######## block 1 ########
### Supply network, block 1

Scale: 6 px per um. Pins as bars on the die edge. Tap cells in grey.
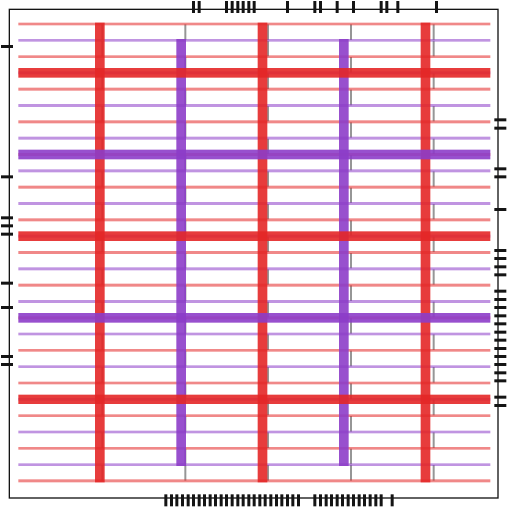
### Placed cells, one colour a class, block 1

Scale: 6 px per um. Fill, decap, tap and diode cells in grey.
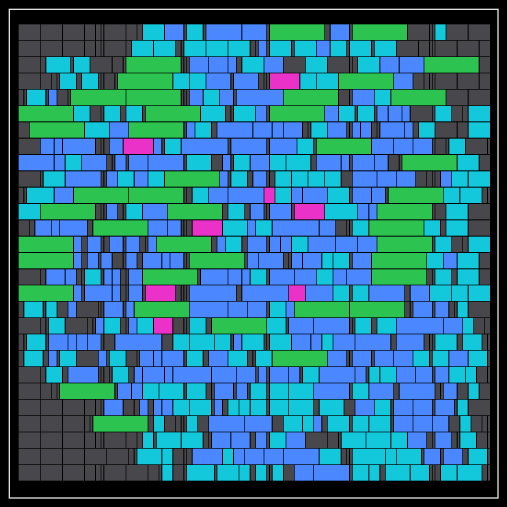
### src/rtl/hazard_ctrl.sv
// rtl/hazard_ctrl.sv - RV32 5-stage pipeline hazard controller
// Stall/flush/forward control with a data-memory miss FSM, miss timeout and stall-cycle counter.
module hazard_ctrl #(
    parameter logic [1:0] LOAD_SRC = 2'b01,
    parameter int         MAX_WAIT = 64,
    parameter int         CNT_W    = 32
) (
    input  logic             clk,
    input  logic             rst_n,
    input  logic [4:0]       Rs1D,
    input  logic [4:0]       Rs2D,
    input  logic [4:0]       Rs1E,
    input  logic [4:0]       Rs2E,
    input  logic [4:0]       RdE,
    input  logic [4:0]       RdM,
    input  logic [4:0]       RdW,
    input  logic             RegWriteM,
    input  logic             RegWriteW,
    input  logic [1:0]       ResultSrcE,
    input  logic             PcTakenE,
    input  logic             MemReqM,
    input  logic             MemReadyM,
    output logic             StallF,
    output logic             StallD,
    output logic             StallE,
    output logic             StallM,
    output logic             FlushD,
    output logic             FlushE,
    output logic             FlushW,
    output logic [1:0]       ForwardAE,
    output logic [1:0]       ForwardBE,
    output logic             mem_timeout,
    output logic [CNT_W-1:0] stall_cycles
);

    localparam int WW = $clog2(MAX_WAIT + 1);
    localparam logic [WW-1:0] WAIT_LIM = WW'(MAX_WAIT);

    typedef enum logic [1:0] {
        RUN       = 2'd0,
        MISS_WAIT = 2'd1,
        FILL      = 2'd2
    } state_t;

    state_t        state;
    state_t        next_state;
    logic [WW-1:0] wait_cnt;
    logic          miss_stall;
    logic          lw_stall;

    function automatic logic [1:0] fwd_sel(input logic [4:0] rs);
        if (RegWriteM && RdM != 5'd0 && RdM == rs)
            return 2'b10;
        else if (RegWriteW && RdW != 5'd0 && RdW == rs)
            return 2'b01;
        else
            return 2'b00;
    endfunction

    always_ff @(posedge clk or negedge rst_n) begin
        if (!rst_n)
            state <= RUN;
        else
            state <= next_state;
    end

    always_comb begin
        next_state = state;
        case (state)
            RUN:       if (MemReqM && !MemReadyM) next_state = MISS_WAIT;
            MISS_WAIT: if (MemReadyM) next_state = FILL;
            FILL:      next_state = RUN;
            default:   next_state = RUN;
        endcase
    end

    // The miss is stalled in the very cycle it is seen, before the FSM has moved.
    assign miss_stall = (state == RUN && MemReqM && !MemReadyM) ||
                        state == MISS_WAIT || state == FILL;
    assign lw_stall   = (ResultSrcE == LOAD_SRC) && RdE != 5'd0 &&
                        (RdE == Rs1D || RdE == Rs2D);

    always_comb begin
        StallF    = 1'b0;
        StallD    = 1'b0;
        StallE    = 1'b0;
        StallM    = 1'b0;
        FlushD    = 1'b0;
        FlushE    = 1'b0;
        FlushW    = 1'b0;
        ForwardAE = 2'b00;
        ForwardBE = 2'b00;
        if (rst_n) begin
            ForwardAE = fwd_sel(Rs1E);
            ForwardBE = fwd_sel(Rs2E);
            if (miss_stall) begin
                StallF = 1'b1;
                StallD = 1'b1;
                StallE = 1'b1;
                StallM = 1'b1;
                // FILL lets the returned read data land in M/W.
                FlushW = (state != FILL);
            end else if (PcTakenE) begin
                FlushD = 1'b1;
                FlushE = 1'b1;
            end else if (lw_stall) begin
                StallF = 1'b1;
                StallD = 1'b1;
                FlushE = 1'b1;
            end
        end
    end

    always_ff @(posedge clk or negedge rst_n) begin
        if (!rst_n) begin
            wait_cnt    <= '0;
            mem_timeout <= 1'b0;
        end else begin
            if (state == RUN && next_state == MISS_WAIT)
                wait_cnt <= '0;
            else if (state == MISS_WAIT && wait_cnt != WAIT_LIM)
                wait_cnt <= wait_cnt + 1'b1;
            if (state == MISS_WAIT && wait_cnt == WAIT_LIM - 1'b1)
                mem_timeout <= 1'b1;
        end
    end

    always_ff @(posedge clk or negedge rst_n) begin
        if (!rst_n)
            stall_cycles <= '0;
        else if (StallF && stall_cycles != {CNT_W{1'b1}})
            stall_cycles <= stall_cycles + 1'b1;
    end

endmodule

### config.mk
export PLATFORM = sky130hd
export DESIGN_NAME = hazard_ctrl
export DESIGN_NICKNAME = d
export VERILOG_FILES = /design/src/rtl/hazard_ctrl.sv
export SDC_FILE = /design/constraint.sdc
export NUM_CORES = 1
export LEC_CHECK = 0
export ABC_CLOCK_PERIOD_IN_PS = 1800
export CAP_MARGIN = 40
export CORE_UTILIZATION = 41
export DETAILED_ROUTE_END_ITERATION = 12
export MAX_ROUTING_LAYER = met4
export PLACE_DENSITY = 0.76
export SETUP_SLACK_MARGIN = 0.02
export SLEW_MARGIN = 20
export SYNTH_ARGS = -nofsm -noshare
export SYNTH_HDL_FRONTEND = slang
export SYNTH_SLANG_ARGS = --single-unit
### constraint.sdc
create_clock -name clk -period 1.8 [get_ports clk]
set_input_delay 0.36 -clock clk [delete_from_list [all_inputs] [get_ports clk]]
set_output_delay 0.36 -clock clk [all_outputs]
set_load 0.005 [all_outputs]
==> reports/results.tsv <==
stage	metric	value	unit
yosys	post-synthesis sequential element count	42	
pwr	Sw Ratio	0.316	
global_route	first-pass GRT wire length	13400	um
outcome	status	finished with violations	
clock_network	total CTS buffers	5	
finish	post-route insts no fill	535	
clock_network	post-cts sizing count	183	
drt	DR DRC count	0	
sta	final setup fails	39	
outcome	failing checks	setup timing	
yosys	YS chip area	2570	um2
pwr	Biggest consumer	registers	
sta	setup ws final	-262	ps
placed_design	Buffers on Ports	87	
global_route	GRT busiest layer	met2	
placed_design	Placement Cell Area	4110	um2
## Picture notes: 'Supply network' of block 1
legend:
  red:
    net: VSS
  purple:
    net: VDD
signal pins: 88
tap cells: 75
Die Wd: 81.2 um
core area: 5990 um2

## Picture notes: 'Placed cells, one colour a class' of block 1
legend:
  green:
    class: registers
    cells: 42
    share_of_their_area: 23%
  magenta:
    class: clock drivers and dummy loads
    cells: 8
    share_of_their_area: 2.0%
  cyan:
    class: remaining buffers and delay cells
    cells: 185
    share_of_their_area: 34%
  blue:
    class: remaining logic cells
    cells: 225
    share_of_their_area: 42%

==> registers in the layout, summed over array words and instances, names as in the netlist <==
register and count:
wait_cnt 7, stall_cycles 32, state 2, mem_timeout 1
==> worst paths after layout <==
| kind | depth (start not counted) | start | endpoint | slack, ps |
|---|---|---|---|---|
| min reg2reg | 1 | mem_timeout | mem_timeout | 490 |
| min in group clk | 3 | MemReadyM | state[0] | 460 |
| max in group asynchronous | 4 | rst_n | stall_cycles[15] | 1030 |
| max reg2reg | 8 | stall_cycles[0] | stall_cycles[14] | -260 |
| max | 8 | stall_cycles[0] | stall_cycles[14] | -260 |
| min | 3 | rst_n | stall_cycles[9] | 180 |
==> cell type report <==
| cell class | instances | share of cell area |
|---|---|---|
| Sequential cell | 42 | 0.225 |
| Clock buffer | 5 | 0.0147 |
| Timing Repair Buffer | 185 | 0.329 |
| Inverter | 10 | 0.00857 |
| Clock inverter | 3 | 0.00455 |
| Multi-Input combinational cell | 215 | 0.398 |
| Tap cell | 75 | 0.0201 |
==> cell families after synthesis <==
kind of cell	count (synthesis)
and+or+nand+nor	127
xor gates and xnor gates	66
DFF	42
AOI/OAI and AO/OA	18
buffers and inverters	15
adders and majority gates	3

######## block 2 ########
### Supply network, block 2

Scale: 4 px per um. Pins as bars on the die edge. Tap cells in grey.
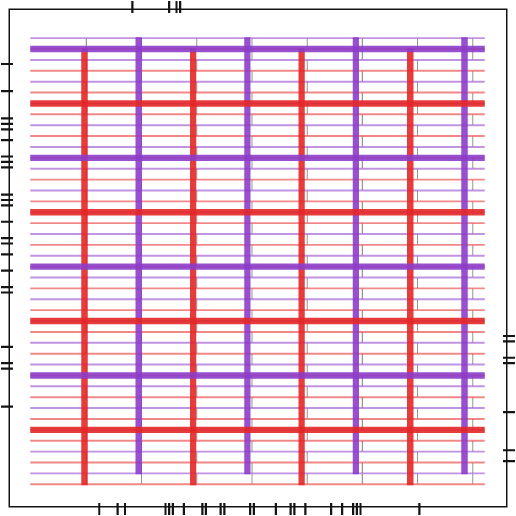
### Placed cells, one colour a class, block 2

Scale: 4 px per um. Fill, decap, tap and diode cells in grey.
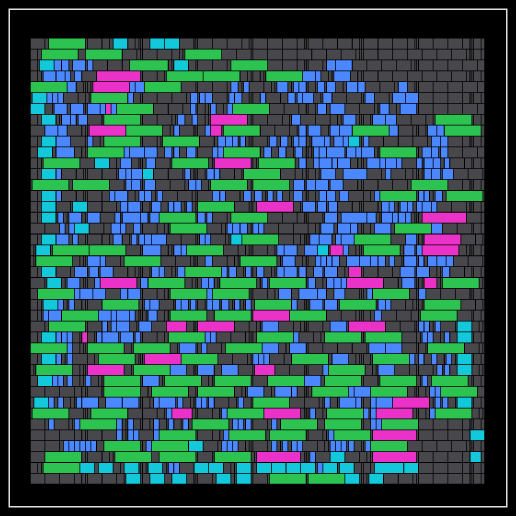
`config.mk`:
```
export PLATFORM = sky130hd
export DESIGN_NAME = imem_loader
export DESIGN_NICKNAME = d
export VERILOG_FILES = /design/src/rtl/imem_loader.sv
export SDC_FILE = /design/constraint.sdc
export NUM_CORES = 1
export LEC_CHECK = 0
export CORE_MARGIN = 5
export CORE_UTILIZATION = 45
export CTS_CLUSTER_DIAMETER = 40
export DETAILED_ROUTE_END_ITERATION = 6
export PLACE_DENSITY_LB_ADDON = 0.1
export SYNTH_ARGS = -nofsm -noshare
export SYNTH_HDL_FRONTEND = slang
export SYNTH_SLANG_ARGS = --single-unit
```
`constraint.sdc`:
```
create_clock -name clk -period 4.1 [get_ports clk]
set_clock_uncertainty 0.05 [all_clocks]
set_input_delay 0.615 -clock clk [delete_from_list [all_inputs] [get_ports clk]]
set_output_delay 0.615 -clock clk [all_outputs]
set_load 0.01 [all_outputs]
```
`src/rtl/imem_loader.sv`:
```
// Boot loader: receives a framed byte stream, writes big-endian 32-bit words to
// instruction memory and releases the core once the frame checksum matches.
module imem_loader #(
  parameter int ADDR_W = 8
) (
  input  logic              clk,
  input  logic              rst,
  input  logic              in_valid,
  input  logic [7:0]        in_data,
  output logic              in_ready,
  input  logic              start,
  output logic              mem_we,
  output logic [ADDR_W-1:0] mem_addr,
  output logic [31:0]       mem_wdata,
  output logic              cpu_rst,
  output logic              done,
  output logic              err
);

  // Counters hold N = 2**ADDR_W without overflow.
  localparam int CW = (ADDR_W + 1 > 17) ? ADDR_W + 1 : 17;
  localparam logic [CW-1:0] MAX_N = CW'(1) << ADDR_W;

  typedef enum logic [2:0] {
    S_IDLE,
    S_LEN_LO,
    S_DATA,
    S_CSUM,
    S_DONE,
    S_ERR
  } state_t;

  state_t          state, next_state;
  logic [7:0]      len_hi;
  logic [CW-1:0]   len, word_cnt;
  logic [1:0]      byte_idx;
  logic [23:0]     shreg;
  logic [7:0]      xsum;
  logic            xfer;
  logic [CW-1:0]   len_next;
  logic            last_word;

  always_comb begin
    next_state = state;
    xfer       = in_valid && in_ready;
    len_next   = {{(CW-16){1'b0}}, len_hi, in_data};
    last_word  = (byte_idx == 2'd3) && ((word_cnt + CW'(1)) == len);
    case (state)
      S_IDLE:   if (xfer) next_state = S_LEN_LO;
      S_LEN_LO: if (xfer) begin
        if (len_next > MAX_N)      next_state = S_ERR;
        else if (len_next == '0)   next_state = S_CSUM;
        else                       next_state = S_DATA;
      end
      S_DATA:   if (xfer && last_word) next_state = S_CSUM;
      S_CSUM:   if (xfer) next_state = (in_data == xsum) ? S_DONE : S_ERR;
      S_DONE,
      S_ERR:    if (start) next_state = S_IDLE;
      default:  next_state = S_IDLE;
    endcase
  end

  always_ff @(posedge clk or negedge rst) begin
    if (!rst) begin
      state     <= S_IDLE;
      in_ready  <= 1'b0;
      mem_we    <= 1'b0;
      mem_addr  <= '0;
      mem_wdata <= '0;
      cpu_rst   <= 1'b1;
      done      <= 1'b0;
      err       <= 1'b0;
      len_hi    <= '0;
      len       <= '0;
      word_cnt  <= '0;
      byte_idx  <= '0;
      shreg     <= '0;
      xsum      <= '0;
    end else begin
      state    <= next_state;
      in_ready <= (next_state != S_DONE) && (next_state != S_ERR);
      done     <= (next_state == S_DONE);
      err      <= (next_state == S_ERR);
      cpu_rst  <= (next_state != S_DONE);
      mem_we   <= 1'b0;
      if (mem_we) mem_addr <= mem_addr + ADDR_W'(1);
      if (xfer && state != S_CSUM) xsum <= xsum ^ in_data;
      case (state)
        S_IDLE:   if (xfer) len_hi <= in_data;
        S_LEN_LO: if (xfer) begin
          len      <= len_next;
          word_cnt <= '0;
          byte_idx <= '0;
        end
        S_DATA:   if (xfer) begin
          byte_idx <= byte_idx + 2'd1;
          shreg    <= {shreg[15:0], in_data};
          if (byte_idx == 2'd3) begin
            mem_we    <= 1'b1;
            mem_wdata <= {shreg, in_data};
            word_cnt  <= word_cnt + CW'(1);
          end
        end
        S_DONE,
        S_ERR:    if (start) begin
          mem_addr <= '0;
          xsum     <= '0;
          len_hi   <= '0;
          len      <= '0;
          word_cnt <= '0;
          byte_idx <= '0;
        end
        default: ;
      endcase
    end
  end

endmodule
```
==> reports/results.tsv <==
stage	metric	value	unit
drt	WL met2	6530	um
yosys	YS chip area	5850	um2
finish	Commonest Layout Cell	nand2_1	
sta	TNS Setup	0	ps
sta	FMAX	0.374	GHz
yosys	yosys warns	0	
yosys	yosys stat cell total	612	
floorplan	Initial Utilization	0.462	
drt	Routed Antenna Nets	0	
setup_path	Critical Path Fanout Max	17	
setup_path	Setup crit start kind	flop	
floorplan	n_taps	172	
finish	Clock buf/inv share	0.0923	
setup_path	WP depth	7	
drt	WL met3	614	um
pwr	Biggest consumer	registers	
outcome	status	complete, no violations	
pwr	sw power	1.26	mW
sta	setup ws final	1430	ps
global_route	M2 GR Usage	0.313	
finish	bufs w/o clock	61	
clock_network	Num Clock Sinks	123	
setup_path	worst r2r path cells	7	
setup_path	reg2reg start	word_cnt[0]	
Notes on 'Supply network' of block 2 above:
legend:
  purple:
    net: VDD
  red:
    net: VSS
met5 straps: 8
met4 straps: 8
tap cells: 172
rows: 41
met1 rails: 42
Die Wd: 124 um
core area: 12700 um2

Notes on 'Placed cells, one colour a class' of block 2 above:
legend:
  blue:
    class: remaining logic cells
    cells: 452
    share_of_their_area: 37%
  green:
    class: registers
    cells: 123
    share_of_their_area: 45%
  cyan:
    class: remaining buffers and delay cells
    cells: 61
    share_of_their_area: 8.8%
  magenta:
    class: clock drivers and dummy loads
    cells: 31
    share_of_their_area: 9.5%
Final Cell Area: 7130 um2
final core occ: 0.563

-- logic make-up after synthesis --
| logic type | count (synthesis) | synth area share |
|---|---|---|
| and+or+nand+nor | 279 | 0.216 |
| DFF | 123 | 0.527 |
| adders and majority gates | 3 | 0.00642 |
| xor gates and xnor gates | 43 | 0.0644 |
| buffers and inverters | 43 | 0.0377 |
| muxes | 26 | 0.0496 |
| AOI/OAI and AO/OA | 95 | 0.0993 |
-- synthesized netlist by cell type (3+ instances only) --
master	count	area (um2)
o31ai_1	6	45.0
inv_1	5	18.8
o21ai_0	34	170
xor2_1	31	272
o2bb2ai_1	3	26.3
mux2_2	23	259
nor2_1	34	128
and3_1	5	31.3
nor3_1	5	25.0
dfrtp_1	122	3050
a21oi_1	9	45.0
a31oi_1	9	56.3
buf_2	11	55.1
o2111ai_1	3	26.3
xnor2_1	12	105
nand2_1	175	657
buf_6	5	56.3
o21ai_1	16	80.1
nor4_1	5	31.3
nand2b_1	6	37.5
nand3_1	13	65.1
ha_1	3	37.5
clkbuf_1	19	71.3
nand4_1	14	87.6

######## block 3 ########
### Supply network, block 3

Scale: 4 px per um. Pins as bars on the die edge. Tap cells in grey.
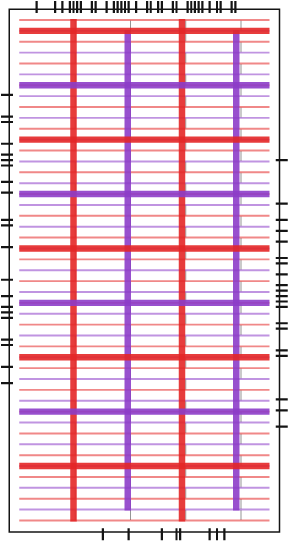
### Placed cells, one colour a class, block 3

Scale: 4 px per um. Fill, decap, tap and diode cells in grey.
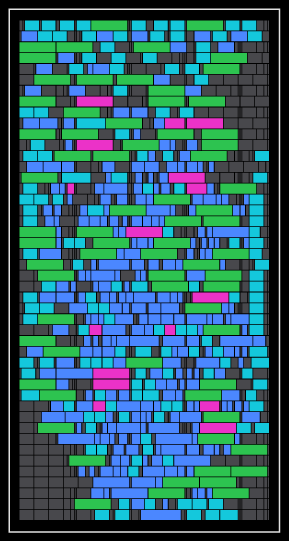
### Clock distribution, block 3

Scale: 4 px per um.
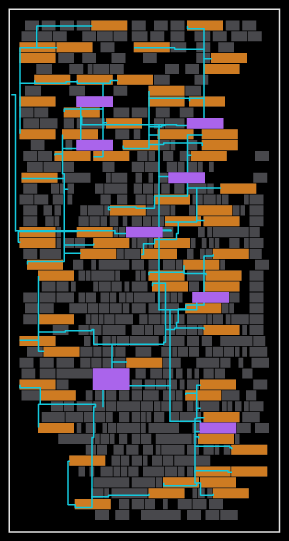
**src/rtl/dadda_mac_pkg.sv**
```systemverilog
// Shared constants and helpers for the Dadda multiply-accumulate datapath.
// Latency: n/a (package only).
// Backpressure: n/a (package only).
//
// Contents:
//   OP_W   - operand width of the 8x8 multiplier
//   PROD_W - product width of the 8x8 multiplier
//   clog2  - ceiling log2, usable in constant (parameter) expressions
package dadda_mac_pkg;

  localparam int OP_W   = 8;
  localparam int PROD_W = 16;

  // ceil(log2(value)); clog2(1) == 0, clog2(0) == 0.
  function automatic int clog2(input int value);
    int result;
    int rem;
    result = 0;
    rem    = value - 1;
    while (rem > 0) begin
      result = result + 1;
      rem    = rem >> 1;
    end
    return result;
  endfunction

endpackage : dadda_mac_pkg

```
**src/rtl/dot_beat_counter.sv**
```systemverilog
// Modulo-LEN beat counter with a flag marking the final beat of a vector.
// Latency: cnt/last are registered; inc takes effect on the next rising edge.
// Backpressure: none; the owner pulses inc only on an accepted beat.
//
// Ports:
//   clk  in  1      clock, rising edge
//   rst  in  1      asynchronous active-high reset (count clears to 0)
//   inc  in  1      advance the count by one, wrapping after LEN-1
//   cnt  out CNT_W  index of the next beat
//   last out 1      cnt == LEN-1
module dot_beat_counter
  import dadda_mac_pkg::*;
#(
  parameter int LEN   = 8,
  parameter int CNT_W = 3
) (
  input  logic             clk,
  input  logic             rst,
  input  logic             inc,
  output logic [CNT_W-1:0] cnt,
  output logic             last
);

  localparam logic [CNT_W-1:0] LAST_IDX = CNT_W'(LEN - 1);

  logic [CNT_W-1:0] cnt_q;
  logic [CNT_W-1:0] cnt_d;

  always_comb begin
    cnt_d = cnt_q;
    if (inc) begin
      // Explicit wrap so non-power-of-two LEN works.
      if (cnt_q == LAST_IDX) begin
        cnt_d = '0;
      end else begin
        cnt_d = cnt_q + 1'b1;
      end
    end
  end

  always_ff @(posedge clk or posedge rst) begin
    if (rst) begin
      cnt_q <= '0;
    end else begin
      cnt_q <= cnt_d;
    end
  end

  assign cnt  = cnt_q;
  assign last = (cnt_q == LAST_IDX);

endmodule : dot_beat_counter

```
**src/rtl/dadda_dot_accumulator.sv**
```systemverilog
// Registers operand pairs for the external 8x8 multiplier and sums LEN products into a dot product.
// Latency: last beat accepted at edge N -> out_valid after edge N+1; one beat per cycle when unstalled.
// Backpressure: only a held result blocks the next vector's last beat; earlier beats keep retiring.
//
// Ports:
//   clk        in  1      clock, rising edge
//   rst        in  1      asynchronous active-high reset
//   in_valid   in  1      operand pair valid
//   in_ready   out 1      stage can take an operand pair
//   in_a       in  8      multiplicand
//   in_b       in  8      multiplier
//   mul_a      out 8      registered operand to multiplier input a
//   mul_b      out 8      registered operand to multiplier input b
//   mul_y      in  16     multiplier product, combinational from mul_a/mul_b
//   out_valid  out 1      result valid, held until accepted
//   out_ready  in  1      consumer accepts result
//   out_result out ACC_W  dot-product result
//   beat_cnt   out CNT_W  index of the next beat to accept
module dadda_dot_accumulator
  import dadda_mac_pkg::*;
#(
  parameter int LEN   = 8,
  parameter int ACC_W = 24,
  // Derived; not meant to be overridden.
  parameter int CNT_W = (clog2(LEN) < 1) ? 1 : clog2(LEN)
) (
  input  logic              clk,
  input  logic              rst,
  input  logic              in_valid,
  output logic              in_ready,
  input  logic [OP_W-1:0]   in_a,
  input  logic [OP_W-1:0]   in_b,
  output logic [OP_W-1:0]   mul_a,
  output logic [OP_W-1:0]   mul_b,
  input  logic [PROD_W-1:0] mul_y,
  output logic              out_valid,
  input  logic              out_ready,
  output logic [ACC_W-1:0]  out_result,
  output logic [CNT_W-1:0]  beat_cnt
);

  // The accumulator must hold LEN full-scale products without wrapping.
  if (LEN < 1) begin : g_len_err
    $error("dadda_dot_accumulator: LEN must be >= 1");
  end
  if (ACC_W < PROD_W + clog2(LEN)) begin : g_width_err
    $error("dadda_dot_accumulator: ACC_W must be >= 16 + clog2(LEN)");
  end

  // Stage 1: operand register feeding the multiplier.
  logic [OP_W-1:0]  mul_a_q, mul_a_d;
  logic [OP_W-1:0]  mul_b_q, mul_b_d;
  logic             s1_v_q, s1_v_d;
  logic             s1_last_q, s1_last_d;

  // Stage 2: running sum and the presented result.
  logic [ACC_W-1:0] acc_q, acc_d;
  logic [ACC_W-1:0] out_result_q, out_result_d;
  logic             out_valid_q, out_valid_d;

  logic             xfer;
  logic             stall;
  logic             retire;
  logic             cnt_last;
  logic [ACC_W-1:0] sum;

  dot_beat_counter #(
    .LEN   (LEN),
    .CNT_W (CNT_W)
  ) u_beat_counter (
    .clk  (clk),
    .rst  (rst),
    .inc  (xfer),
    .cnt  (beat_cnt),
    .last (cnt_last)
  );

  // A last beat cannot retire into a result slot the consumer still owns.
  assign stall    = s1_v_q && s1_last_q && out_valid_q && !out_ready;
  assign retire   = s1_v_q && !stall;
  assign in_ready = !s1_v_q || !stall;
  assign xfer     = in_valid && in_ready;

  // Product is taken as-is; approximate low bits are not corrected.
  assign sum = acc_q + ACC_W'(mul_y);

  always_comb begin
    mul_a_d   = mul_a_q;
    mul_b_d   = mul_b_q;
    s1_v_d    = s1_v_q;
    s1_last_d = s1_last_q;
    if (xfer) begin
      mul_a_d   = in_a;
      mul_b_d   = in_b;
      s1_v_d    = 1'b1;
      s1_last_d = cnt_last;
    end else if (retire) begin
      s1_v_d    = 1'b0;
    end
  end

  always_comb begin
    acc_d        = acc_q;
    out_result_d = out_result_q;
    out_valid_d  = out_valid_q;
    if (out_valid_q && out_ready) begin
      out_valid_d = 1'b0;
    end
    // A last beat retiring alongside a handshake overrides the clear above.
    if (retire) begin
      if (s1_last_q) begin
        out_result_d = sum;
        out_valid_d  = 1'b1;
        acc_d        = '0;
      end else begin
        acc_d        = sum;
      end
    end
  end

  always_ff @(posedge clk or posedge rst) begin
    if (rst) begin
      mul_a_q      <= '0;
      mul_b_q      <= '0;
      s1_v_q       <= 1'b0;
      s1_last_q    <= 1'b0;
      acc_q        <= '0;
      out_result_q <= '0;
      out_valid_q  <= 1'b0;
    end else begin
      mul_a_q      <= mul_a_d;
      mul_b_q      <= mul_b_d;
      s1_v_q       <= s1_v_d;
      s1_last_q    <= s1_last_d;
      acc_q        <= acc_d;
      out_result_q <= out_result_d;
      out_valid_q  <= out_valid_d;
    end
  end

  assign mul_a      = mul_a_q;
  assign mul_b      = mul_b_q;
  assign out_valid  = out_valid_q;
  assign out_result = out_result_q;

endmodule : dadda_dot_accumulator

```
**config.mk**
```make
export PLATFORM = sky130hd
export DESIGN_NAME = dadda_dot_accumulator
export DESIGN_NICKNAME = d
export VERILOG_FILES = /design/src/rtl/dadda_mac_pkg.sv /design/src/rtl/dot_beat_counter.sv /design/src/rtl/dadda_dot_accumulator.sv
export SDC_FILE = /design/constraint.sdc
export NUM_CORES = 1
export LEC_CHECK = 0
export CORE_ASPECT_RATIO = 2
export CORE_MARGIN = 2
export CORE_UTILIZATION = 46
export DETAILED_ROUTE_END_ITERATION = 10
export PLACE_DENSITY = 0.77
export SLEW_MARGIN = 25
export SYNTH_ARGS = -nofsm -noshare
export SYNTH_HDL_FRONTEND = slang
export SYNTH_SLANG_ARGS = --single-unit
```
**constraint.sdc**
```tcl
create_clock -name clk -period 2.5 [get_ports clk]
set_clock_uncertainty 0.2 [all_clocks]
set_input_delay 0.375 -clock clk [delete_from_list [all_inputs] [get_ports clk]]
set_output_delay 0.375 -clock clk [all_outputs]
set_load 0.02 [all_outputs]
```
==> reports/results.tsv <==
stage	metric	value	unit
sta	hold_ws	242	ps
outcome	failing checks	setup timing	
global_route	met3 GRT Util	0.0353	
drt	WL met2	4970	um
finish	commonest cells after routing, fill and taps aside	clkdlybuf4s50_1 (75), dfrtp_1 (70), buf_4 (58)	
sta	RSZ-0062 raised after global routing	true	
outcome	status	finished with violations	
setup_path	Setup crit start kind	flop	
pwr	PD cells	1170	nW/um2
yosys	YS chip area	3670	um2
yosys	yosys stat cell total	358	
drt	DR DRC count	0	
finish	registers	70	
setup_path	reg2reg start	acc_q[0]	
sta	setup ws final	-138	ps
setup_path	R2R setup slack	-140	ps
pwr	Sw Ratio	0.385	
finish	logic area	2100	um2
clock_network	clk slew on worst S/H paths	60	ps
placed_design	Buffers on Ports	80	
floorplan	Chip Area	8750	um2
pwr	Clock power frac	0.189	
floorplan	Die Wd	67.2	um
setup_path	worst r2r path cells	11	
finish	Area Growth Syn to Fin	53.9	%
yosys	post-synthesis sequential element count	70	
global_route	vias in the first global route	3134	
run	Max Cap Viol	0	
sta	final setup fails	12	
About 'Supply network' of block 3:
legend:
  purple:
    net: VDD
  red:
    net: VSS
rows: 46
met5 straps: 9

About 'Placed cells, one colour a class' of block 3:
legend:
  magenta:
    class: clock drivers and dummy loads
    cells: 16
    share_of_their_area: 5.4%
  green:
    class: registers
    cells: 70
    share_of_their_area: 32%
  blue:
    class: remaining logic cells
    cells: 272
    share_of_their_area: 39%
  cyan:
    class: remaining buffers and delay cells
    cells: 145
    share_of_their_area: 24%
core area: 7830 um2
standard-cell rows: 46

About 'Clock distribution' of block 3:
legend:
  orange:
    item: flip-flops
    count: 70
  purple:
    item: clock-net drivers
    count: 9
  cyan:
    item: clock wires
    length: 964 um
routed clock nets: 10
flops lie: spread over the die

## power by group through the flow
stage	clock, mW	sequential [mW]	combinational (mW)
after floorplan	0	2.03	1.44
after global placement	0	1.80	2.89
after detailed placement	0	1.81	2.94
after CTS	1.26	1.82	3.18
after global routing	1.31	1.87	3.81
final	1.25	1.83	3.54
## cells by family after synthesis
| family | Yosys count | share of synthesized area |
|---|---|---|
| AND-OR/OR-AND | 94 | 0.175 |
| XOR/XNOR | 15 | 0.0358 |
| adder cells (fa/ha/maj) | 19 | 0.0668 |
| buffers and inverters | 27 | 0.0303 |
| flip-flops | 70 | 0.477 |
| multiplexers | 23 | 0.0706 |
| AND/OR/NAND/NOR | 110 | 0.144 |
## sequential cells by signal, indices dropped and copies added, names as in the netlist
register	count
s1_last_q	1
u_beat_counter.cnt	3
s1_v_q	1
out_result	24
mul_b	8
out_valid	1
acc_q	24
mul_a	8
## timing repair
item,CTS,global route
resized,22,35
buffers inserted,7,8
pin swaps,20,34
endpoints found under the setup margin,22,28
## worst min-delay path, stage by stage
cell and delay [ps]:
clkdlybuf4s50_1 420, inv_2 80, buf_12 310

######## block 4 ########
### Clock distribution, block 4

Scale: 2 px per um.
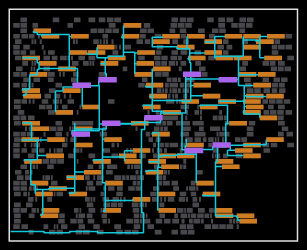
### Supply network, block 4

Scale: 3 px per um. Pins as bars on the die edge. Tap cells in grey.
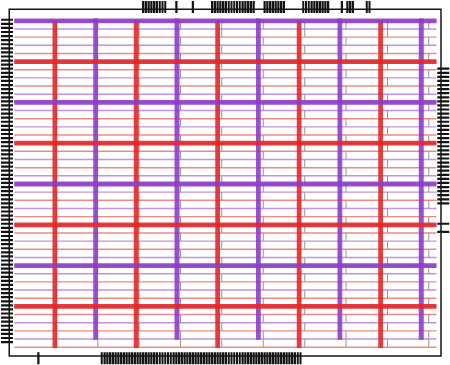
`config.mk`:
```
export PLATFORM = sky130hd
export DESIGN_NAME = mem_port_arbiter
export DESIGN_NICKNAME = d
export VERILOG_FILES = /design/src/rtl/mem_port_arbiter.sv
export SDC_FILE = /design/constraint.sdc
export NUM_CORES = 1
export LEC_CHECK = 0
export ABC_CLOCK_PERIOD_IN_PS = 7700
export CORE_ASPECT_RATIO = 0.8
export CORE_MARGIN = 1
export CORE_UTILIZATION = 29
export DETAILED_ROUTE_END_ITERATION = 12
export PLACE_DENSITY_LB_ADDON = 0.15
export SETUP_SLACK_MARGIN = 0.3
export SLEW_MARGIN = 20
export SYNTH_ARGS = -nofsm -noshare
export SYNTH_HDL_FRONTEND = slang
export SYNTH_SLANG_ARGS = --single-unit
```
`constraint.sdc`:
```
create_clock -name clk -period 7.7 [get_ports clk]
set_clock_uncertainty 0.2 [all_clocks]
set_input_delay 0.77 -clock clk [delete_from_list [all_inputs] [get_ports clk]]
set_output_delay 0.77 -clock clk [all_outputs]
set_load 0.02 [all_outputs]
```
`src/rtl/mem_port_arbiter.sv`:
```
// mem_port_arbiter
// Shares one single-port memory between the data port (load/store),
// instruction fetch and an external DMA/debug port. One transaction is
// in flight at a time. Priority is data > fetch > DMA, except that DMA
// jumps to the top once it has been passed over STARVE_LIMIT times.
// A memory that never acks is abandoned after TIMEOUT busy cycles and
// the requester receives an ack with rsp_err set.
//
// Ports:
//   clk, reset (async, active low)
//   d_*       data requester   (req/we/addr/wdata in, ack out)
//   if_*      fetch requester  (req/addr in, ack out; always a read)
//   dma_*     DMA requester    (req/we/addr/wdata in, ack out)
//   rsp_*     response data/error, valid while any ack is high
//   mem_*     memory port      (req/we/addr/wdata out, ack/rdata in)
//   busy      high while a transaction occupies the memory (BUSY, DONE)
//   grant_id  current owner: 00 none, 01 data, 10 fetch, 11 DMA
//
// state | meaning
// IDLE  | no owner; arbitrate any pending requests
// BUSY  | mem_req held to memory, waiting for mem_ack or timeout
// DONE  | one-cycle ack to the owner, response valid
module mem_port_arbiter #(
    parameter int ADDR_W       = 16,
    parameter int DATA_W       = 32,
    parameter int TIMEOUT      = 16,
    parameter int STARVE_LIMIT = 4
) (
    input  logic              clk,
    input  logic              reset,
    input  logic              d_req,
    input  logic              d_we,
    input  logic [ADDR_W-1:0] d_addr,
    input  logic [DATA_W-1:0] d_wdata,
    output logic              d_ack,
    input  logic              if_req,
    input  logic [ADDR_W-1:0] if_addr,
    output logic              if_ack,
    input  logic              dma_req,
    input  logic              dma_we,
    input  logic [ADDR_W-1:0] dma_addr,
    input  logic [DATA_W-1:0] dma_wdata,
    output logic              dma_ack,
    output logic [DATA_W-1:0] rsp_rdata,
    output logic              rsp_err,
    output logic              mem_req,
    output logic              mem_we,
    output logic [ADDR_W-1:0] mem_addr,
    output logic [DATA_W-1:0] mem_wdata,
    input  logic              mem_ack,
    input  logic [DATA_W-1:0] mem_rdata,
    output logic              busy,
    output logic [1:0]        grant_id
);

    typedef enum logic [1:0] {
        IDLE = 2'd0,
        BUSY = 2'd1,
        DONE = 2'd2
    } state_t;

    localparam logic [1:0] GID_NONE  = 2'b00;
    localparam logic [1:0] GID_DATA  = 2'b01;
    localparam logic [1:0] GID_FETCH = 2'b10;
    localparam logic [1:0] GID_DMA   = 2'b11;

    localparam logic [7:0] WAIT_LAST  = 8'(TIMEOUT - 1);
    localparam logic [3:0] STARVE_MAX = 4'(STARVE_LIMIT);

    state_t            state, state_nxt;
    logic [7:0]        wait_cnt, wait_nxt;
    logic [3:0]        starve_cnt, starve_nxt;
    logic [1:0]        winner;
    logic [1:0]        grant_nxt;
    logic              mem_req_nxt, mem_we_nxt;
    logic [ADDR_W-1:0] mem_addr_nxt;
    logic [DATA_W-1:0] mem_wdata_nxt;
    logic [DATA_W-1:0] rsp_rdata_nxt;
    logic              rsp_err_nxt;
    logic              d_ack_nxt, if_ack_nxt, dma_ack_nxt;
    logic              busy_nxt;

    always_ff @(posedge clk or negedge reset) begin
        if (!reset) begin
            state      <= IDLE;
            wait_cnt   <= '0;
            starve_cnt <= '0;
            grant_id   <= GID_NONE;
            mem_req    <= 1'b0;
            mem_we     <= 1'b0;
            mem_addr   <= '0;
            mem_wdata  <= '0;
            rsp_rdata  <= '0;
            rsp_err    <= 1'b0;
            d_ack      <= 1'b0;
            if_ack     <= 1'b0;
            dma_ack    <= 1'b0;
            busy       <= 1'b0;
        end else begin
            state      <= state_nxt;
            wait_cnt   <= wait_nxt;
            starve_cnt <= starve_nxt;
            grant_id   <= grant_nxt;
            mem_req    <= mem_req_nxt;
            mem_we     <= mem_we_nxt;
            mem_addr   <= mem_addr_nxt;
            mem_wdata  <= mem_wdata_nxt;
            rsp_rdata  <= rsp_rdata_nxt;
            rsp_err    <= rsp_err_nxt;
            d_ack      <= d_ack_nxt;
            if_ack     <= if_ack_nxt;
            dma_ack    <= dma_ack_nxt;
            busy       <= busy_nxt;
        end
    end

    always_comb begin
        // A starved DMA requester outranks even the data port.
        winner = GID_NONE;
        if (dma_req && (starve_cnt == STARVE_MAX)) winner = GID_DMA;
        else if (d_req)                            winner = GID_DATA;
        else if (if_req)                           winner = GID_FETCH;
        else if (dma_req)                          winner = GID_DMA;
    end

    always_comb begin
        state_nxt     = state;
        wait_nxt      = wait_cnt;
        starve_nxt    = dma_req ? starve_cnt : 4'd0;
        grant_nxt     = grant_id;
        mem_req_nxt   = mem_req;
        mem_we_nxt    = mem_we;
        mem_addr_nxt  = mem_addr;
        mem_wdata_nxt = mem_wdata;
        rsp_rdata_nxt = rsp_rdata;
        rsp_err_nxt   = rsp_err;
        d_ack_nxt     = 1'b0;
        if_ack_nxt    = 1'b0;
        dma_ack_nxt   = 1'b0;

        unique case (state)
            IDLE: begin
                if (winner != GID_NONE) begin
                    state_nxt   = BUSY;
                    grant_nxt   = winner;
                    mem_req_nxt = 1'b1;
                    wait_nxt    = 8'd0;
                    if (winner == GID_DMA)
                        starve_nxt = 4'd0;
                    else if (dma_req && (starve_cnt != STARVE_MAX))
                        starve_nxt = starve_cnt + 4'd1;
                    unique case (winner)
                        GID_DATA: begin
                            mem_we_nxt    = d_we;
                            mem_addr_nxt  = d_addr;
                            mem_wdata_nxt = d_wdata;
                        end
                        GID_FETCH: begin
                            mem_we_nxt    = 1'b0;
                            mem_addr_nxt  = if_addr;
                            mem_wdata_nxt = '0;
                        end
                        default: begin
                            mem_we_nxt    = dma_we;
                            mem_addr_nxt  = dma_addr;
                            mem_wdata_nxt = dma_wdata;
                        end
                    endcase
                end
            end
            BUSY: begin
                // mem_ack is checked first so it wins over a same-cycle timeout.
                if (mem_ack || (wait_cnt == WAIT_LAST)) begin
                    state_nxt     = DONE;
                    mem_req_nxt   = 1'b0;
                    mem_we_nxt    = 1'b0;
                    rsp_err_nxt   = !mem_ack;
                    rsp_rdata_nxt = (mem_ack && !mem_we) ? mem_rdata : '0;
                    d_ack_nxt     = (grant_id == GID_DATA);
                    if_ack_nxt    = (grant_id == GID_FETCH);
                    dma_ack_nxt   = (grant_id == GID_DMA);
                end else begin
                    wait_nxt = wait_cnt + 8'd1;
                end
            end
            DONE: begin
                state_nxt     = IDLE;
                grant_nxt     = GID_NONE;
                rsp_rdata_nxt = '0;
                rsp_err_nxt   = 1'b0;
            end
            default: begin
                state_nxt = IDLE;
                grant_nxt = GID_NONE;
            end
        endcase

        busy_nxt = (state_nxt != IDLE);
    end

endmodule

```
==> reports/results.tsv <==
stage	metric	value	unit
sta	Fin. Hold Viols	0	
clock_network	Num Clock Sinks	103	
finish	Clock buffer cells	9	
global_route	pin count of the biggest net entering global routing	83	
sta	RSZ-0062 raised after global routing	false	
placed_design	Buffers on Ports	240	
outcome	status	complete, no violations	
setup_path	critical path capture point type	flop	
finish	MI comb cells	289	
finish	Clock buf/inv share	0.0421	
clock_network	clk slew on worst S/H paths	70	ps
yosys	Synth top cell by count	dfrtp_1	
finish	Nets	815	
clock_network	CTS tree	built	
yosys	Synth Flop Type	dfrtp_1	
setup_path	CP Launch Point	dma_req	
yosys	Syn Area/Cell	10.7	um2
finish	register area	2580	um2
drt	Routed Antenna Nets	0	
finish	Commonest Layout Cell	clkdlybuf4s50_1	
yosys	Syn Inst Count	435	
setup_path	endpoint of the worst register-to-register path	mem_wdata[3]	
About 'Clock distribution' of block 4:
legend:
  purple:
    item: clock-net drivers
    count: 9
  cyan:
    item: clock wires
    length: 1330 um
  orange:
    item: flip-flops
    count: 103
flops lie: spread over the die
routed clock nets: 10

About 'Supply network' of block 4:
legend:
  red:
    net: VSS
  purple:
    net: VDD
tap cells: 210
rows: 40
signal pins: 241
Die Ht: 115 um
Peak VDD IR: 0.158 mV
core area: 15300 um2
Die Wd: 143 um

==> layer usage <==
layer,global-route usage,share of wire
met1,0.228,0.42
met2,0.294,0.47
met3,0.0725,0.093
met4,0.0433,0.011
met5,0,0
==> power by group <==
group	internal, mW	leakage, nW	switching, mW
Sequential	0.762	1.30	0.144
Combinational	0.613	1.66	0.682
Clock	0.260	0.152	0.218
==> sequential cells by signal (all words and copies together), names as in the netlist, 2 cells and up <==
name / cells
grant_id: 2
rsp_rdata: 32
mem_addr: 16
state: 2
wait_cnt: 8
starve_cnt: 4
mem_wdata: 32
==> stage by stage <==
step	hold WS [ps]	total power, mW	utilization	area (um2)	setup WS (ps)
after CTS	180	2.72	0.488	7470	3650
after global placement	264	2.20	0.466	7140	3530
after global routing	192	2.85	0.488	7470	3380
after detailed placement	270	2.22	0.467	7150	3290
final	166	2.68	0.488	7470	3700
after floorplan	274	1.60	-	4640	4990
==> cells by family after synthesis <==
| group | Yosys count | synth area share |
|---|---|---|
| xor+xnor | 3 | 0.00567 |
| buf+inv | 43 | 0.0513 |
| compound gates | 132 | 0.224 |
| flops | 103 | 0.556 |
| fa+ha+maj | 7 | 0.0189 |
| simple gates | 147 | 0.145 |

######## block 5 ########
### Signal wires by layer, block 5

Scale: 1.5 px per um.
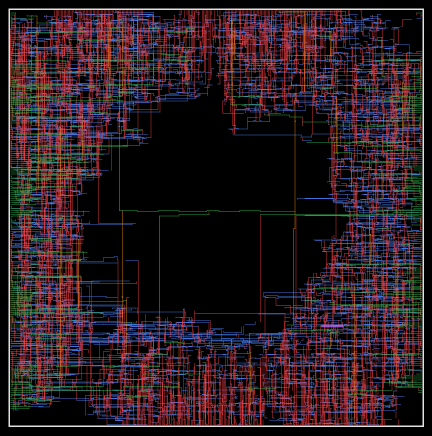
### Clock distribution, block 5

Scale: 1.5 px per um.
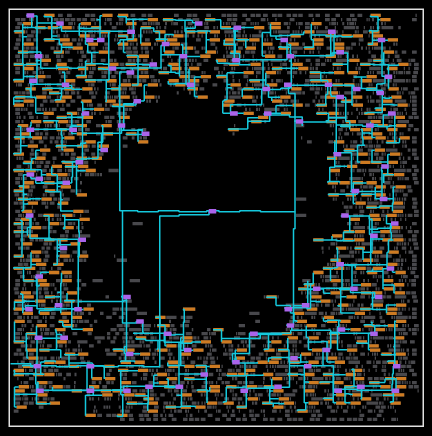
[src/rtl/cacheline_adapter.sv]
// Splits arbiter cache-line reads/writes into fixed-length memory bursts.
// One line per request; resp_o pulses one cycle after the last beat.
module cacheline_adapter #(
  parameter int unsigned cacheline_size = 256,
  parameter int unsigned burst_size     = 64
) (
  input  logic                      clk,
  input  logic                      rst,
  input  logic [cacheline_size-1:0] line_i,
  output logic [cacheline_size-1:0] line_o,
  input  logic [31:0]               address_i,
  input  logic                      read_i,
  input  logic                      write_i,
  output logic                      resp_o,
  input  logic [burst_size-1:0]     burst_i,
  output logic [burst_size-1:0]     burst_o,
  output logic [31:0]               address_o,
  output logic                      read_o,
  output logic                      write_o,
  input  logic                      resp_i
);

  localparam int unsigned Beats      = cacheline_size / burst_size;
  localparam int unsigned CntW       = (Beats > 1) ? $clog2(Beats) : 1;
  localparam int unsigned OffsetBits = 5;

  typedef enum logic [1:0] {StIdle, StRead, StWrite, StDone} state_e;

  state_e                    state_q, state_d;
  logic [CntW-1:0]           cnt_q, cnt_d;
  logic [31:0]               addr_q, addr_d;
  logic [cacheline_size-1:0] wline_q, wline_d;
  logic [cacheline_size-1:0] rline_q, rline_d;
  logic                      last_beat;

  assign last_beat = (cnt_q == CntW'(Beats - 1));

  always_ff @(posedge clk) begin
    if (rst) begin
      state_q <= StIdle;
      cnt_q   <= '0;
      addr_q  <= '0;
      wline_q <= '0;
      rline_q <= '0;
    end else begin
      state_q <= state_d;
      cnt_q   <= cnt_d;
      addr_q  <= addr_d;
      wline_q <= wline_d;
      rline_q <= rline_d;
    end
  end

  always_comb begin
    state_d = state_q;
    cnt_d   = cnt_q;
    addr_d  = addr_q;
    wline_d = wline_q;
    rline_d = rline_q;
    unique case (state_q)
      StIdle: begin
        // Read takes priority when both requests are raised together.
        if (read_i) begin
          addr_d  = address_i;
          cnt_d   = '0;
          state_d = StRead;
        end else if (write_i) begin
          addr_d  = address_i;
          wline_d = line_i;
          cnt_d   = '0;
          state_d = StWrite;
        end
      end
      StRead: begin
        if (resp_i) begin
          rline_d[int'(cnt_q)*burst_size +: burst_size] = burst_i;
          cnt_d = cnt_q + 1'b1;
          if (last_beat) state_d = StDone;
        end
      end
      StWrite: begin
        if (resp_i) begin
          cnt_d = cnt_q + 1'b1;
          if (last_beat) state_d = StDone;
        end
      end
      StDone:  state_d = StIdle;
      default: state_d = StIdle;
    endcase
  end

  always_comb begin
    read_o    = (state_q == StRead);
    write_o   = (state_q == StWrite);
    resp_o    = (state_q == StDone);
    address_o = '0;
    burst_o   = '0;
    if (read_o || write_o) address_o = {addr_q[31:OffsetBits], {OffsetBits{1'b0}}};
    if (write_o) burst_o = wline_q[int'(cnt_q)*burst_size +: burst_size];
  end

  assign line_o = rline_q;

  // Memory address is line-aligned; the low offset bits are latched but never driven.
  logic unused_addr;
  assign unused_addr = ^addr_q[OffsetBits-1:0];

endmodule

[config.mk]
export PLATFORM = sky130hd
export DESIGN_NAME = cacheline_adapter
export DESIGN_NICKNAME = d
export VERILOG_FILES = /design/src/rtl/cacheline_adapter.sv
export SDC_FILE = /design/constraint.sdc
export NUM_CORES = 1
export LEC_CHECK = 0
export CORE_AREA = 2 2 273 275
export CTS_BUF_LIST = sky130_fd_sc_hd__clkbuf_4 sky130_fd_sc_hd__clkbuf_8
export CTS_CLUSTER_DIAMETER = 60
export DETAILED_ROUTE_END_ITERATION = 7
export DIE_AREA = 0 0 275 277
export HOLD_SLACK_MARGIN = 0.1
export SLEW_MARGIN = 20
export SYNTH_ARGS = -nofsm -noshare
export SYNTH_HDL_FRONTEND = slang
export SYNTH_SLANG_ARGS = --single-unit
[constraint.sdc]
create_clock -name clk -period 3.5 [get_ports clk]
set_input_delay 0.35 -clock clk [delete_from_list [all_inputs] [get_ports clk]]
set_output_delay 0.35 -clock clk [all_outputs]
set_load 0.005 [all_outputs]
==> reports/results.tsv <==
stage	metric	value	unit
setup_path	max incr delay on CP	570	ps
setup_path	WP depth	4	
yosys	post-synthesis sequential element count	543	
yosys	post-synth design cell area	21300	um2
clock_network	CTS root buffer	clkbuf_8	
placed_design	routability congestion estimate	0.832	
setup_path	CP Cell Sequence	buf_12, mux4_2, and2_1, clkdlybuf4s50_1	
finish	final core occ	0.426	
drt	via count	20200	
finish	Clock buf/inv share	0.0655	
yosys	Syn Area/Cell	8.74	um2
floorplan	Chip Area	76200	um2
min_path	Worst Hold Endpoint	wline_q[162]	
finish	MI comb cells	1667	
clock_network	H-tree levels	3	
drt	total wire length	81800	um
outcome	status	complete, no violations	
sta	worst-margin pin slew	1060	ps
About 'Signal wires by layer' of block 5:
legend:
  red:
    layer: M2
    wire_length: 38.0 mm
  purple:
    layer: M5
    wire_length: 12.9 um
  green:
    layer: M3
    wire_length: 7990 um
  blue:
    layer: M1
    wire_length: 33.8 mm
  orange:
    layer: M4
    wire_length: 2070 um

About 'Clock distribution' of block 5:
legend:
  orange:
    item: flip-flops
    count: 543
  cyan:
    item: clock wires
    length: 7880 um
  purple:
    item: clock-net drivers
    count: 96
routed clock nets: 97
flops lie: spread over the die

==> per-layer routing <==
| metal | vias up | global-route usage |
|---|---|---|
| met5 | - | 0 |
| met4 | 2 | 0.0657 |
| met3 | 128 | 0.0687 |
| met2 | 788 | 0.334 |
| met1 | 9658 | 0.254 |
| li1 | 9630 | - |
==> layout by cell type (no fill, tap or decap), types with 2 or more instances in the layout <==
cell / n
a21oi_1: 396
a31o_1: 20
a31o_2: 28
a32o_1: 16
a32oi_1: 80
and2_1: 91
and3_1: 48
and3_2: 3
buf_12: 19
buf_4: 34
bufinv_16: 3
clkbuf_4: 35
clkbuf_8: 114
clkdlybuf4s50_1: 700
clkinv_2: 8
clkinv_8: 2
clkinvlp_4: 3
conb_1: 5
dfxtp_1: 541
dfxtp_4: 2
diode_2: 4
ha_1: 12
inv_1: 4
mux2i_1: 2
mux4_2: 64
nand2_1: 681
nand3_1: 114
nand3_2: 4
nor2_1: 80
nor2_4: 2
o311ai_0: 2
o41ai_1: 2
==> where the power goes <==
part / total [mW] / switching, mW / internal (mW)
logic: 4.06 / 2.34 / 1.72
registers: 6.90 / 0.262 / 6.64
clock network: 6.28 / 2.72 / 3.56

######## block 6 ########
### Supply network, block 6

Scale: 3 px per um. Pins as bars on the die edge. Tap cells in grey.
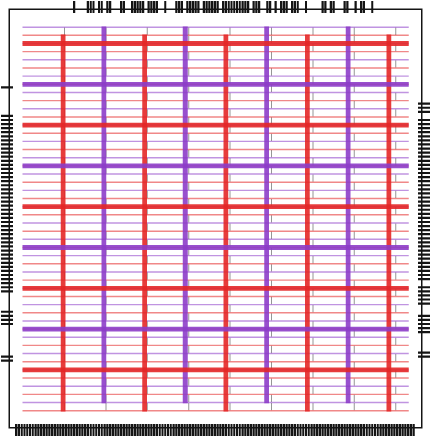
### Placed cells, one colour a class, block 6

Scale: 3 px per um. Fill, decap, tap and diode cells in grey.
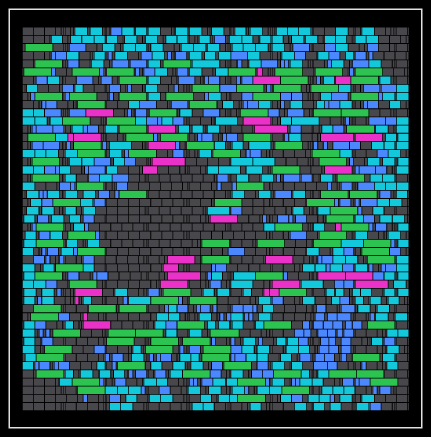
### Clock distribution, block 6

Scale: 3 px per um.
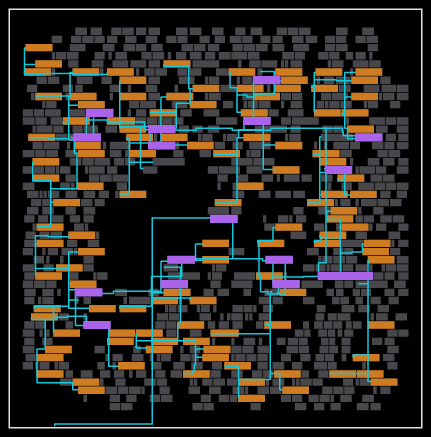
## src/rtl/ex_pkg.sv

```systemverilog
// rtl/ex_pkg.sv - shared types and constants for the ID/EX operand stage
package ex_pkg;

    localparam int XLEN = 32;
    localparam int RA_W = 5;
    localparam int F_W  = 4;

    localparam logic [RA_W-1:0] REG_ZERO = '0;

    // ALU function codes
    localparam logic [F_W-1:0] ALU_ADD  = 4'b0000;
    localparam logic [F_W-1:0] ALU_SUB  = 4'b0001;
    localparam logic [F_W-1:0] ALU_AND  = 4'b0010;
    localparam logic [F_W-1:0] ALU_OR   = 4'b0011;
    localparam logic [F_W-1:0] ALU_XOR  = 4'b0100;
    localparam logic [F_W-1:0] ALU_NOR  = 4'b0101;
    localparam logic [F_W-1:0] ALU_SLT  = 4'b0110;
    localparam logic [F_W-1:0] ALU_SLTU = 4'b0111;
    localparam logic [F_W-1:0] ALU_SLL  = 4'b1000;
    localparam logic [F_W-1:0] ALU_SRL  = 4'b1001;
    localparam logic [F_W-1:0] ALU_SRA  = 4'b1010;
    localparam logic [F_W-1:0] ALU_SLLV = 4'b1011;
    localparam logic [F_W-1:0] ALU_SRLV = 4'b1100;
    localparam logic [F_W-1:0] ALU_SRAV = 4'b1101;
    localparam logic [F_W-1:0] ALU_LUI  = 4'b1110;

    // Fields latched into the EX register
    typedef struct packed {
        logic            valid;
        logic [RA_W-1:0] rs;
        logic [RA_W-1:0] rt;
        logic [RA_W-1:0] rd;
        logic [XLEN-1:0] rs_data;
        logic [XLEN-1:0] rt_data;
        logic [XLEN-1:0] imm;
        logic            use_imm;
        logic [F_W-1:0]  alu_f;
        logic [4:0]      shamt;
        logic            reg_write;
        logic            mem_read;
    } id_ex_t;

endpackage

```

## src/rtl/ex_fwd_unit.sv

```systemverilog
// rtl/ex_fwd_unit.sv - operand forward mux from EX/MEM and MEM/WB
// Ports: src_i (source register), reg_data_i (latched register data),
//        exm_*_i / mwb_*_i (producer write enable, rd, result),
//        fwd_data_o (operand value after forwarding).
// Macro ID_EX_FORWARD_EN: when undefined the unit is a pass-through of reg_data_i.
import ex_pkg::*;

module ex_fwd_unit (
    input  logic [RA_W-1:0] src_i,
    input  logic [XLEN-1:0] reg_data_i,
    input  logic            exm_reg_write_i,
    input  logic [RA_W-1:0] exm_rd_i,
    input  logic [XLEN-1:0] exm_result_i,
    input  logic            mwb_reg_write_i,
    input  logic [RA_W-1:0] mwb_rd_i,
    input  logic [XLEN-1:0] mwb_result_i,
    output logic [XLEN-1:0] fwd_data_o
);

`ifdef ID_EX_FORWARD_EN
    // EX/MEM is the younger producer, so it is checked first; r0 never forwards.
    always_comb begin
        fwd_data_o = reg_data_i;
        if (exm_reg_write_i && (exm_rd_i != REG_ZERO) && (exm_rd_i == src_i)) begin
            fwd_data_o = exm_result_i;
        end else if (mwb_reg_write_i && (mwb_rd_i != REG_ZERO) && (mwb_rd_i == src_i)) begin
            fwd_data_o = mwb_result_i;
        end
    end
`else
    logic unused_fwd_inputs;
    assign unused_fwd_inputs = ^{src_i, exm_reg_write_i, exm_rd_i, exm_result_i,
                                 mwb_reg_write_i, mwb_rd_i, mwb_result_i};
    assign fwd_data_o = reg_data_i;
`endif

endmodule

```

## src/rtl/id_ex_operand_stage.sv

```systemverilog
// rtl/id_ex_operand_stage.sv - ID/EX register with operand forwarding feeding the ALU
// Ports: id_* decoded fields in; stall/flush register control; exm_*/mwb_*
//        forwarding sources; alu_a/alu_b/alu_f/alu_shamt ALU drive;
//        ex_* EX-stage status; load_use_hazard combinational stall request.
// Macro ID_EX_FORWARD_EN: enables forwarding; undefined widens load_use_hazard
// into a full RAW interlock against EX and EX/MEM.
import ex_pkg::*;

module id_ex_operand_stage (
    input  logic            clk,
    input  logic            rst_n,
    input  logic            id_valid,
    input  logic [RA_W-1:0] id_rs,
    input  logic [RA_W-1:0] id_rt,
    input  logic [RA_W-1:0] id_rd,
    input  logic [XLEN-1:0] id_rs_data,
    input  logic [XLEN-1:0] id_rt_data,
    input  logic [XLEN-1:0] id_imm,
    input  logic            id_use_imm,
    input  logic [F_W-1:0]  id_alu_f,
    input  logic [4:0]      id_shamt,
    input  logic            id_reg_write,
    input  logic            id_mem_read,
    input  logic            stall,
    input  logic            flush,
    input  logic            exm_reg_write,
    input  logic [RA_W-1:0] exm_rd,
    input  logic [XLEN-1:0] exm_result,
    input  logic            mwb_reg_write,
    input  logic [RA_W-1:0] mwb_rd,
    input  logic [XLEN-1:0] mwb_result,
    output logic            ex_valid,
    output logic [XLEN-1:0] alu_a,
    output logic [XLEN-1:0] alu_b,
    output logic [F_W-1:0]  alu_f,
    output logic [4:0]      alu_shamt,
    output logic [XLEN-1:0] ex_store_data,
    output logic [RA_W-1:0] ex_rd,
    output logic            ex_reg_write,
    output logic            ex_mem_read,
    output logic            load_use_hazard
);

    id_ex_t ex_q, ex_d;
    logic [XLEN-1:0] fwd_a, fwd_b;

    // flush > stall > load; side effects of an invalid instruction are masked on capture
    always_comb begin
        ex_d = ex_q;
        if (flush) begin
            ex_d = '0;
        end else if (!stall) begin
            ex_d.valid     = id_valid;
            ex_d.rs        = id_rs;
            ex_d.rt        = id_rt;
            ex_d.rd        = id_rd;
            ex_d.rs_data   = id_rs_data;
            ex_d.rt_data   = id_rt_data;
            ex_d.imm       = id_imm;
            ex_d.use_imm   = id_use_imm;
            ex_d.alu_f     = id_alu_f;
            ex_d.shamt     = id_shamt;
            ex_d.reg_write = id_reg_write & id_valid;
            ex_d.mem_read  = id_mem_read & id_valid;
        end
    end

    always_ff @(posedge clk or negedge rst_n) begin
        if (!rst_n) begin
            ex_q <= '0;
        end else begin
            ex_q <= ex_d;
        end
    end

    ex_fwd_unit u_fwd_rs (
        .src_i           (ex_q.rs),
        .reg_data_i      (ex_q.rs_data),
        .exm_reg_write_i (exm_reg_write),
        .exm_rd_i        (exm_rd),
        .exm_result_i    (exm_result),
        .mwb_reg_write_i (mwb_reg_write),
        .mwb_rd_i        (mwb_rd),
        .mwb_result_i    (mwb_result),
        .fwd_data_o      (fwd_a)
    );

    ex_fwd_unit u_fwd_rt (
        .src_i           (ex_q.rt),
        .reg_data_i      (ex_q.rt_data),
        .exm_reg_write_i (exm_reg_write),
        .exm_rd_i        (exm_rd),
        .exm_result_i    (exm_result),
        .mwb_reg_write_i (mwb_reg_write),
        .mwb_rd_i        (mwb_rd),
        .mwb_result_i    (mwb_result),
        .fwd_data_o      (fwd_b)
    );

    assign alu_a         = fwd_a;
    assign alu_b         = ex_q.use_imm ? ex_q.imm : fwd_b;
    assign ex_store_data = fwd_b;
    assign alu_f         = ex_q.alu_f;
    assign alu_shamt     = ex_q.shamt;
    assign ex_valid      = ex_q.valid;
    assign ex_rd         = ex_q.rd;
    assign ex_reg_write  = ex_q.reg_write;
    assign ex_mem_read   = ex_q.mem_read;

`ifdef ID_EX_FORWARD_EN
    // Only a load in EX cannot be covered by forwarding.
    assign load_use_hazard = id_valid & ex_q.valid & ex_q.mem_read & (ex_q.rd != REG_ZERO)
                           & ((id_rs == ex_q.rd) | (id_rt == ex_q.rd));
`else
    // Without forwarding every pending write in EX or EX/MEM must drain;
    // MEM/WB is covered by the write-first register file.
    logic rs_raw, rt_raw;
    assign rs_raw = (id_rs != REG_ZERO)
                  & ((ex_q.reg_write & (id_rs == ex_q.rd)) | (exm_reg_write & (id_rs == exm_rd)));
    assign rt_raw = (id_rt != REG_ZERO)
                  & ((ex_q.reg_write & (id_rt == ex_q.rd)) | (exm_reg_write & (id_rt == exm_rd)));
    assign load_use_hazard = id_valid & (rs_raw | rt_raw);
`endif

endmodule

```

## config.mk

```make
export PLATFORM = sky130hd
export DESIGN_NAME = id_ex_operand_stage
export DESIGN_NICKNAME = d
export VERILOG_FILES = /design/src/rtl/ex_pkg.sv /design/src/rtl/ex_fwd_unit.sv /design/src/rtl/id_ex_operand_stage.sv
export SDC_FILE = /design/constraint.sdc
export NUM_CORES = 1
export LEC_CHECK = 0
export ABC_CLOCK_PERIOD_IN_PS = 1300
export CAP_MARGIN = 20
export CORE_AREA = 4 4 133 135
export CTS_CLUSTER_DIAMETER = 30
export DETAILED_ROUTE_END_ITERATION = 8
export DIE_AREA = 0 0 137 139
export HOLD_SLACK_MARGIN = 0.05
export PLACE_DENSITY_LB_ADDON = 0.15
export SETUP_SLACK_MARGIN = 0.4
export SLEW_MARGIN = 20
export SYNTH_ARGS = -nofsm -noshare
export SYNTH_HDL_FRONTEND = slang
export SYNTH_SLANG_ARGS = --single-unit
export TNS_END_PERCENT = 100
```

## constraint.sdc

```tcl
create_clock -name clk -period 1.3 [get_ports clk]
set_clock_uncertainty 0.15 [all_clocks]
set_input_delay 0.195 -clock clk [delete_from_list [all_inputs] [get_ports clk]]
set_output_delay 0.195 -clock clk [all_outputs]
set_load 0.03 [all_outputs]
```

==> reports/results.tsv <==
stage	metric	value	unit
sta	Fin. Hold Viols	0	
pwr	Power Internal	8.70	mW
setup_path	critical path capture point type	output port	
min_path	Hold Crit Class	input port to flop	
placed_design	DP Wirelength	11700	um
yosys	yosys stat cell total	519	
pwr	Biggest consumer	clock	
clock_network	H-tree levels	4	
clock_network	CTS root buffer	clkbuf_16	
outcome	status	finished with violations	
sta	final setup fails	73	
global_route	M2 GR Usage	0.310	
setup_path	Worst Setup EP	load_use_hazard	
yosys	post-synth design cell area	5830	um2
clock_network	CTS tree	built	
setup_path	R2R setup slack	50	ps
outcome	failing checks	setup timing	
sta	setup ws final	-745	ps
pwr	Comb power	2.56	mW
yosys	synth top area cells	dfrtp_1 (49%), mux2i_1 (19%), buf_4 (11%), nor2_1 (7.5%), mux2_2 (6.2%)	
min_path	HP Start	stall	
pwr	Reg power frac	0.337	
global_route	pin count of the biggest net entering global routing	88	
min_path	WHS Path Cells	3	
Notes on 'Supply network' of block 6 above:
legend:
  red:
    net: VSS
  purple:
    net: VDD
tap cells: 220
rows: 47
Peak VDD IR: 0.858 mV
Die Wd: 137 um
core area: 16500 um2
Die Ht: 139 um

Notes on 'Placed cells, one colour a class' of block 6 above:
legend:
  green:
    class: registers
    cells: 114
    share_of_their_area: 30%
  cyan:
    class: remaining buffers and delay cells
    cells: 339
    share_of_their_area: 39%
  blue:
    class: remaining logic cells
    cells: 297
    share_of_their_area: 25%
  magenta:
    class: clock drivers and dummy loads
    cells: 32
    share_of_their_area: 6.8%
Final Cell Area: 9840 um2
final core occ: 0.598
Seq area share: 0.290
standard-cell rows: 47

Notes on 'Clock distribution' of block 6 above:
legend:
  orange:
    item: flip-flops
    count: 114
  purple:
    item: clock-net drivers
    count: 17
  cyan:
    item: clock wires
    length: 1620 um
flops lie: spread over the die
routed clock nets: 18

## per-stage QoR
| stage | TNS, ps | utilization |
|---|---|---|
| after global placement | -16600 | 0.501 |
| after floorplan | -985 | - |
| after CTS | -27280 | 0.579 |
| final | -25050 | 0.598 |
| after global routing | -29570 | 0.598 |
| after detailed placement | -16820 | 0.501 |
## timing repair
item | in CTS | in global routing
endpoints found under the hold margin | 148 | 121
setup buffers | 14 | 22
endpoints found under the setup margin | 152 | 302
resized | 236 | 105
hold buffers | 1 | 1
cloned | 0 | 3
pin swaps | 7 | 15
## cell type report
type | instances | area [um2] | area share
repair buffers | 339 | 3710 | 0.377
flip-flops and latches | 114 | 2860 | 0.290
multi-input cells | 297 | 2350 | 0.238
clock buffers | 22 | 474 | 0.0482
well taps | 220 | 275 | 0.0280
clock inverters | 10 | 179 | 0.0182
## metal layers
| metal | part of all wire | vias to the layer above |
|---|---|---|
| li1 | - | 2151 |
| met1 | 0.37 | 2209 |
| met2 | 0.54 | 158 |
| met3 | 0.076 | 19 |
| met4 | 0.020 | 0 |
| met5 | 0 | - |
## worst max-delay path: stages, from the launching register on
cell	delay [ps]
dfrtp_1	410
xor2_1	160
nor4_1	290
a32oi_1	120
o22ai_2	170
buf_6	150

######## block 7 ########
### Supply network, block 7

Scale: 6 px per um. Pins as bars on the die edge. Tap cells in grey.
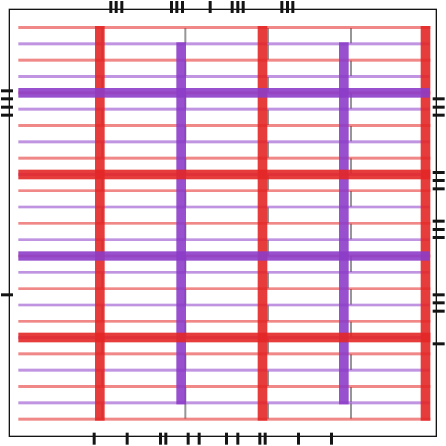
--- config.mk ---
export PLATFORM = sky130hd
export DESIGN_NAME = csa_tree_accumulator
export DESIGN_NICKNAME = d
export VERILOG_FILES = /design/src/rtl/csa_pkg.sv /design/src/rtl/csa_tree.sv /design/src/rtl/csa_tree_accumulator.sv
export SDC_FILE = /design/constraint.sdc
export NUM_CORES = 1
export LEC_CHECK = 0
export CORE_UTILIZATION = 53
export CTS_CLUSTER_SIZE = 24
export DETAILED_ROUTE_END_ITERATION = 7
export PLACE_DENSITY = 0.85
export SYNTH_ARGS = -nofsm -noshare
export SYNTH_HDL_FRONTEND = slang
export SYNTH_SLANG_ARGS = --single-unit
--- constraint.sdc ---
create_clock -name clk -period 2.38 [get_ports clk]
set_input_delay 0.357 -clock clk [delete_from_list [all_inputs] [get_ports clk]]
set_output_delay 0.357 -clock clk [all_outputs]
set_load 0.05 [all_outputs]
--- src/rtl/csa_pkg.sv ---
// Shared types and elaboration-time helpers for the carry-save tree accumulator.
package csa_pkg;

  typedef enum logic {ACCUM, RESOLVE} state_t;

  // Internal width that holds NUM_OPS*BEATS operands of XLEN bits without overflow.
  function automatic int unsigned acc_width(input int unsigned xlen,
                                            input int unsigned nops,
                                            input int unsigned beats);
    return xlen + $clog2(nops * beats) + 1;
  endfunction

  // Number of operands remaining after `lvl` levels of 3:2 compression.
  function automatic int unsigned level_ops(input int unsigned n, input int unsigned lvl);
    int unsigned k;
    k = n;
    for (int unsigned i = 0; i < lvl; i++) k = (k / 3) * 2 + k % 3;
    return k;
  endfunction

  function automatic int unsigned tree_depth(input int unsigned n);
    int unsigned k;
    int unsigned d;
    k = n;
    d = 0;
    while (k > 2) begin
      k = (k / 3) * 2 + k % 3;
      d++;
    end
    return d;
  endfunction

endpackage

--- src/rtl/csa_tree.sv ---
// Combinational 3:2 carry-save reduction of M W-bit operands to a (sum, carry) pair.
module csa_cell #(
  parameter int unsigned W = 8
) (
  input  logic [W-1:0] a,
  input  logic [W-1:0] b,
  input  logic [W-1:0] d,
  output logic [W-1:0] s,
  output logic [W-1:0] c
);
  assign s = a ^ b ^ d;
  // Carry is pre-shifted; the top carry-out falls off (mod 2^W arithmetic).
  assign c = ((a & b) | (a & d) | (b & d)) << 1;
endmodule

module csa_tree
  import csa_pkg::*;
#(
  parameter int unsigned M = 5,
  parameter int unsigned W = 13
) (
  input  logic [M*W-1:0] ops,
  output logic [W-1:0]   s,
  output logic [W-1:0]   c
);
  localparam int unsigned DEPTH = tree_depth(M);

  logic [W-1:0] lv [DEPTH+1][M];

  for (genvar i = 0; i < M; i++) begin : g_in
    assign lv[0][i] = ops[i*W +: W];
  end

  // Each level groups operands in threes; leftovers pass straight to the next level.
  for (genvar l = 0; l < DEPTH; l++) begin : g_lvl
    localparam int unsigned N = level_ops(M, l);
    localparam int unsigned G = N / 3;
    localparam int unsigned R = N % 3;
    for (genvar g = 0; g < G; g++) begin : g_grp
      csa_cell #(.W(W)) u_cell (
        .a(lv[l][3*g]),
        .b(lv[l][3*g+1]),
        .d(lv[l][3*g+2]),
        .s(lv[l+1][2*g]),
        .c(lv[l+1][2*g+1])
      );
    end
    for (genvar r = 0; r < R; r++) begin : g_pass
      assign lv[l+1][2*G+r] = lv[l][3*G+r];
    end
  end

  assign s = lv[DEPTH][0];
  assign c = lv[DEPTH][1];
endmodule

--- src/rtl/csa_tree_accumulator.sv ---
// Multi-beat carry-save accumulator with a single resolving add per frame.
// Optional CSA_TREE_SATURATE_EN clamps out_sum to all ones and adds out_sat.
module csa_tree_accumulator
  import csa_pkg::*;
#(
  parameter int unsigned XLEN     = 8,
  parameter int unsigned NUM_OPS  = 3,
  parameter int unsigned BEATS    = 3,
  parameter int unsigned ACC_XLEN = acc_width(XLEN, NUM_OPS, BEATS),
  parameter int unsigned OUT_XLEN = ACC_XLEN
) (
  input  logic                    clk,
  input  logic                    rst,
  input  logic                    in_valid,
  output logic                    in_ready,
  input  logic [NUM_OPS*XLEN-1:0] in_ops,
  output logic                    out_valid,
  input  logic                    out_ready,
  output logic [OUT_XLEN-1:0]     out_sum
`ifdef CSA_TREE_SATURATE_EN
  ,
  output logic                    out_sat
`endif
);
  localparam int unsigned M  = NUM_OPS + 2;
  localparam int unsigned CW = (BEATS > 1) ? $clog2(BEATS) : 1;

  state_t                state;
  logic [ACC_XLEN-1:0]   acc_sum;
  logic [ACC_XLEN-1:0]   acc_carry;
  logic [CW-1:0]         beat_cnt;
  logic [M*ACC_XLEN-1:0] tree_in;
  logic [ACC_XLEN-1:0]   tree_s;
  logic [ACC_XLEN-1:0]   tree_c;
  logic [ACC_XLEN-1:0]   cpa;
  logic                  last_beat;

  always_comb begin
    tree_in = '0;
    for (int unsigned k = 0; k < NUM_OPS; k++)
      tree_in[k*ACC_XLEN +: ACC_XLEN] = ACC_XLEN'(in_ops[k*XLEN +: XLEN]);
    tree_in[NUM_OPS*ACC_XLEN +: ACC_XLEN]     = acc_sum;
    tree_in[(NUM_OPS+1)*ACC_XLEN +: ACC_XLEN] = acc_carry;
  end

  csa_tree #(.M(M), .W(ACC_XLEN)) u_tree (
    .ops(tree_in),
    .s  (tree_s),
    .c  (tree_c)
  );

  assign cpa       = acc_sum + acc_carry;
  assign last_beat = (beat_cnt == CW'(BEATS - 1));
  assign in_ready  = (state == ACCUM);

`ifdef CSA_TREE_SATURATE_EN
  logic sat_hit;
  assign sat_hit = ((cpa >> OUT_XLEN) != '0);
`endif

  always_ff @(posedge clk) begin
    if (rst) begin
      state     <= ACCUM;
      acc_sum   <= '0;
      acc_carry <= '0;
      beat_cnt  <= '0;
      out_valid <= 1'b0;
      out_sum   <= '0;
`ifdef CSA_TREE_SATURATE_EN
      out_sat   <= 1'b0;
`endif
    end else begin
      case (state)
        ACCUM: begin
          if (in_valid) begin
            acc_sum   <= tree_s;
            acc_carry <= tree_c;
            if (last_beat) begin
              beat_cnt <= '0;
              state    <= RESOLVE;
            end else begin
              beat_cnt <= beat_cnt + CW'(1);
            end
          end
          if (out_valid && out_ready) out_valid <= 1'b0;
        end
        RESOLVE: begin
          // A load here also covers a same-cycle consume: out_valid stays high.
          if (!out_valid || out_ready) begin
`ifdef CSA_TREE_SATURATE_EN
            out_sum <= sat_hit ? '1 : cpa[OUT_XLEN-1:0];
            out_sat <= sat_hit;
`else
            out_sum <= cpa[OUT_XLEN-1:0];
`endif
            out_valid <= 1'b1;
            acc_sum   <= '0;
            acc_carry <= '0;
            state     <= ACCUM;
          end
        end
        default: state <= ACCUM;
      endcase
    end
  end
endmodule

==> reports/results.tsv <==
stage	metric	value	unit
global_route	met3 GRT Util	0.0370	
clock_network	H-tree levels	2	
yosys	post-synth design cell area	2520	um2
min_path	HP Start	out_sum[5]	
sta	Final Max Tran Viols	0	
clock_network	Num Clock Sinks	41	
finish	Final Cell Area	3100	um2
global_route	first-pass GRT wire length	8870	um
min_path	Hold Crit Class	flop to flop	
drt	via count	2129	
setup_path	Worst Path Arrival	2480	ps
outcome	status	complete, no violations	
min_path	Worst Hold Endpoint	out_sum[5]	
sta	hold_ws	462	ps
drt	met1 wire length	2150	um
finish	final core occ	0.692	
yosys	Nets at Floorplan	343	
yosys	Post-synth EDFFs	0	
setup_path	WP depth	8	
yosys	Synth Seq Share	0.326	
drt	first drt pass iteration count	6	
finish	commonest cells after routing, fill and taps aside	clkdlybuf4s50_1 (42), dfxtp_1 (40), a21oi_1 (34), nand2_1 (34), nand3_1 (25)	
global_route	met1 usage in global routing	0.275	
setup_path	Worst Setup EP	out_sum[12]	
yosys	Post-Synth AOI/OAI Area	0.155	
Notes on 'Supply network' of block 7 above:
legend:
  purple:
    net: VDD
  red:
    net: VSS
met1 rails: 25
tap cells: 52
signal pins: 43

[synth_stat cells (2+ instances only)]
cell type | count | area (um2)
o21ai_1 | 2 | 10.0
o211ai_1 | 2 | 15.0
nor2_1 | 17 | 63.8
o21a_1 | 2 | 15.0
a31oi_1 | 3 | 18.8
a21oi_1 | 34 | 170
nand3b_1 | 5 | 37.5
nand3_1 | 25 | 125
inv_1 | 16 | 60.1
nor3b_1 | 2 | 15.0
buf_2 | 4 | 20.0
o21ai_0 | 2 | 10.0
or4_1 | 2 | 15.0
ha_1 | 13 | 163
nor3_1 | 4 | 20.0
nand2_1 | 34 | 128
nor2b_1 | 3 | 18.8
dfxtp_1 | 41 | 821
clkbuf_1 | 10 | 37.5
fa_1 | 24 | 480
nor4_1 | 3 | 18.8
nand4_1 | 2 | 12.5
a211oi_1 | 3 | 22.5
[cell type report]
cell class | instances | share of cell area
clock buffer | 6 | 0.0234
timing repair buffer | 52 | 0.164
multi-input combinational | 205 | 0.504
sequential | 41 | 0.265
inverter | 16 | 0.0194
tap | 52 | 0.0210
clock inverter | 2 | 0.00323
[sequential cells by signal, indices dropped and copies added (netlist names)]
name,cells
state,1
out_sum,13
acc_sum,13
out_valid,1
acc_carry,11
beat_cnt,2

######## block 8 ########
`src/rtl/dmem_pkg.sv`:
```
// Shared types and constants for the data-memory lane controller.
// Optional misalignment trapping is selected in the top by DMEM_MISALIGN_TRAP_EN.
package dmem_pkg;

    localparam int LANES     = 4;
    localparam int DEF_ROW_W = 14;

    typedef enum logic [1:0] {
        SZ_BYTE = 2'd0,
        SZ_HALF = 2'd1,
        SZ_WORD = 2'd2,
        SZ_ILL  = 2'd3
    } size_e;

    typedef enum logic [1:0] {
        IDLE = 2'd0,
        PH1  = 2'd1,
        PH2  = 2'd2,
        RESP = 2'd3
    } state_e;

    // Number of bytes moved by an access; 0 marks the illegal encoding.
    function automatic logic [2:0] size_bytes(input size_e sz);
        case (sz)
            SZ_BYTE: return 3'd1;
            SZ_HALF: return 3'd2;
            SZ_WORD: return 3'd4;
            default: return 3'd0;
        endcase
    endfunction

endpackage

```
`src/rtl/dmem_load_ext.sv`:
```
// Sign/zero extension of the assembled load word; byte 0 of the access sits in bits [7:0].
module dmem_load_ext
    import dmem_pkg::*;
(
    input  logic [31:0] asm_word,
    input  size_e       size,
    input  logic        is_unsigned,
    output logic [31:0] rdata
);

    always_comb begin
        rdata = '0;
        case (size)
            SZ_BYTE: rdata = {{24{~is_unsigned & asm_word[7]}}, asm_word[7:0]};
            SZ_HALF: rdata = {{16{~is_unsigned & asm_word[15]}}, asm_word[15:0]};
            SZ_WORD: rdata = asm_word;
            default: rdata = '0;
        endcase
    end

endmodule

```
`src/rtl/dmem_lane_ctrl.sv`:
```
// Requester-side controller for four byte-wide banks; splits row-crossing accesses into two phases.
// Define DMEM_MISALIGN_TRAP_EN to reject misaligned accesses with an error instead of splitting them.
module dmem_lane_ctrl
    import dmem_pkg::*;
#(
    parameter int ROW_W  = DEF_ROW_W,
    parameter int ADDR_W = ROW_W + 2
)(
    input  logic              clk_i,
    input  logic              rst_i,
    input  logic              req_valid_i,
    output logic              req_ready_o,
    input  logic              req_we_i,
    input  logic [1:0]        req_size_i,
    input  logic              req_unsigned_i,
    input  logic [ADDR_W-1:0] req_addr_i,
    input  logic [31:0]       req_wdata_i,
    output logic              rsp_valid_o,
    output logic [31:0]       rsp_rdata_o,
    output logic              rsp_err_o,
    output logic [ROW_W-1:0]  bank_addr_o,
    output logic [3:0]        bank_wren_o,
    output logic [31:0]       bank_wdata_o,
    input  logic [31:0]       bank_rdata_i
);

    state_e            state_q, state_d;
    logic              we_q, uns_q, err_q;
    size_e             size_q;
    logic [ADDR_W-1:0] addr_q;
    logic [31:0]       wdata_q, asm_q, ext_rdata;

    size_e             req_size;
    logic [2:0]        req_n, n_q;
    logic              accept, req_bad, crossing;
    logic [1:0]        off_q;
    logic [ROW_W-1:0]  row_q;
    logic [LANES-1:0]  lane_act, lane_ph2, phase_lanes;
    logic [1:0]        lane_k [LANES];

    assign req_size    = size_e'(req_size_i);
    assign req_n       = size_bytes(req_size);
    assign req_ready_o = (state_q == IDLE);
    assign accept      = req_valid_i && req_ready_o;

`ifdef DMEM_MISALIGN_TRAP_EN
    assign req_bad = (req_size == SZ_ILL) ||
                     ((req_addr_i[1:0] & (req_n[1:0] - 2'd1)) != 2'b00);
`else
    assign req_bad = (req_size == SZ_ILL);
`endif

    assign n_q      = size_bytes(size_q);
    assign off_q    = addr_q[1:0];
    assign row_q    = addr_q[ADDR_W-1:2];
    assign crossing = ({2'b00, off_q} + {1'b0, n_q}) > 4'd4;

    // Lane l carries data byte k = (l - off) mod 4; lanes below off belong to the next row.
    always_comb begin
        for (int l = 0; l < LANES; l++) begin
            lane_k[l]   = 2'(l) - off_q;
            lane_act[l] = {1'b0, lane_k[l]} < n_q;
            lane_ph2[l] = 2'(l) < off_q;
        end
    end

    always_comb begin
        bank_addr_o  = '0;
        bank_wren_o  = '0;
        bank_wdata_o = '0;
        phase_lanes  = '0;
        if (state_q == PH1) begin
            phase_lanes = lane_act & ~lane_ph2;
            bank_addr_o = row_q;
        end else if (state_q == PH2) begin
            phase_lanes = lane_act & lane_ph2;
            bank_addr_o = row_q + ROW_W'(1);
        end
        if (we_q) begin
            bank_wren_o = phase_lanes;
            for (int l = 0; l < LANES; l++) begin
                if (phase_lanes[l])
                    bank_wdata_o[8*l +: 8] = wdata_q[{lane_k[l], 3'b000} +: 8];
            end
        end
    end

    always_comb begin
        state_d = state_q;
        case (state_q)
            IDLE:    if (accept) state_d = req_bad ? RESP : PH1;
            PH1:     state_d = crossing ? PH2 : RESP;
            PH2:     state_d = RESP;
            RESP:    state_d = IDLE;
            default: state_d = IDLE;
        endcase
    end

    always_ff @(posedge clk_i) begin
        if (rst_i) begin
            state_q <= IDLE;
            we_q    <= 1'b0;
            uns_q   <= 1'b0;
            err_q   <= 1'b0;
            size_q  <= SZ_BYTE;
            addr_q  <= '0;
            wdata_q <= '0;
            asm_q   <= '0;
        end else begin
            state_q <= state_d;
            if (accept) begin
                we_q    <= req_we_i;
                uns_q   <= req_unsigned_i;
                err_q   <= req_bad;
                size_q  <= req_size;
                addr_q  <= req_addr_i;
                wdata_q <= req_wdata_i;
                asm_q   <= '0;
            end else if (!we_q && (state_q == PH1 || state_q == PH2)) begin
                for (int l = 0; l < LANES; l++) begin
                    if (phase_lanes[l])
                        asm_q[{lane_k[l], 3'b000} +: 8] <= bank_rdata_i[8*l +: 8];
                end
            end
        end
    end

    dmem_load_ext u_load_ext (
        .asm_word    (asm_q),
        .size        (size_q),
        .is_unsigned (uns_q),
        .rdata       (ext_rdata)
    );

    assign rsp_valid_o = (state_q == RESP);
    assign rsp_err_o   = (state_q == RESP) && err_q;
    assign rsp_rdata_o = (state_q == RESP && !err_q && !we_q) ? ext_rdata : 32'h0;

endmodule

```
`config.mk`:
```
export PLATFORM = sky130hd
export DESIGN_NAME = dmem_lane_ctrl
export DESIGN_NICKNAME = d
export VERILOG_FILES = /design/src/rtl/dmem_pkg.sv /design/src/rtl/dmem_load_ext.sv /design/src/rtl/dmem_lane_ctrl.sv
export SDC_FILE = /design/constraint.sdc
export NUM_CORES = 1
export LEC_CHECK = 0
export ABC_AREA = 0
export CAP_MARGIN = 20
export CORE_AREA = 5 5 180 95
export CTS_CLUSTER_SIZE = 24
export DETAILED_ROUTE_END_ITERATION = 10
export DIE_AREA = 0 0 185 100
export PLACE_DENSITY = 0.85
export SLEW_MARGIN = 20
export SYNTH_ARGS = -nofsm -noshare
export SYNTH_HDL_FRONTEND = slang
export SYNTH_HIERARCHICAL = 1
export SYNTH_SLANG_ARGS = --single-unit
```
`constraint.sdc`:
```
create_clock -name clk_i -period 4 [get_ports clk_i]
set_clock_uncertainty 0.15 [all_clocks]
set_input_delay 0.8 -clock clk_i [delete_from_list [all_inputs] [get_ports clk_i]]
set_output_delay 0.8 -clock clk_i [all_outputs]
set_load 0.02 [all_outputs]
```
### Supply network, block 8

Scale: 3 px per um. Pins as bars on the die edge. Tap cells in grey.
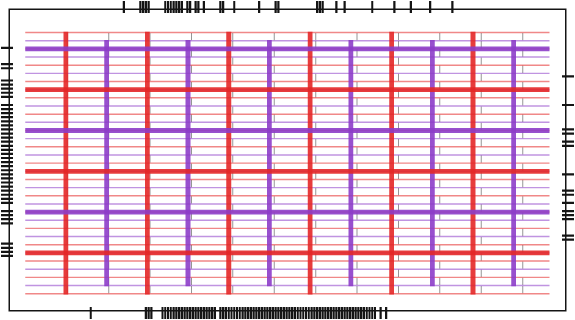
legend:
  red:
    net: VSS
  purple:
    net: VDD
met1 rails: 33
tap cells: 204
met4 straps: 12
met5 straps: 6
signal pins: 172

==> reports/results.tsv <==
stage	metric	value	unit
sta	worst-margin pin slew	1090	ps
sta	fin crit period	3860	ps
sta	FMAX	0.259	GHz
setup_path	Setup Crit Path Kind	flop to output port	
floorplan	Die Ht	100	um
finish	commonest cells after routing, fill and taps aside	nand2_1 (202), clkdlybuf4s50_1 (168), dfxtp_1 (85)	
yosys	Post-synth EDFFs	0	
pwr	P_clk	0.867	mW
outcome	status	complete, no violations	
yosys	Nets at Floorplan	1101	
min_path	HP Start	addr_q[12]	
global_route	met3 GRT Util	0.0833	
clock_network	Clock Latency Late Sink	350	ps
global_route	vias in the first global route	8082	
floorplan	Die Wd	185	um
global_route	pin count of the biggest net entering global routing	65	
finish	top cell category	logic gates	
finish	Area Growth Syn to Fin	27.2	%
sta	relative slew slack	0.271	
yosys	yosys stat cell total	996	
drt	initial drt markers	1196	
pwr	Clock power frac	0.196	
finish	Commonest Layout Cell	nand2_1	
drt	drt wl/cell	21.9	um
==> per-stage QoR <==
step | total power [mW] | std cells | cell area [um2]
5_1_grt | 4.64 | 1328 | 9970
2_1_floorplan | 2.80 | 996 | 7840
6_report | 4.43 | 1328 | 9970
4_1_cts | 4.35 | 1327 | 9950
3_3_place_gp | 3.43 | 1311 | 9640
3_5_place_dp | 3.48 | 1311 | 9640
==> cell usage after synthesis (all sizes together), types with 2 or more instances <==
master     n  share of area
a2111oi    4          0.014
and3b      9          0.010
mux4      32          0.094
dfxtp     87           0.22
nand2    203          0.097
o211ai    69          0.068
nand4     34          0.027
ha        18          0.029
a221oi    32          0.036
nor2      19          0.010
nor3b      2         0.0026
nand3      7         0.0045
a211o     23          0.026
xnor2      2         0.0022
a21o       2         0.0019
a22o      24          0.027
o21ai      4         0.0026
nand2b     9         0.0081
o21a      32          0.031
xor2       9          0.010
and2      45          0.036
nor3      37          0.026
nand3b     4         0.0038
a311oi     2         0.0022
nor2b     51          0.041
nor4b      2         0.0061
o211a      3         0.0048
buf       40          0.029
a21oi     76          0.048
a31oi     10         0.0080
and2b      2         0.0022
inv        8         0.0038
and3      31          0.025
clkbuf    51          0.025

######## block 9 ########
### Supply network, block 9

Scale: 4 px per um. Pins as bars on the die edge. Tap cells in grey.
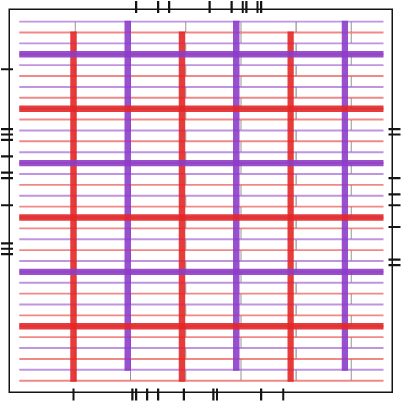
### Placed cells, one colour a class, block 9

Scale: 4 px per um. Fill, decap, tap and diode cells in grey.
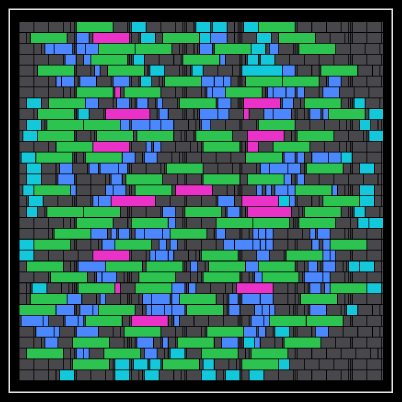
<file path="src/rtl/sc_clock_reset_io_gen.sv">
`default_nettype none
// ============================================================================
// Module   : sc_clock_reset_io_gen
// Purpose  : Board-side clock/reset/input generator for the single-cycle
//            computer. Divides the board clock into mem_clk and a cpu_clk at
//            half the mem_clk rate. cpu_clk can free-run or be single-stepped
//            from a debounced key. The block also sequences the CPU's
//            active-low reset and debounces the slide switches.
// Ports    : clock      - board clock; all logic runs on its rising edge
//            reset      - asynchronous active-high clear of all state
//            run_mode   - 1 = free-run cpu_clk, 0 = single-step (synchronised)
//            step_key   - raw step button, active-high
//            sw_raw     - raw slide switches
//            mem_clk    - memory clock
//            cpu_clk    - CPU clock; every edge coincides with a mem_clk rise
//            resetn_out - active-low CPU reset
//            sw_db      - debounced switches
//            sw_chg     - one-clock pulse per channel when sw_db changes
//            step_busy  - high while a requested single step is in progress
// Revision : 1.0 - initial release
// ============================================================================
module sc_clock_reset_io_gen #(
  parameter int MEM_DIV   = 1,
  parameter int RST_HOLD  = 4,
  parameter int SW_WIDTH  = 10,
  parameter int DB_CYCLES = 16
) (
  input  logic                clock,
  input  logic                reset,
  input  logic                run_mode,
  input  logic                step_key,
  input  logic [SW_WIDTH-1:0] sw_raw,
  output logic                mem_clk,
  output logic                cpu_clk,
  output logic                resetn_out,
  output logic [SW_WIDTH-1:0] sw_db,
  output logic [SW_WIDTH-1:0] sw_chg,
  output logic                step_busy
);

  localparam int c_div_w  = (MEM_DIV > 1) ? $clog2(MEM_DIV) : 1;
  localparam int c_rst_w  = $clog2(RST_HOLD + 1);
  localparam int c_db_w   = $clog2(DB_CYCLES);
  localparam int c_n_db   = SW_WIDTH + 1;

  localparam logic [c_div_w-1:0] c_div_last = c_div_w'(MEM_DIV - 1);
  localparam logic [c_rst_w-1:0] c_rst_hold = c_rst_w'(RST_HOLD);
  localparam logic [c_db_w-1:0]  c_db_last  = c_db_w'(DB_CYCLES - 1);

  // --------------------------------------------------------------------------
  // Debounce: switch channels plus the step key as the top channel.
  // --------------------------------------------------------------------------
  logic [c_n_db-1:0] w_raw;
  logic [c_n_db-1:0] w_db;
  logic [c_n_db-1:0] w_chg;

  assign w_raw = {step_key, sw_raw};

  for (genvar gi = 0; gi < c_n_db; gi++) begin : g_db
    logic              r_s1;
    logic              r_s2;
    logic              r_db;
    logic              r_chg;
    logic [c_db_w-1:0] r_cnt;

    always_ff @(posedge clock or posedge reset) begin
      if (reset) begin
        r_s1  <= 1'b0;
        r_s2  <= 1'b0;
        r_db  <= 1'b0;
        r_chg <= 1'b0;
        r_cnt <= '0;
      end else begin
        r_s1  <= w_raw[gi];
        r_s2  <= r_s1;
        r_chg <= 1'b0;
        if (r_s2 != r_db) begin
          // Accept only after DB_CYCLES consecutive differing samples;
          // any sample equal to r_db restarts the count.
          if (r_cnt == c_db_last) begin
            r_db  <= r_s2;
            r_cnt <= '0;
            r_chg <= 1'b1;
          end else begin
            r_cnt <= r_cnt + c_db_w'(1);
          end
        end else begin
          r_cnt <= '0;
        end
      end
    end

    assign w_db[gi]  = r_db;
    assign w_chg[gi] = r_chg;
  end

  // --------------------------------------------------------------------------
  // Clock divider, cpu_clk control, step handshake and reset sequencer
  // --------------------------------------------------------------------------
  logic               r_run_s1;
  logic               r_run_s2;
  logic [c_div_w-1:0] r_div_cnt;
  logic               r_mem_clk;
  logic               r_cpu_clk;
  logic               r_step_busy;
  logic [c_rst_w-1:0] r_rst_cnt;
  logic               r_resetn;

  logic w_wrap;
  logic w_rise;
  logic w_cpu_tog;
  logic w_cpu_up;
  logic w_cpu_down;
  logic w_step_press;

  assign w_wrap     = (r_div_cnt == c_div_last);
  assign w_rise     = w_wrap & ~r_mem_clk;
  // A high cpu_clk always completes its low transition, so leaving run mode
  // mid-pulse never truncates the pulse or parks the clock high.
  assign w_cpu_tog  = w_rise & (r_run_s2 | r_step_busy | r_cpu_clk);
  assign w_cpu_up   = w_cpu_tog & ~r_cpu_clk;
  assign w_cpu_down = w_cpu_tog & r_cpu_clk;
  // Debounced key just went 0->1: its change pulse coincides with the new level.
  assign w_step_press = w_chg[SW_WIDTH] & w_db[SW_WIDTH];

  always_ff @(posedge clock or posedge reset) begin
    if (reset) begin
      r_run_s1    <= 1'b0;
      r_run_s2    <= 1'b0;
      r_div_cnt   <= '0;
      r_mem_clk   <= 1'b0;
      r_cpu_clk   <= 1'b0;
      r_step_busy <= 1'b0;
      r_rst_cnt   <= '0;
      r_resetn    <= 1'b0;
    end else begin
      r_run_s1 <= run_mode;
      r_run_s2 <= r_run_s1;

      if (w_wrap) begin
        r_div_cnt <= '0;
        r_mem_clk <= ~r_mem_clk;
      end else begin
        r_div_cnt <= r_div_cnt + c_div_w'(1);
      end

      if (w_cpu_tog) begin
        r_cpu_clk <= ~r_cpu_clk;
      end

      // Presses while busy are dropped; a fresh press wins over a fall that
      // merely finishes a pulse left over from run mode.
      if (w_step_press && !r_run_s2 && !r_step_busy) begin
        r_step_busy <= 1'b1;
      end else if (w_cpu_down) begin
        r_step_busy <= 1'b0;
      end

      if (w_cpu_up && (r_rst_cnt != c_rst_hold)) begin
        r_rst_cnt <= r_rst_cnt + c_rst_w'(1);
      end

      if (w_cpu_down && (r_rst_cnt == c_rst_hold)) begin
        r_resetn <= 1'b1;
      end
    end
  end

  assign mem_clk    = r_mem_clk;
  assign cpu_clk    = r_cpu_clk;
  assign resetn_out = r_resetn;
  assign step_busy  = r_step_busy;
  assign sw_db      = w_db[SW_WIDTH-1:0];
  assign sw_chg     = w_chg[SW_WIDTH-1:0];

endmodule
`default_nettype wire
</file>
<file path="config.mk">
export PLATFORM = sky130hd
export DESIGN_NAME = sc_clock_reset_io_gen
export DESIGN_NICKNAME = d
export VERILOG_FILES = /design/src/rtl/sc_clock_reset_io_gen.sv
export SDC_FILE = /design/constraint.sdc
export NUM_CORES = 1
export LEC_CHECK = 0
export CAP_MARGIN = 20
export CORE_MARGIN = 2
export CORE_UTILIZATION = 45
export CTS_BUF_LIST = sky130_fd_sc_hd__clkbuf_16
export DETAILED_ROUTE_END_ITERATION = 16
export GPL_TIMING_DRIVEN = 0
export PLACE_DENSITY = 0.65
export SETUP_SLACK_MARGIN = 0.15
export SLEW_MARGIN = 0
export SYNTH_ARGS = -nofsm -noshare
export SYNTH_HDL_FRONTEND = slang
export SYNTH_SLANG_ARGS = --single-unit
</file>
<file path="constraint.sdc">
create_clock -name clock -period 4.25 [get_ports clock]
set_input_delay 0.85 -clock clock [delete_from_list [all_inputs] [get_ports clock]]
set_output_delay 0.85 -clock clock [all_outputs]
set_load 0.01 [all_outputs]
</file>
==> reports/results.tsv <==
stage	metric	value	unit
yosys	synth top area cells	dfrtp_1 (65%), xnor2_1 (5.4%), ha_1 (4.3%), buf_4 (4.0%), mux2_2 (3.3%)	
yosys	Cell Type Count	24	
finish	Non-clock buffers, area share	0.119	
finish	ant diodes	0	
yosys	Post-synth EDFFs	0	
clock_network	Num Clock Sinks	97	
yosys	Synth top cell by count	dfrtp_1	
outcome	status	complete, no violations	
setup_path	WP depth	2	
yosys	Syn Area/Cell	13.4	um2
sta	fin crit share	0.521	
clock_network	H-tree levels	3	
sta	hold_ws	348	ps
finish	logic area	1140	um2
drt	DR DRC count	0	
finish	post-route insts no fill	439	
Notes on 'Supply network' of block 9 above:
legend:
  purple:
    net: VDD
  red:
    net: VSS
met4 straps: 6
met1 rails: 34
rows: 33
Die Wd: 95.4 um
core area: 8180 um2
Peak VDD IR: 0.242 mV

Notes on 'Placed cells, one colour a class' of block 9 above:
legend:
  cyan:
    class: remaining buffers and delay cells
    cells: 58
    share_of_their_area: 12%
  green:
    class: registers
    cells: 97
    share_of_their_area: 54%
  magenta:
    class: clock drivers and dummy loads
    cells: 16
    share_of_their_area: 7.4%
  blue:
    class: remaining logic cells
    cells: 163
    share_of_their_area: 26%

sequential cells by signal (all words and copies together) (netlist names):
signal / cells
r_run_s2: 1
g_db.r_cnt: 44
r_rst_cnt: 3
g_db.r_chg: 11
g_db.r_s1: 11
mem_clk: 1
cpu_clk: 1
r_run_s1: 1
g_db.r_db: 11
resetn_out: 1
step_busy: 1
g_db.r_s2: 11
per-stage QoR:
step / TNS, ps / setup WS, ps
after global placement: -57840 / -601
after global routing: 0 / 1960
after CTS: 0 / 2010
after detailed placement: 0 / 2350
after floorplan: 0 / 866
final: 0 / 2040
metal layers:
| metal | GRT usage | vias up | wire, um |
|---|---|---|---|
| met5 | 0 | - | 0 |
| met4 | 0.0786 | 0 | 135 |
| met3 | 0.0285 | 12 | 136 |
| met2 | 0.190 | 28 | 2380 |
| met1 | 0.170 | 1072 | 2460 |
| li1 | - | 1051 | - |
worst register-to-register path, stage by stage, from the launching register on:
cell and delay (ps):
dfrtp_1 380, inv_1 60, ha_1 230, a211o_1 310, mux2_4 300
power breakdown:
group	leakage, nW	switching [mW]	internal, mW
Sequential	1.26	0.0498	0.981
Combinational	0.697	0.0695	0.0814
Clock	0.158	0.321	0.569

######## block 10 ########
### Supply network, block 10

Scale: 6 px per um. Pins as bars on the die edge. Tap cells in grey.
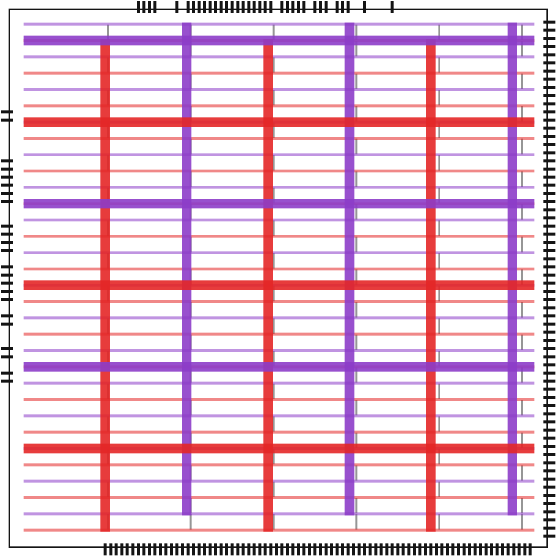
### Placed cells, one colour a class, block 10

Scale: 6 px per um. Fill, decap, tap and diode cells in grey.
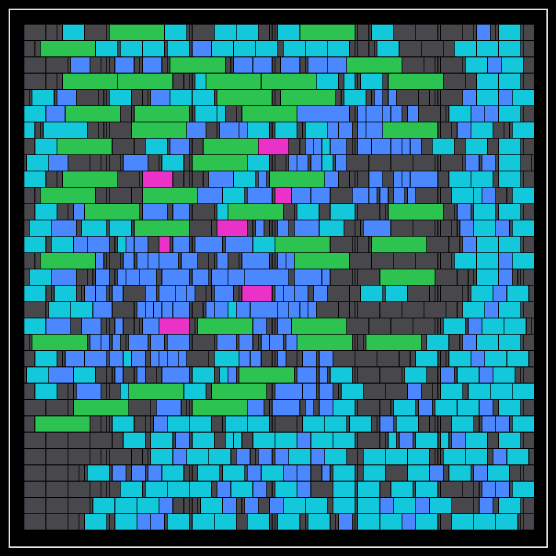
[src/rtl/gdp_pkg.sv]
// Shared types and constants for the GDP pipeline and its feeder.
package gdp_pkg;

  typedef logic [15:0] word_t;

  localparam int    GDP_LATENCY = 5;
  localparam word_t LNP_FLOOR   = 16'h8000;

  typedef enum logic [2:0] {
    IDLE,
    ISSUE,
    DRAIN,
    WAIT,
    DONE
  } feeder_state_t;

endpackage

[src/rtl/gdp_feeder.sv]
// Sequencer that streams one observation vector and one Gaussian's parameters
// into the GDP pipe, then waits for and returns the resulting ln_p.
module gdp_feeder
  import gdp_pkg::*;
#(
  parameter int NUM_DIM = 39,
  parameter int PADDR_W = 12,
  parameter int XADDR_W = 6
) (
  input  logic               clk,
  input  logic               nreset,
  input  logic               start,
  input  logic [PADDR_W-1:0] param_base,
  output logic               busy,
  output logic [XADDR_W-1:0] x_addr,
  input  word_t              x_data,
  output logic [PADDR_W-1:0] p_addr,
  input  word_t              p_mean,
  input  word_t              p_omega,
  input  word_t              p_k,
  output logic               first_calc,
  output logic               last_calc,
  output word_t              x,
  output word_t              k,
  output word_t              omega,
  output word_t              mean,
  input  word_t              ln_p,
  input  logic               data_ready,
  output word_t              result,
  output logic               result_valid,
  output logic               timeout_err
);

  localparam logic [XADDR_W-1:0] D_LAST = XADDR_W'(NUM_DIM - 1);
  localparam int                 WCNT_W = $clog2(GDP_LATENCY + 3);
  // wcnt holds "cycles since last_calc"; giving up at this value lands DONE
  // on last_calc + GDP_LATENCY + 2.
  localparam logic [WCNT_W-1:0]  WCNT_LAST = WCNT_W'(GDP_LATENCY + 1);

  feeder_state_t       state, state_nx;
  logic [XADDR_W-1:0]  d;
  logic [PADDR_W-1:0]  base_q;
  logic [WCNT_W-1:0]   wcnt;
  word_t               result_q;
  logic                tmo_q;
  logic                vld_p0, first_p0, last_p0;

  always_ff @(posedge clk or negedge nreset) begin
    if (!nreset) state <= IDLE;
    else         state <= state_nx;
  end

  always_comb begin
    state_nx = state;
    case (state)
      IDLE:    if (start) state_nx = ISSUE;
      ISSUE:   if (d == D_LAST) state_nx = DRAIN;
      DRAIN:   state_nx = WAIT;
      WAIT:    if (data_ready || (wcnt == WCNT_LAST)) state_nx = DONE;
      DONE:    state_nx = IDLE;
      default: state_nx = IDLE;
    endcase
  end

  always_ff @(posedge clk or negedge nreset) begin
    if (!nreset) begin
      d        <= '0;
      base_q   <= '0;
      wcnt     <= '0;
      result_q <= '0;
      tmo_q    <= 1'b0;
    end else begin
      case (state)
        IDLE: begin
          if (start) begin
            base_q <= param_base;
            d      <= '0;
            tmo_q  <= 1'b0;
          end
        end
        ISSUE: d <= d + 1'b1;
        DRAIN: wcnt <= WCNT_W'(1);
        WAIT: begin
          wcnt <= wcnt + 1'b1;
          if (data_ready) begin
            result_q <= ln_p;
          end else if (wcnt == WCNT_LAST) begin
            result_q <= LNP_FLOOR;
            tmo_q    <= 1'b1;
          end
        end
        default: ;
      endcase
    end
  end

  // p0: memory words return one cycle after issue; markers are registered to
  // line up with that return so the operand stream is gap-free.
  always_ff @(posedge clk or negedge nreset) begin
    if (!nreset) begin
      vld_p0   <= 1'b0;
      first_p0 <= 1'b0;
      last_p0  <= 1'b0;
    end else begin
      vld_p0   <= (state == ISSUE);
      first_p0 <= (state == ISSUE) && (d == '0);
      last_p0  <= (state == ISSUE) && (d == D_LAST);
    end
  end

  assign x_addr       = (state == ISSUE) ? d : '0;
  assign p_addr       = (state == ISSUE) ? base_q + PADDR_W'(d) : '0;
  assign first_calc   = first_p0;
  assign last_calc    = last_p0;
  assign x            = vld_p0  ? x_data  : '0;
  assign mean         = vld_p0  ? p_mean  : '0;
  assign omega        = vld_p0  ? p_omega : '0;
  assign k            = last_p0 ? p_k     : '0;
  assign busy         = (state != IDLE);
  assign result       = result_q;
  assign result_valid = (state == DONE);
  assign timeout_err  = tmo_q;

endmodule

[config.mk]
export PLATFORM = sky130hd
export DESIGN_NAME = gdp_feeder
export DESIGN_NICKNAME = d
export VERILOG_FILES = /design/src/rtl/gdp_pkg.sv /design/src/rtl/gdp_feeder.sv
export SDC_FILE = /design/constraint.sdc
export NUM_CORES = 1
export LEC_CHECK = 0
export CAP_MARGIN = 10
export CORE_MARGIN = 2
export CORE_UTILIZATION = 38
export DETAILED_ROUTE_END_ITERATION = 12
export GPL_ROUTABILITY_DRIVEN = 0
export GPL_TIMING_DRIVEN = 0
export HOLD_SLACK_MARGIN = 0.15
export PLACE_DENSITY = 0.87
export SYNTH_ARGS = -nofsm -noshare
export SYNTH_HDL_FRONTEND = slang
export SYNTH_SLANG_ARGS = --single-unit
[constraint.sdc]
create_clock -name clk -period 6.7 [get_ports clk]
set_input_delay 1.675 -clock clk [delete_from_list [all_inputs] [get_ports clk]]
set_output_delay 1.675 -clock clk [all_outputs]
set_load 0.03 [all_outputs]
==> reports/results.tsv <==
stage	metric	value	unit
yosys	Syn Inst Count	296	
global_route	met1 usage in global routing	0.298	
placed_design	Buffers on Ports	198	
drt	max layer used	met4	
finish	fillcell total	562	
pwr	PD cells	455	nW/um2
pwr	Comb power	1.63	mW
outcome	status	complete, no violations	
drt	first drt pass iteration count	4	
yosys	Post-synth EDFFs	0	
setup_path	Worst path slowest cell	clkdlybuf4s50_1	
pwr	Clock power frac	0.071	
clock_network	Num Clock Sinks	44	
run	Max Cap Viol	0	
global_route	first-pass GRT wire length	13900	um
clock_network	Max Root-Sink Buffers	2	
yosys	Top logic family	simple AND/OR/NAND/NOR gates	
global_route	All-Layer GR Usage	0.226	
floorplan	Ports	199	
yosys	Nets at Floorplan	404	
sta	hold_ws	500	ps
run	Tool Warnings	29	
yosys	Synth area leader	dfrtp_1	
clock_network	clk slew on worst S/H paths	80	ps
clock_network	total CTS buffers	5	
pwr	Seq power	0.468	mW
setup_path	worst r2r path cells	4	
setup_path	Setup crit start kind	flop	
yosys	YS chip area	2770	um2
pwr	Sw Ratio	0.489	
## Picture notes: 'Supply network' of block 10
legend:
  purple:
    net: VDD
  red:
    net: VSS
met1 rails: 32
met5 straps: 6

## Picture notes: 'Placed cells, one colour a class' of block 10
legend:
  blue:
    class: remaining logic cells
    cells: 232
    share_of_their_area: 32%
  magenta:
    class: clock drivers and dummy loads
    cells: 7
    share_of_their_area: 1.7%
  cyan:
    class: remaining buffers and delay cells
    cells: 219
    share_of_their_area: 43%
  green:
    class: registers
    cells: 44
    share_of_their_area: 23%
Seq area share: 0.221
standard-cell rows: 31
core area: 7180 um2
Final Cell Area: 4970 um2
final core occ: 0.693

## stage by stage
step	util	cell area [um2]	total power, mW	setup slack, ps	instances
final	0.693	4970	2.26	1990	601
after global routing	0.693	4970	2.40	1820	601
after CTS	0.693	4970	2.27	2020	601
after detailed placement	0.682	4890	2.10	2030	594
after global placement	0.680	4880	2.06	2030	593
after floorplan	-	2770	1.44	2870	296
## layout make-up
cell class | instances | area share
Tap cell | 99 | 0.0249
Timing Repair Buffer | 199 | 0.402
Inverter | 8 | 0.00629
Buffer | 20 | 0.0221
Clock buffer | 5 | 0.0138
Sequential cell | 44 | 0.221
Multi-Input combinational cell | 224 | 0.307
Clock inverter | 2 | 0.00252
## critical path: cells and delay by family (launching register included)
family,cells,cell delay [ps]
adder cells (fa/ha/maj),2,710
buffers and inverters,1,700
AND-OR/OR-AND,4,890
flip-flops,1,450
## flip-flops by register name, indices dropped and copies added, names as in the netlist
register,count
base_q,12
d,6
first_calc,1
last_calc,1
result,16
state,3
timeout_err,1
vld_p0,1
wcnt,3

######## block 11 ########
### config.mk
export PLATFORM = sky130hd
export DESIGN_NAME = wbc_arbiter
export DESIGN_NICKNAME = d
export VERILOG_FILES = /design/src/rtl/wbc_arbiter.sv
export SDC_FILE = /design/constraint.sdc
export NUM_CORES = 1
export LEC_CHECK = 0
export CAP_MARGIN = 40
export CELL_PAD_IN_SITES_DETAIL_PLACEMENT = 1
export CELL_PAD_IN_SITES_GLOBAL_PLACEMENT = 1
export CORE_AREA = 3 3 168 170
export DETAILED_ROUTE_END_ITERATION = 7
export DIE_AREA = 0 0 171 173
export GPL_ROUTABILITY_DRIVEN = 0
export PLACE_DENSITY = 0.74
export SLEW_MARGIN = 30
export SYNTH_ARGS = -nofsm -noshare
export SYNTH_HDL_FRONTEND = slang
export SYNTH_SLANG_ARGS = --single-unit
### constraint.sdc
create_clock -name clk -period 2.45 [get_ports clk]
set_input_delay 0.735 -clock clk [delete_from_list [all_inputs] [get_ports clk]]
set_output_delay 0.735 -clock clk [all_outputs]
set_load 0.03 [all_outputs]
### src/rtl/wbc_arbiter.sv
`default_nettype none
// ============================================================================
//  Module   : wbc_arbiter
//  Purpose  : Round-robin Wishbone classic arbiter. NM masters share one slave
//             bus, and the owner keeps its grant for its whole CYC burst.
//             Optional strobe watchdog enabled by WBC_ARBITER_TIMEOUT_EN.
//  Revision : 1.0  initial release
// ============================================================================
module wbc_arbiter #(
    parameter int NM        = 4,
    parameter int ADDRWIDTH = 32,
    parameter int DATAWIDTH = 32,
    parameter int TIMEOUT   = 255
) (
    input  logic                        clk,
    input  logic                        rst,
    input  logic [NM-1:0]               m_cyc,
    input  logic [NM-1:0]               m_stb,
    input  logic [NM-1:0]               m_we,
    input  logic [NM*ADDRWIDTH-1:0]     m_adr,
    input  logic [NM*DATAWIDTH-1:0]     m_dat_w,
    input  logic [NM*(DATAWIDTH/8)-1:0] m_sel,
    output logic [NM-1:0]               m_ack,
    output logic [NM-1:0]               m_err,
    output logic [DATAWIDTH-1:0]        m_dat_r,
    output logic                        s_cyc,
    output logic                        s_stb,
    output logic                        s_we,
    output logic [ADDRWIDTH-1:0]        s_adr,
    output logic [DATAWIDTH-1:0]        s_dat_w,
    output logic [DATAWIDTH/8-1:0]      s_sel,
    input  logic                        s_ack,
    input  logic                        s_err,
    input  logic [DATAWIDTH-1:0]        s_dat_r,
    output logic [NM-1:0]               grant
);

    localparam int SW = DATAWIDTH / 8;
    localparam int IW = (NM > 1) ? $clog2(NM) : 1;

    if (NM < 2 || NM > 8 || (DATAWIDTH % 8) != 0 || TIMEOUT < 1 || TIMEOUT > 65535) begin : g_bad_params
        $error("wbc_arbiter: unsupported parameter set");
    end

    typedef enum logic [0:0] {
        ST_IDLE = 1'b0,
        ST_BUSY = 1'b1
    } state_t;

    state_t          state_q;
    logic [NM-1:0]   grant_q;
    logic [IW-1:0]   owner_q;
    logic [IW-1:0]   ptr_q;

    logic            w_busy;
    logic            w_timeout;
    logic            w_win_found;
    logic [IW-1:0]   w_win;
    logic [IW-1:0]   w_idx;
    logic [NM-1:0]   w_win_oh;
    logic [IW-1:0]   w_next_ptr;

    assign w_busy     = (state_q == ST_BUSY);
    assign w_next_ptr = (owner_q == IW'(NM - 1)) ? '0 : owner_q + IW'(1);
    assign grant      = grant_q;
    assign m_dat_r    = s_dat_r;

    // Rotating priority search: first requester at or above the pointer wins.
    always_comb begin
        w_win_found = 1'b0;
        w_win       = '0;
        w_idx       = '0;
        w_win_oh    = '0;
        for (int k = 0; k < NM; k++) begin
            w_idx = IW'((int'(ptr_q) + k) % NM);
            if (!w_win_found && m_cyc[w_idx]) begin
                w_win_found = 1'b1;
                w_win       = w_idx;
            end
        end
        w_win_oh[w_win] = 1'b1;
    end

    always_ff @(posedge clk) begin
        if (rst) begin
            state_q <= ST_IDLE;
            grant_q <= '0;
            owner_q <= '0;
            ptr_q   <= '0;
        end else begin
            case (state_q)
                ST_IDLE: begin
                    if (w_win_found) begin
                        state_q <= ST_BUSY;
                        grant_q <= w_win_oh;
                        owner_q <= w_win;
                    end
                end
                ST_BUSY: begin
                    // Releasing always passes through IDLE, giving one dead cycle.
                    if (!m_cyc[owner_q] || w_timeout) begin
                        state_q <= ST_IDLE;
                        grant_q <= '0;
                        ptr_q   <= w_next_ptr;
                    end
                end
                default: begin
                    state_q <= ST_IDLE;
                    grant_q <= '0;
                end
            endcase
        end
    end

    always_comb begin
        s_cyc   = w_busy & m_cyc[owner_q] & ~w_timeout;
        s_stb   = w_busy & m_cyc[owner_q] & m_stb[owner_q] & ~w_timeout;
        s_we    = w_busy & m_we[owner_q];
        s_adr   = w_busy ? m_adr[owner_q*ADDRWIDTH +: ADDRWIDTH] : '0;
        s_dat_w = w_busy ? m_dat_w[owner_q*DATAWIDTH +: DATAWIDTH] : '0;
        s_sel   = w_busy ? m_sel[owner_q*SW +: SW] : '0;
        m_ack   = '0;
        m_err   = '0;
        if (w_busy) begin
            m_ack[owner_q] = s_ack & s_stb;
            m_err[owner_q] = (s_err & s_stb) | w_timeout;
        end
    end

`ifdef WBC_ARBITER_TIMEOUT_EN
    localparam int CW = (TIMEOUT > 255) ? 16 : 8;

    logic [CW-1:0] tmo_q;

    assign w_timeout = w_busy && (tmo_q == CW'(TIMEOUT));

    always_ff @(posedge clk) begin
        if (rst || !w_busy || !s_stb || s_ack || s_err) begin
            tmo_q <= '0;
        end else begin
            tmo_q <= tmo_q + CW'(1);
        end
    end
`else
    assign w_timeout = 1'b0;
`endif

endmodule
`default_nettype wire

### Congestion heat map, block 11

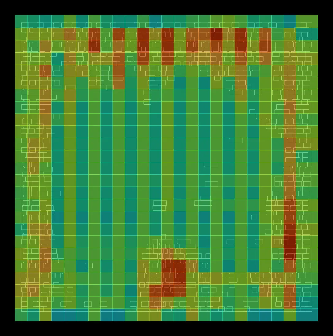
met3 GRT Util: 0.0327
met1 usage in global routing: 0.134

### Clock distribution, block 11

Scale: 2 px per um.
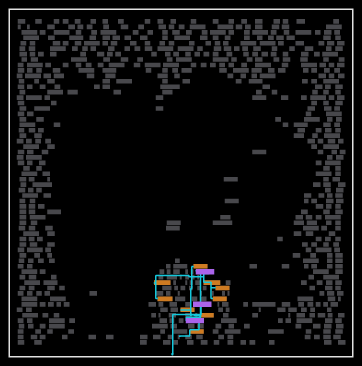
legend:
  purple:
    item: clock-net drivers
    count: 3
  cyan:
    item: clock wires
    length: 200 um
  orange:
    item: flip-flops
    count: 9
routed clock nets: 4
Clock power frac: 0.127
Clock Latency Late Sink: 240 ps
P_clk: 0.299 mW

### Placed cells, one colour a class, block 11

Scale: 3 px per um. Fill, decap, tap and diode cells in grey.
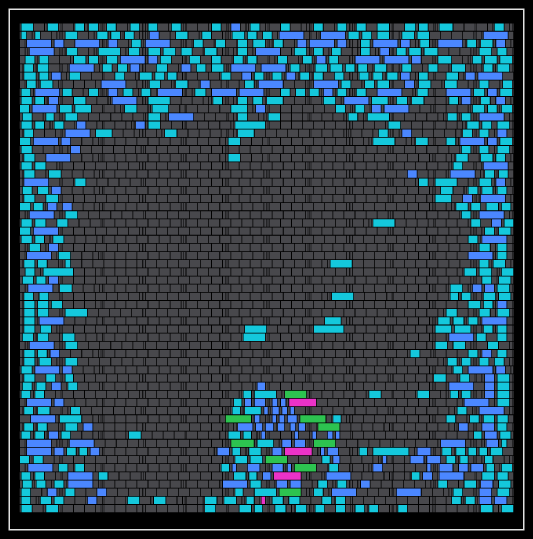
legend:
  cyan:
    class: remaining buffers and delay cells
    cells: 450
    share_of_their_area: 62%
  blue:
    class: remaining logic cells
    cells: 192
    share_of_their_area: 35%
  green:
    class: registers
    cells: 9
    share_of_their_area: 2.5%
  magenta:
    class: clock drivers and dummy loads
    cells: 4
    share_of_their_area: 1.1%
standard-cell rows: 60
Seq area share: 0.0239
Final Cell Area: 7900 um2

==> reports/results.tsv <==
stage	metric	value	unit
outcome	status	finished with violations	
outcome	failing checks	setup timing	
clock_network	Num Clock Sinks	9	
min_path	HP Start	grant[3]	
min_path	WHS Path Cells	1	
sta	RSZ-0062 raised after global routing	true	
finish	Clock buffer cells	4	
drt	drt wl/cell	19.6	um
sta	Fin. Hold Viols	0	
yosys	Nets at Floorplan	584	
placed_design	DP Wirelength	16300	um
yosys	Post-synth EDFFs	0	
setup_path	worst r2r path cells	8	
finish	bufs w/o clock	450	
sta	setup ws final	-373	ps
clock_network	CTS tree	built	
setup_path	reg2reg start	owner_q[0]	
sta	final setup fails	62	
sta	FMAX	0.354	GHz
setup_path	CP dominant cell by count	buf_6	
==> routing by layer <==
layer / GRT usage / vias up / wire length, um
met3: 0.0327 / 13 / 1920
met5: 0 / - / 0
met2: 0.237 / 274 / 10400
met1: 0.134 / 1931 / 7010
met4: 0.0174 / 0 / 226
li1: - / 1781 / -
==> where the power goes <==
| group | internal, mW | leakage, nW | switching [mW] |
|---|---|---|---|
| Sequential | 0.159 | 0.0753 | 0.0182 |
| Combinational | 1.13 | 3.37 | 0.736 |
| Clock | 0.218 | 0.0382 | 0.0804 |
| Total | 1.51 | 3.48 | 0.835 |
==> logic make-up (layout without fill, tap and decap cells) <==
group                      count (synthesis)  after routing  share of synthesized area
AOI/OAI and AO/OA                         15             15                     0.0374
adders and majority gates                  4              4                     0.0170
buffers and inverters                     63            458                      0.128
DFF                                        9              9                     0.0612
muxes                                     73             73                      0.550
other                                      0              1                          0
and+or+nand+nor                           96             96                      0.206
==> flip-flops by register name (all words and copies together), names as in the netlist <==
register / flops
grant: 4
owner_q: 2
ptr_q: 2
state_q: 1

######## block 12 ########
### Supply network, block 12

Scale: 8 px per um. Pins as bars on the die edge. Tap cells in grey.
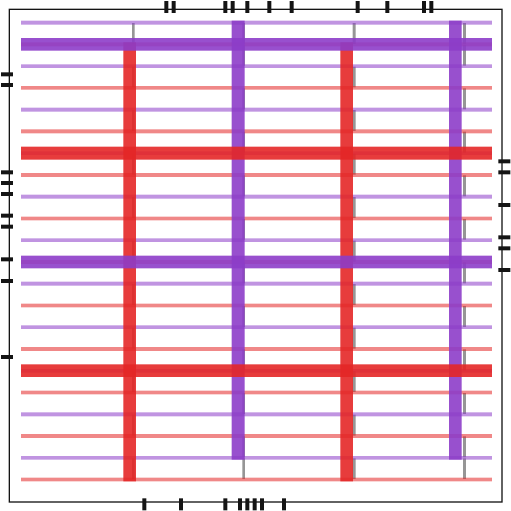
### Congestion heat map, block 12

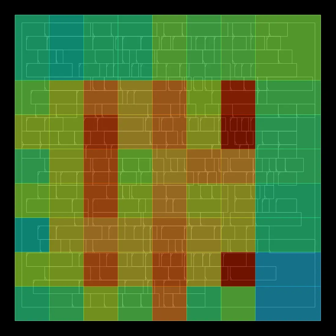
### Placed cells, one colour a class, block 12

Scale: 8 px per um. Fill, decap, tap and diode cells in grey.
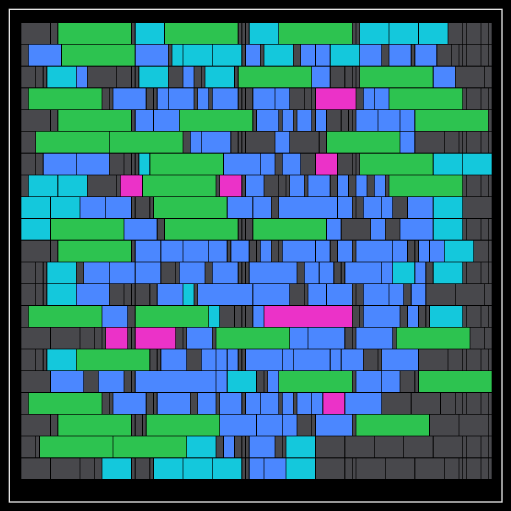
File: config.mk
export PLATFORM = sky130hd
export DESIGN_NAME = mealy_seq_detector
export DESIGN_NICKNAME = d
export VERILOG_FILES = /design/src/rtl/mealy_det_pkg.sv /design/src/rtl/sat_counter.sv /design/src/rtl/mealy_seq_detector.sv
export SDC_FILE = /design/constraint.sdc
export NUM_CORES = 1
export LEC_CHECK = 0
export CORE_MARGIN = 1
export CORE_UTILIZATION = 56
export DETAILED_ROUTE_END_ITERATION = 12
export GPL_TIMING_DRIVEN = 0
export PLACE_DENSITY = 0.85
export RECOVER_POWER = 100
export SLEW_MARGIN = 20
export SYNTH_ARGS = -nofsm -noshare
export SYNTH_HDL_FRONTEND = slang
export SYNTH_SLANG_ARGS = --single-unit
File: constraint.sdc
create_clock -name clk -period 4.9 [get_ports clk]
set_input_delay 0.735 -clock clk [delete_from_list [all_inputs] [get_ports clk]]
set_output_delay 0.735 -clock clk [all_outputs]
set_load 0.1 [all_outputs]
File: src/rtl/mealy_det_pkg.sv
// Shared encodings for the run-time configurable sequence detector.
// State and mode codes are visible to software through the status port.
package mealy_det_pkg;

    typedef enum logic [1:0] {
        ST_IDLE = 2'd0,
        ST_RUN  = 2'd1,
        ST_DONE = 2'd2,
        ST_ERR  = 2'd3
    } state_e;

    localparam logic [1:0] MODE_OVL     = 2'd0;
    localparam logic [1:0] MODE_NOVL    = 2'd1;
    localparam logic [1:0] MODE_ONESHOT = 2'd2;
    localparam logic [1:0] MODE_RSVD    = 2'd3;

    // Mode 3 is reserved and is rejected at load time.
    function automatic logic mode_legal(input logic [1:0] m);
        return m != MODE_RSVD;
    endfunction

endpackage

File: src/rtl/sat_counter.sv
// Saturating up-counter with synchronous clear.
// Clear has priority over increment; the count holds at all-ones.
module sat_counter #(
    parameter int W = 8
) (
    input  logic         clk,
    input  logic         rst,
    input  logic         clr,
    input  logic         inc,
    output logic [W-1:0] cnt
);

    logic at_max;

    assign at_max = &cnt;

    // Count register: clear wins, then increment unless saturated.
    always_ff @(posedge clk or posedge rst) begin
        if (rst) begin
            cnt <= '0;
        end else if (clr) begin
            cnt <= '0;
        end else if (inc && !at_max) begin
            cnt <= cnt + W'(1);
        end
    end

endmodule

File: src/rtl/mealy_seq_detector.sv
// Serial Mealy sequence detector with run-time pattern, length and mode.
// match is combinational; match_q, match_cnt, state and fill are registered.
module mealy_seq_detector
    import mealy_det_pkg::*;
#(
    parameter  int MAX_LEN = 8,
    parameter  int CNT_W   = 8,
    localparam int LEN_W   = $clog2(MAX_LEN) + 1
) (
    input  logic               clk,
    input  logic               rst,
    input  logic               cfg_load,
    input  logic [MAX_LEN-1:0] cfg_pattern,
    input  logic [LEN_W-1:0]   cfg_len,
    input  logic [1:0]         cfg_mode,
    input  logic               bit_valid,
    input  logic               bit_in,
    output logic               match,
    output logic               match_q,
    output logic [CNT_W-1:0]   match_cnt,
    output logic [1:0]         state,
    output logic [LEN_W-1:0]   fill
);

    // Only MAX_LEN-1 past bits are ever compared; the newest bit
    // comes straight from bit_in, so the oldest slot is not stored.
    localparam int HW = MAX_LEN - 1;
    localparam logic [LEN_W-1:0] FULL = LEN_W'(MAX_LEN);

    state_e             state_q;
    state_e             state_d;
    logic [MAX_LEN-1:0] pat_q;
    logic [LEN_W-1:0]   len_q;
    logic [1:0]         mode_q;
    logic [HW-1:0]      hist_q;
    logic [HW-1:0]      hist_d;
    logic [LEN_W-1:0]   fill_q;
    logic [LEN_W-1:0]   fill_d;
    logic [LEN_W-1:0]   fill_inc;
    logic [MAX_LEN-1:0] hist_sh;
    logic [MAX_LEN-1:0] len_mask;
    logic               cfg_ok;
    logic               accept;
    logic               fill_ok;
    logic               pat_hit;
    logic               match_c;

    assign state = state_q;
    assign fill  = fill_q;
    assign match = match_c;

    // Low len bits of the window select the significant pattern bits.
    always_comb begin
        len_mask = '0;
        for (int i = 0; i < MAX_LEN; i++) begin
            len_mask[i] = (i < int'(len_q));
        end
    end

    // Window and compare logic; no clock in the match cone.
    always_comb begin
        hist_sh  = {hist_q, bit_in};
        pat_hit  = ((hist_sh ^ pat_q) & len_mask) == '0;
        fill_ok  = fill_q >= (len_q - LEN_W'(1));
        accept   = (state_q == ST_RUN) && bit_valid && !cfg_load;
        match_c  = accept && fill_ok && pat_hit;
        fill_inc = (fill_q == FULL) ? fill_q : fill_q + LEN_W'(1);
        cfg_ok   = (cfg_len != '0) && (cfg_len <= FULL) &&
                   mode_legal(cfg_mode);
    end

    // Next state, history and fill; a load overrides everything else.
    always_comb begin
        state_d = state_q;
        hist_d  = hist_q;
        fill_d  = fill_q;
        if (cfg_load) begin
            state_d = cfg_ok ? ST_RUN : ST_ERR;
            hist_d  = '0;
            fill_d  = '0;
        end else begin
            unique case (state_q)
                ST_RUN: begin
                    if (accept) begin
                        hist_d = hist_sh[HW-1:0];
                        fill_d = fill_inc;
                    end
                    if (match_c) begin
                        unique case (1'b1)
                            (mode_q == MODE_NOVL): begin
                                hist_d = '0;
                                fill_d = '0;
                            end
                            (mode_q == MODE_ONESHOT): begin
                                state_d = ST_DONE;
                            end
                            default: begin
                            end
                        endcase
                    end
                end
                ST_IDLE, ST_DONE, ST_ERR: begin
                end
                default: begin
                    state_d = ST_ERR;
                end
            endcase
        end
    end

    // FSM, history and fill registers.
    always_ff @(posedge clk or posedge rst) begin
        if (rst) begin
            state_q <= ST_IDLE;
            hist_q  <= '0;
            fill_q  <= '0;
        end else begin
            state_q <= state_d;
            hist_q  <= hist_d;
            fill_q  <= fill_d;
        end
    end

    // Configuration latches, written only on a load strobe.
    always_ff @(posedge clk or posedge rst) begin
        if (rst) begin
            pat_q  <= '0;
            len_q  <= '0;
            mode_q <= MODE_OVL;
        end else if (cfg_load) begin
            pat_q  <= cfg_pattern;
            len_q  <= cfg_len;
            mode_q <= cfg_mode;
        end
    end

    // Registered copy of the Mealy match.
    always_ff @(posedge clk or posedge rst) begin
        if (rst) begin
            match_q <= 1'b0;
        end else begin
            match_q <= match_c;
        end
    end

    sat_counter #(
        .W (CNT_W)
    ) u_cnt (
        .clk (clk),
        .rst (rst),
        .clr (cfg_load),
        .inc (match_c),
        .cnt (match_cnt)
    );

endmodule

==> reports/results.tsv <==
stage	metric	value	unit
sta	fin crit share	0.876	
placed_design	routability congestion estimate	0.826	
setup_path	Worst path slowest cell	dlygate4sd3_1	
yosys	Cell Type Count	46	
outcome	status	complete, no violations	
finish	MI comb cells	125	
pwr	Sw Ratio	0.264	
floorplan	Chip Area	3770	um2
sta	relative slew slack	0.0842	
min_path	WHS Path Cells	1	
clock_network	cts hold-fix bufs	0	
yosys	Max-area cell share	0.456	
setup_path	CP Cell Sequence	dlygate4sd3_1, nor3b_4, o211ai_2, nor2_1, nand3_1, inv_1, dlygate4sd3_1	
min_path	Hold Crit Class	flop to flop	
global_route	pin count of the biggest net entering global routing	37	
finish	Area Growth Syn to Fin	23.6	%
pwr	Clock power frac	0.342	
finish	ant diodes	0	
finish	Commonest Layout Cell	dfrtp_1	
clock_network	H-tree levels	2	
floorplan	Initial Utilization	0.588	
setup_path	Worst Path Arrival	3560	ps
About 'Supply network' of block 12:
legend:
  red:
    net: VSS
  purple:
    net: VDD
rows: 21
met5 straps: 4
signal pins: 35
Peak VDD IR: 0.252 mV
core area: 3360 um2
Die Ht: 61.4 um
Die Wd: 61.4 um

About 'Congestion heat map' of block 12:
drt wl/cell: 15.8 um
All-Layer GR Usage: 0.241
final core occ: 0.727
GRT busiest layer: met2

About 'Placed cells, one colour a class' of block 12:
legend:
  cyan:
    class: remaining buffers and delay cells
    cells: 40
    share_of_their_area: 16%
  magenta:
    class: clock drivers and dummy loads
    cells: 8
    share_of_their_area: 4.0%
  green:
    class: registers
    cells: 36
    share_of_their_area: 38%
  blue:
    class: remaining logic cells
    cells: 134
    share_of_their_area: 43%

==> power groups by stage <==
stage	sequential [mW]	combinational [mW]	clock [mW]
3_5_place_dp	0.330	0.128	0
3_3_place_gp	0.329	0.124	0
5_1_grt	0.326	0.135	0.254
6_report	0.325	0.125	0.234
2_1_floorplan	0.341	0.0773	0
4_1_cts	0.325	0.129	0.238
==> final timing paths <==
path                           endpoint  slack [ps]      start
min in group asynchronous  u_cnt.cnt[2]        1210        rst
max reg2reg                u_cnt.cnt[5]        2100   len_q[0]
max in group asynchronous      pat_q[1]        2880        rst
max                               match         610   cfg_load
min                           mode_q[1]         530  mode_q[1]
min reg2reg                   mode_q[1]         530  mode_q[1]
==> kinds of logic (layout without fill, tap and decap cells) <==
group,Yosys count,count (layout),share of synthesized area
xor+xnor,12,12,0.0627
buf+inv,15,57,0.0380
simple gates,50,50,0.161
mux,12,12,0.0677
flops,36,36,0.456
fa+ha+maj,10,10,0.0633
compound gates,41,41,0.151
==> routing by layer <==
layer,share of wire,GRT usage,up-vias
li1,-,-,730
met1,0.45,0.314,712
met2,0.49,0.379,38
met3,0.046,0.0756,8
met4,0.019,0.0952,0
met5,0,0,-


==> gallery <==
Congestion heat map.
picture 1
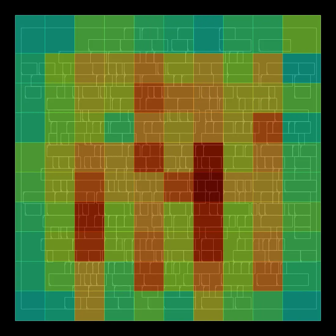
picture 2
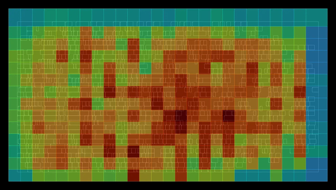
picture 3
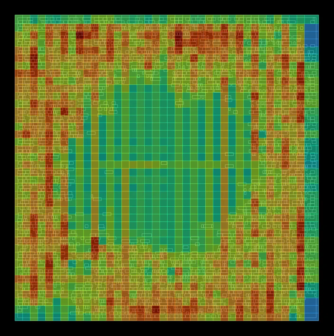
picture 4
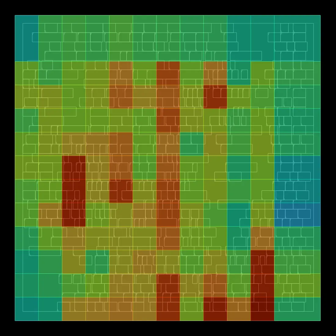
picture 5
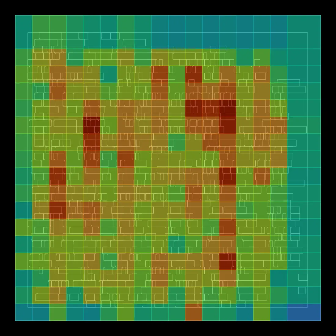
picture 6
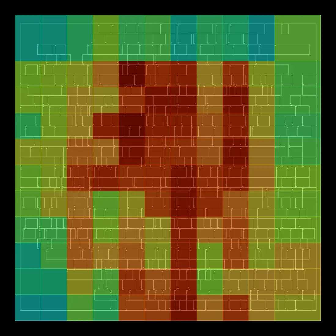
For block 7, see picture 1.
For block 8, see picture 2.
For block 1, see picture 6.
For block 10, see picture 4.
For block 5, see picture 3.
For block 2, see picture 5.
- lowest utilization: picture 3


==> screenshots <==
Placed cells, one colour a class.
image #1
Scale: 1.5 px per um. Fill, decap, tap and diode cells in grey.
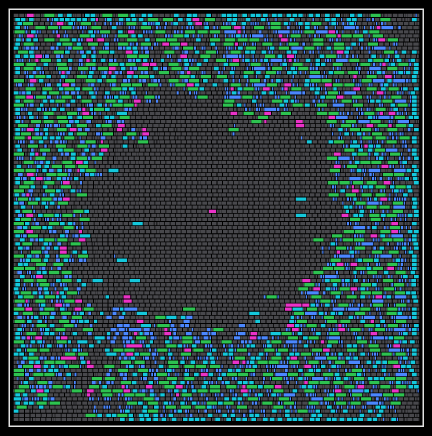
image #2
Scale: 3 px per um. Fill, decap, tap and diode cells in grey.
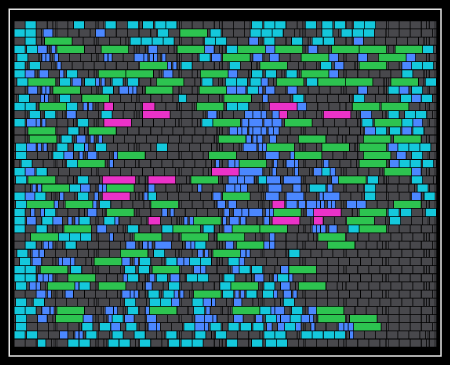
image #3
Scale: 6 px per um. Fill, decap, tap and diode cells in grey.
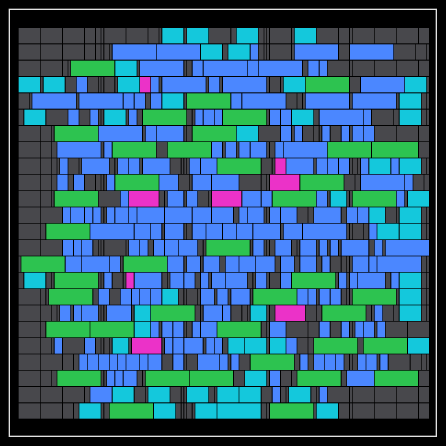
image #4
Scale: 3 px per um. Fill, decap, tap and diode cells in grey.
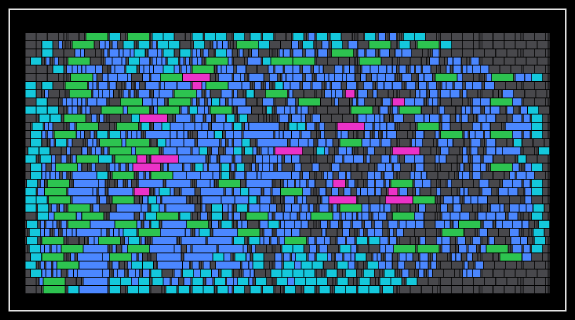
Block 4 is image #2.
Block 8 is image #4.
Block 5 is image #1.
Block 7 is image #3.
- largest die: image #1
- fewest sequential cells: image #3

Key to image #2:
legend:
  blue:
    class: remaining logic cells
    cells: 297
    share_of_their_area: 26%
  green:
    class: registers
    cells: 103
    share_of_their_area: 36%
  cyan:
    class: remaining buffers and delay cells
    cells: 245
    share_of_their_area: 34%
  magenta:
    class: clock drivers and dummy loads
    cells: 16
    share_of_their_area: 4.4%

No activity file was given, so power comes from the tool's default toggle rates.
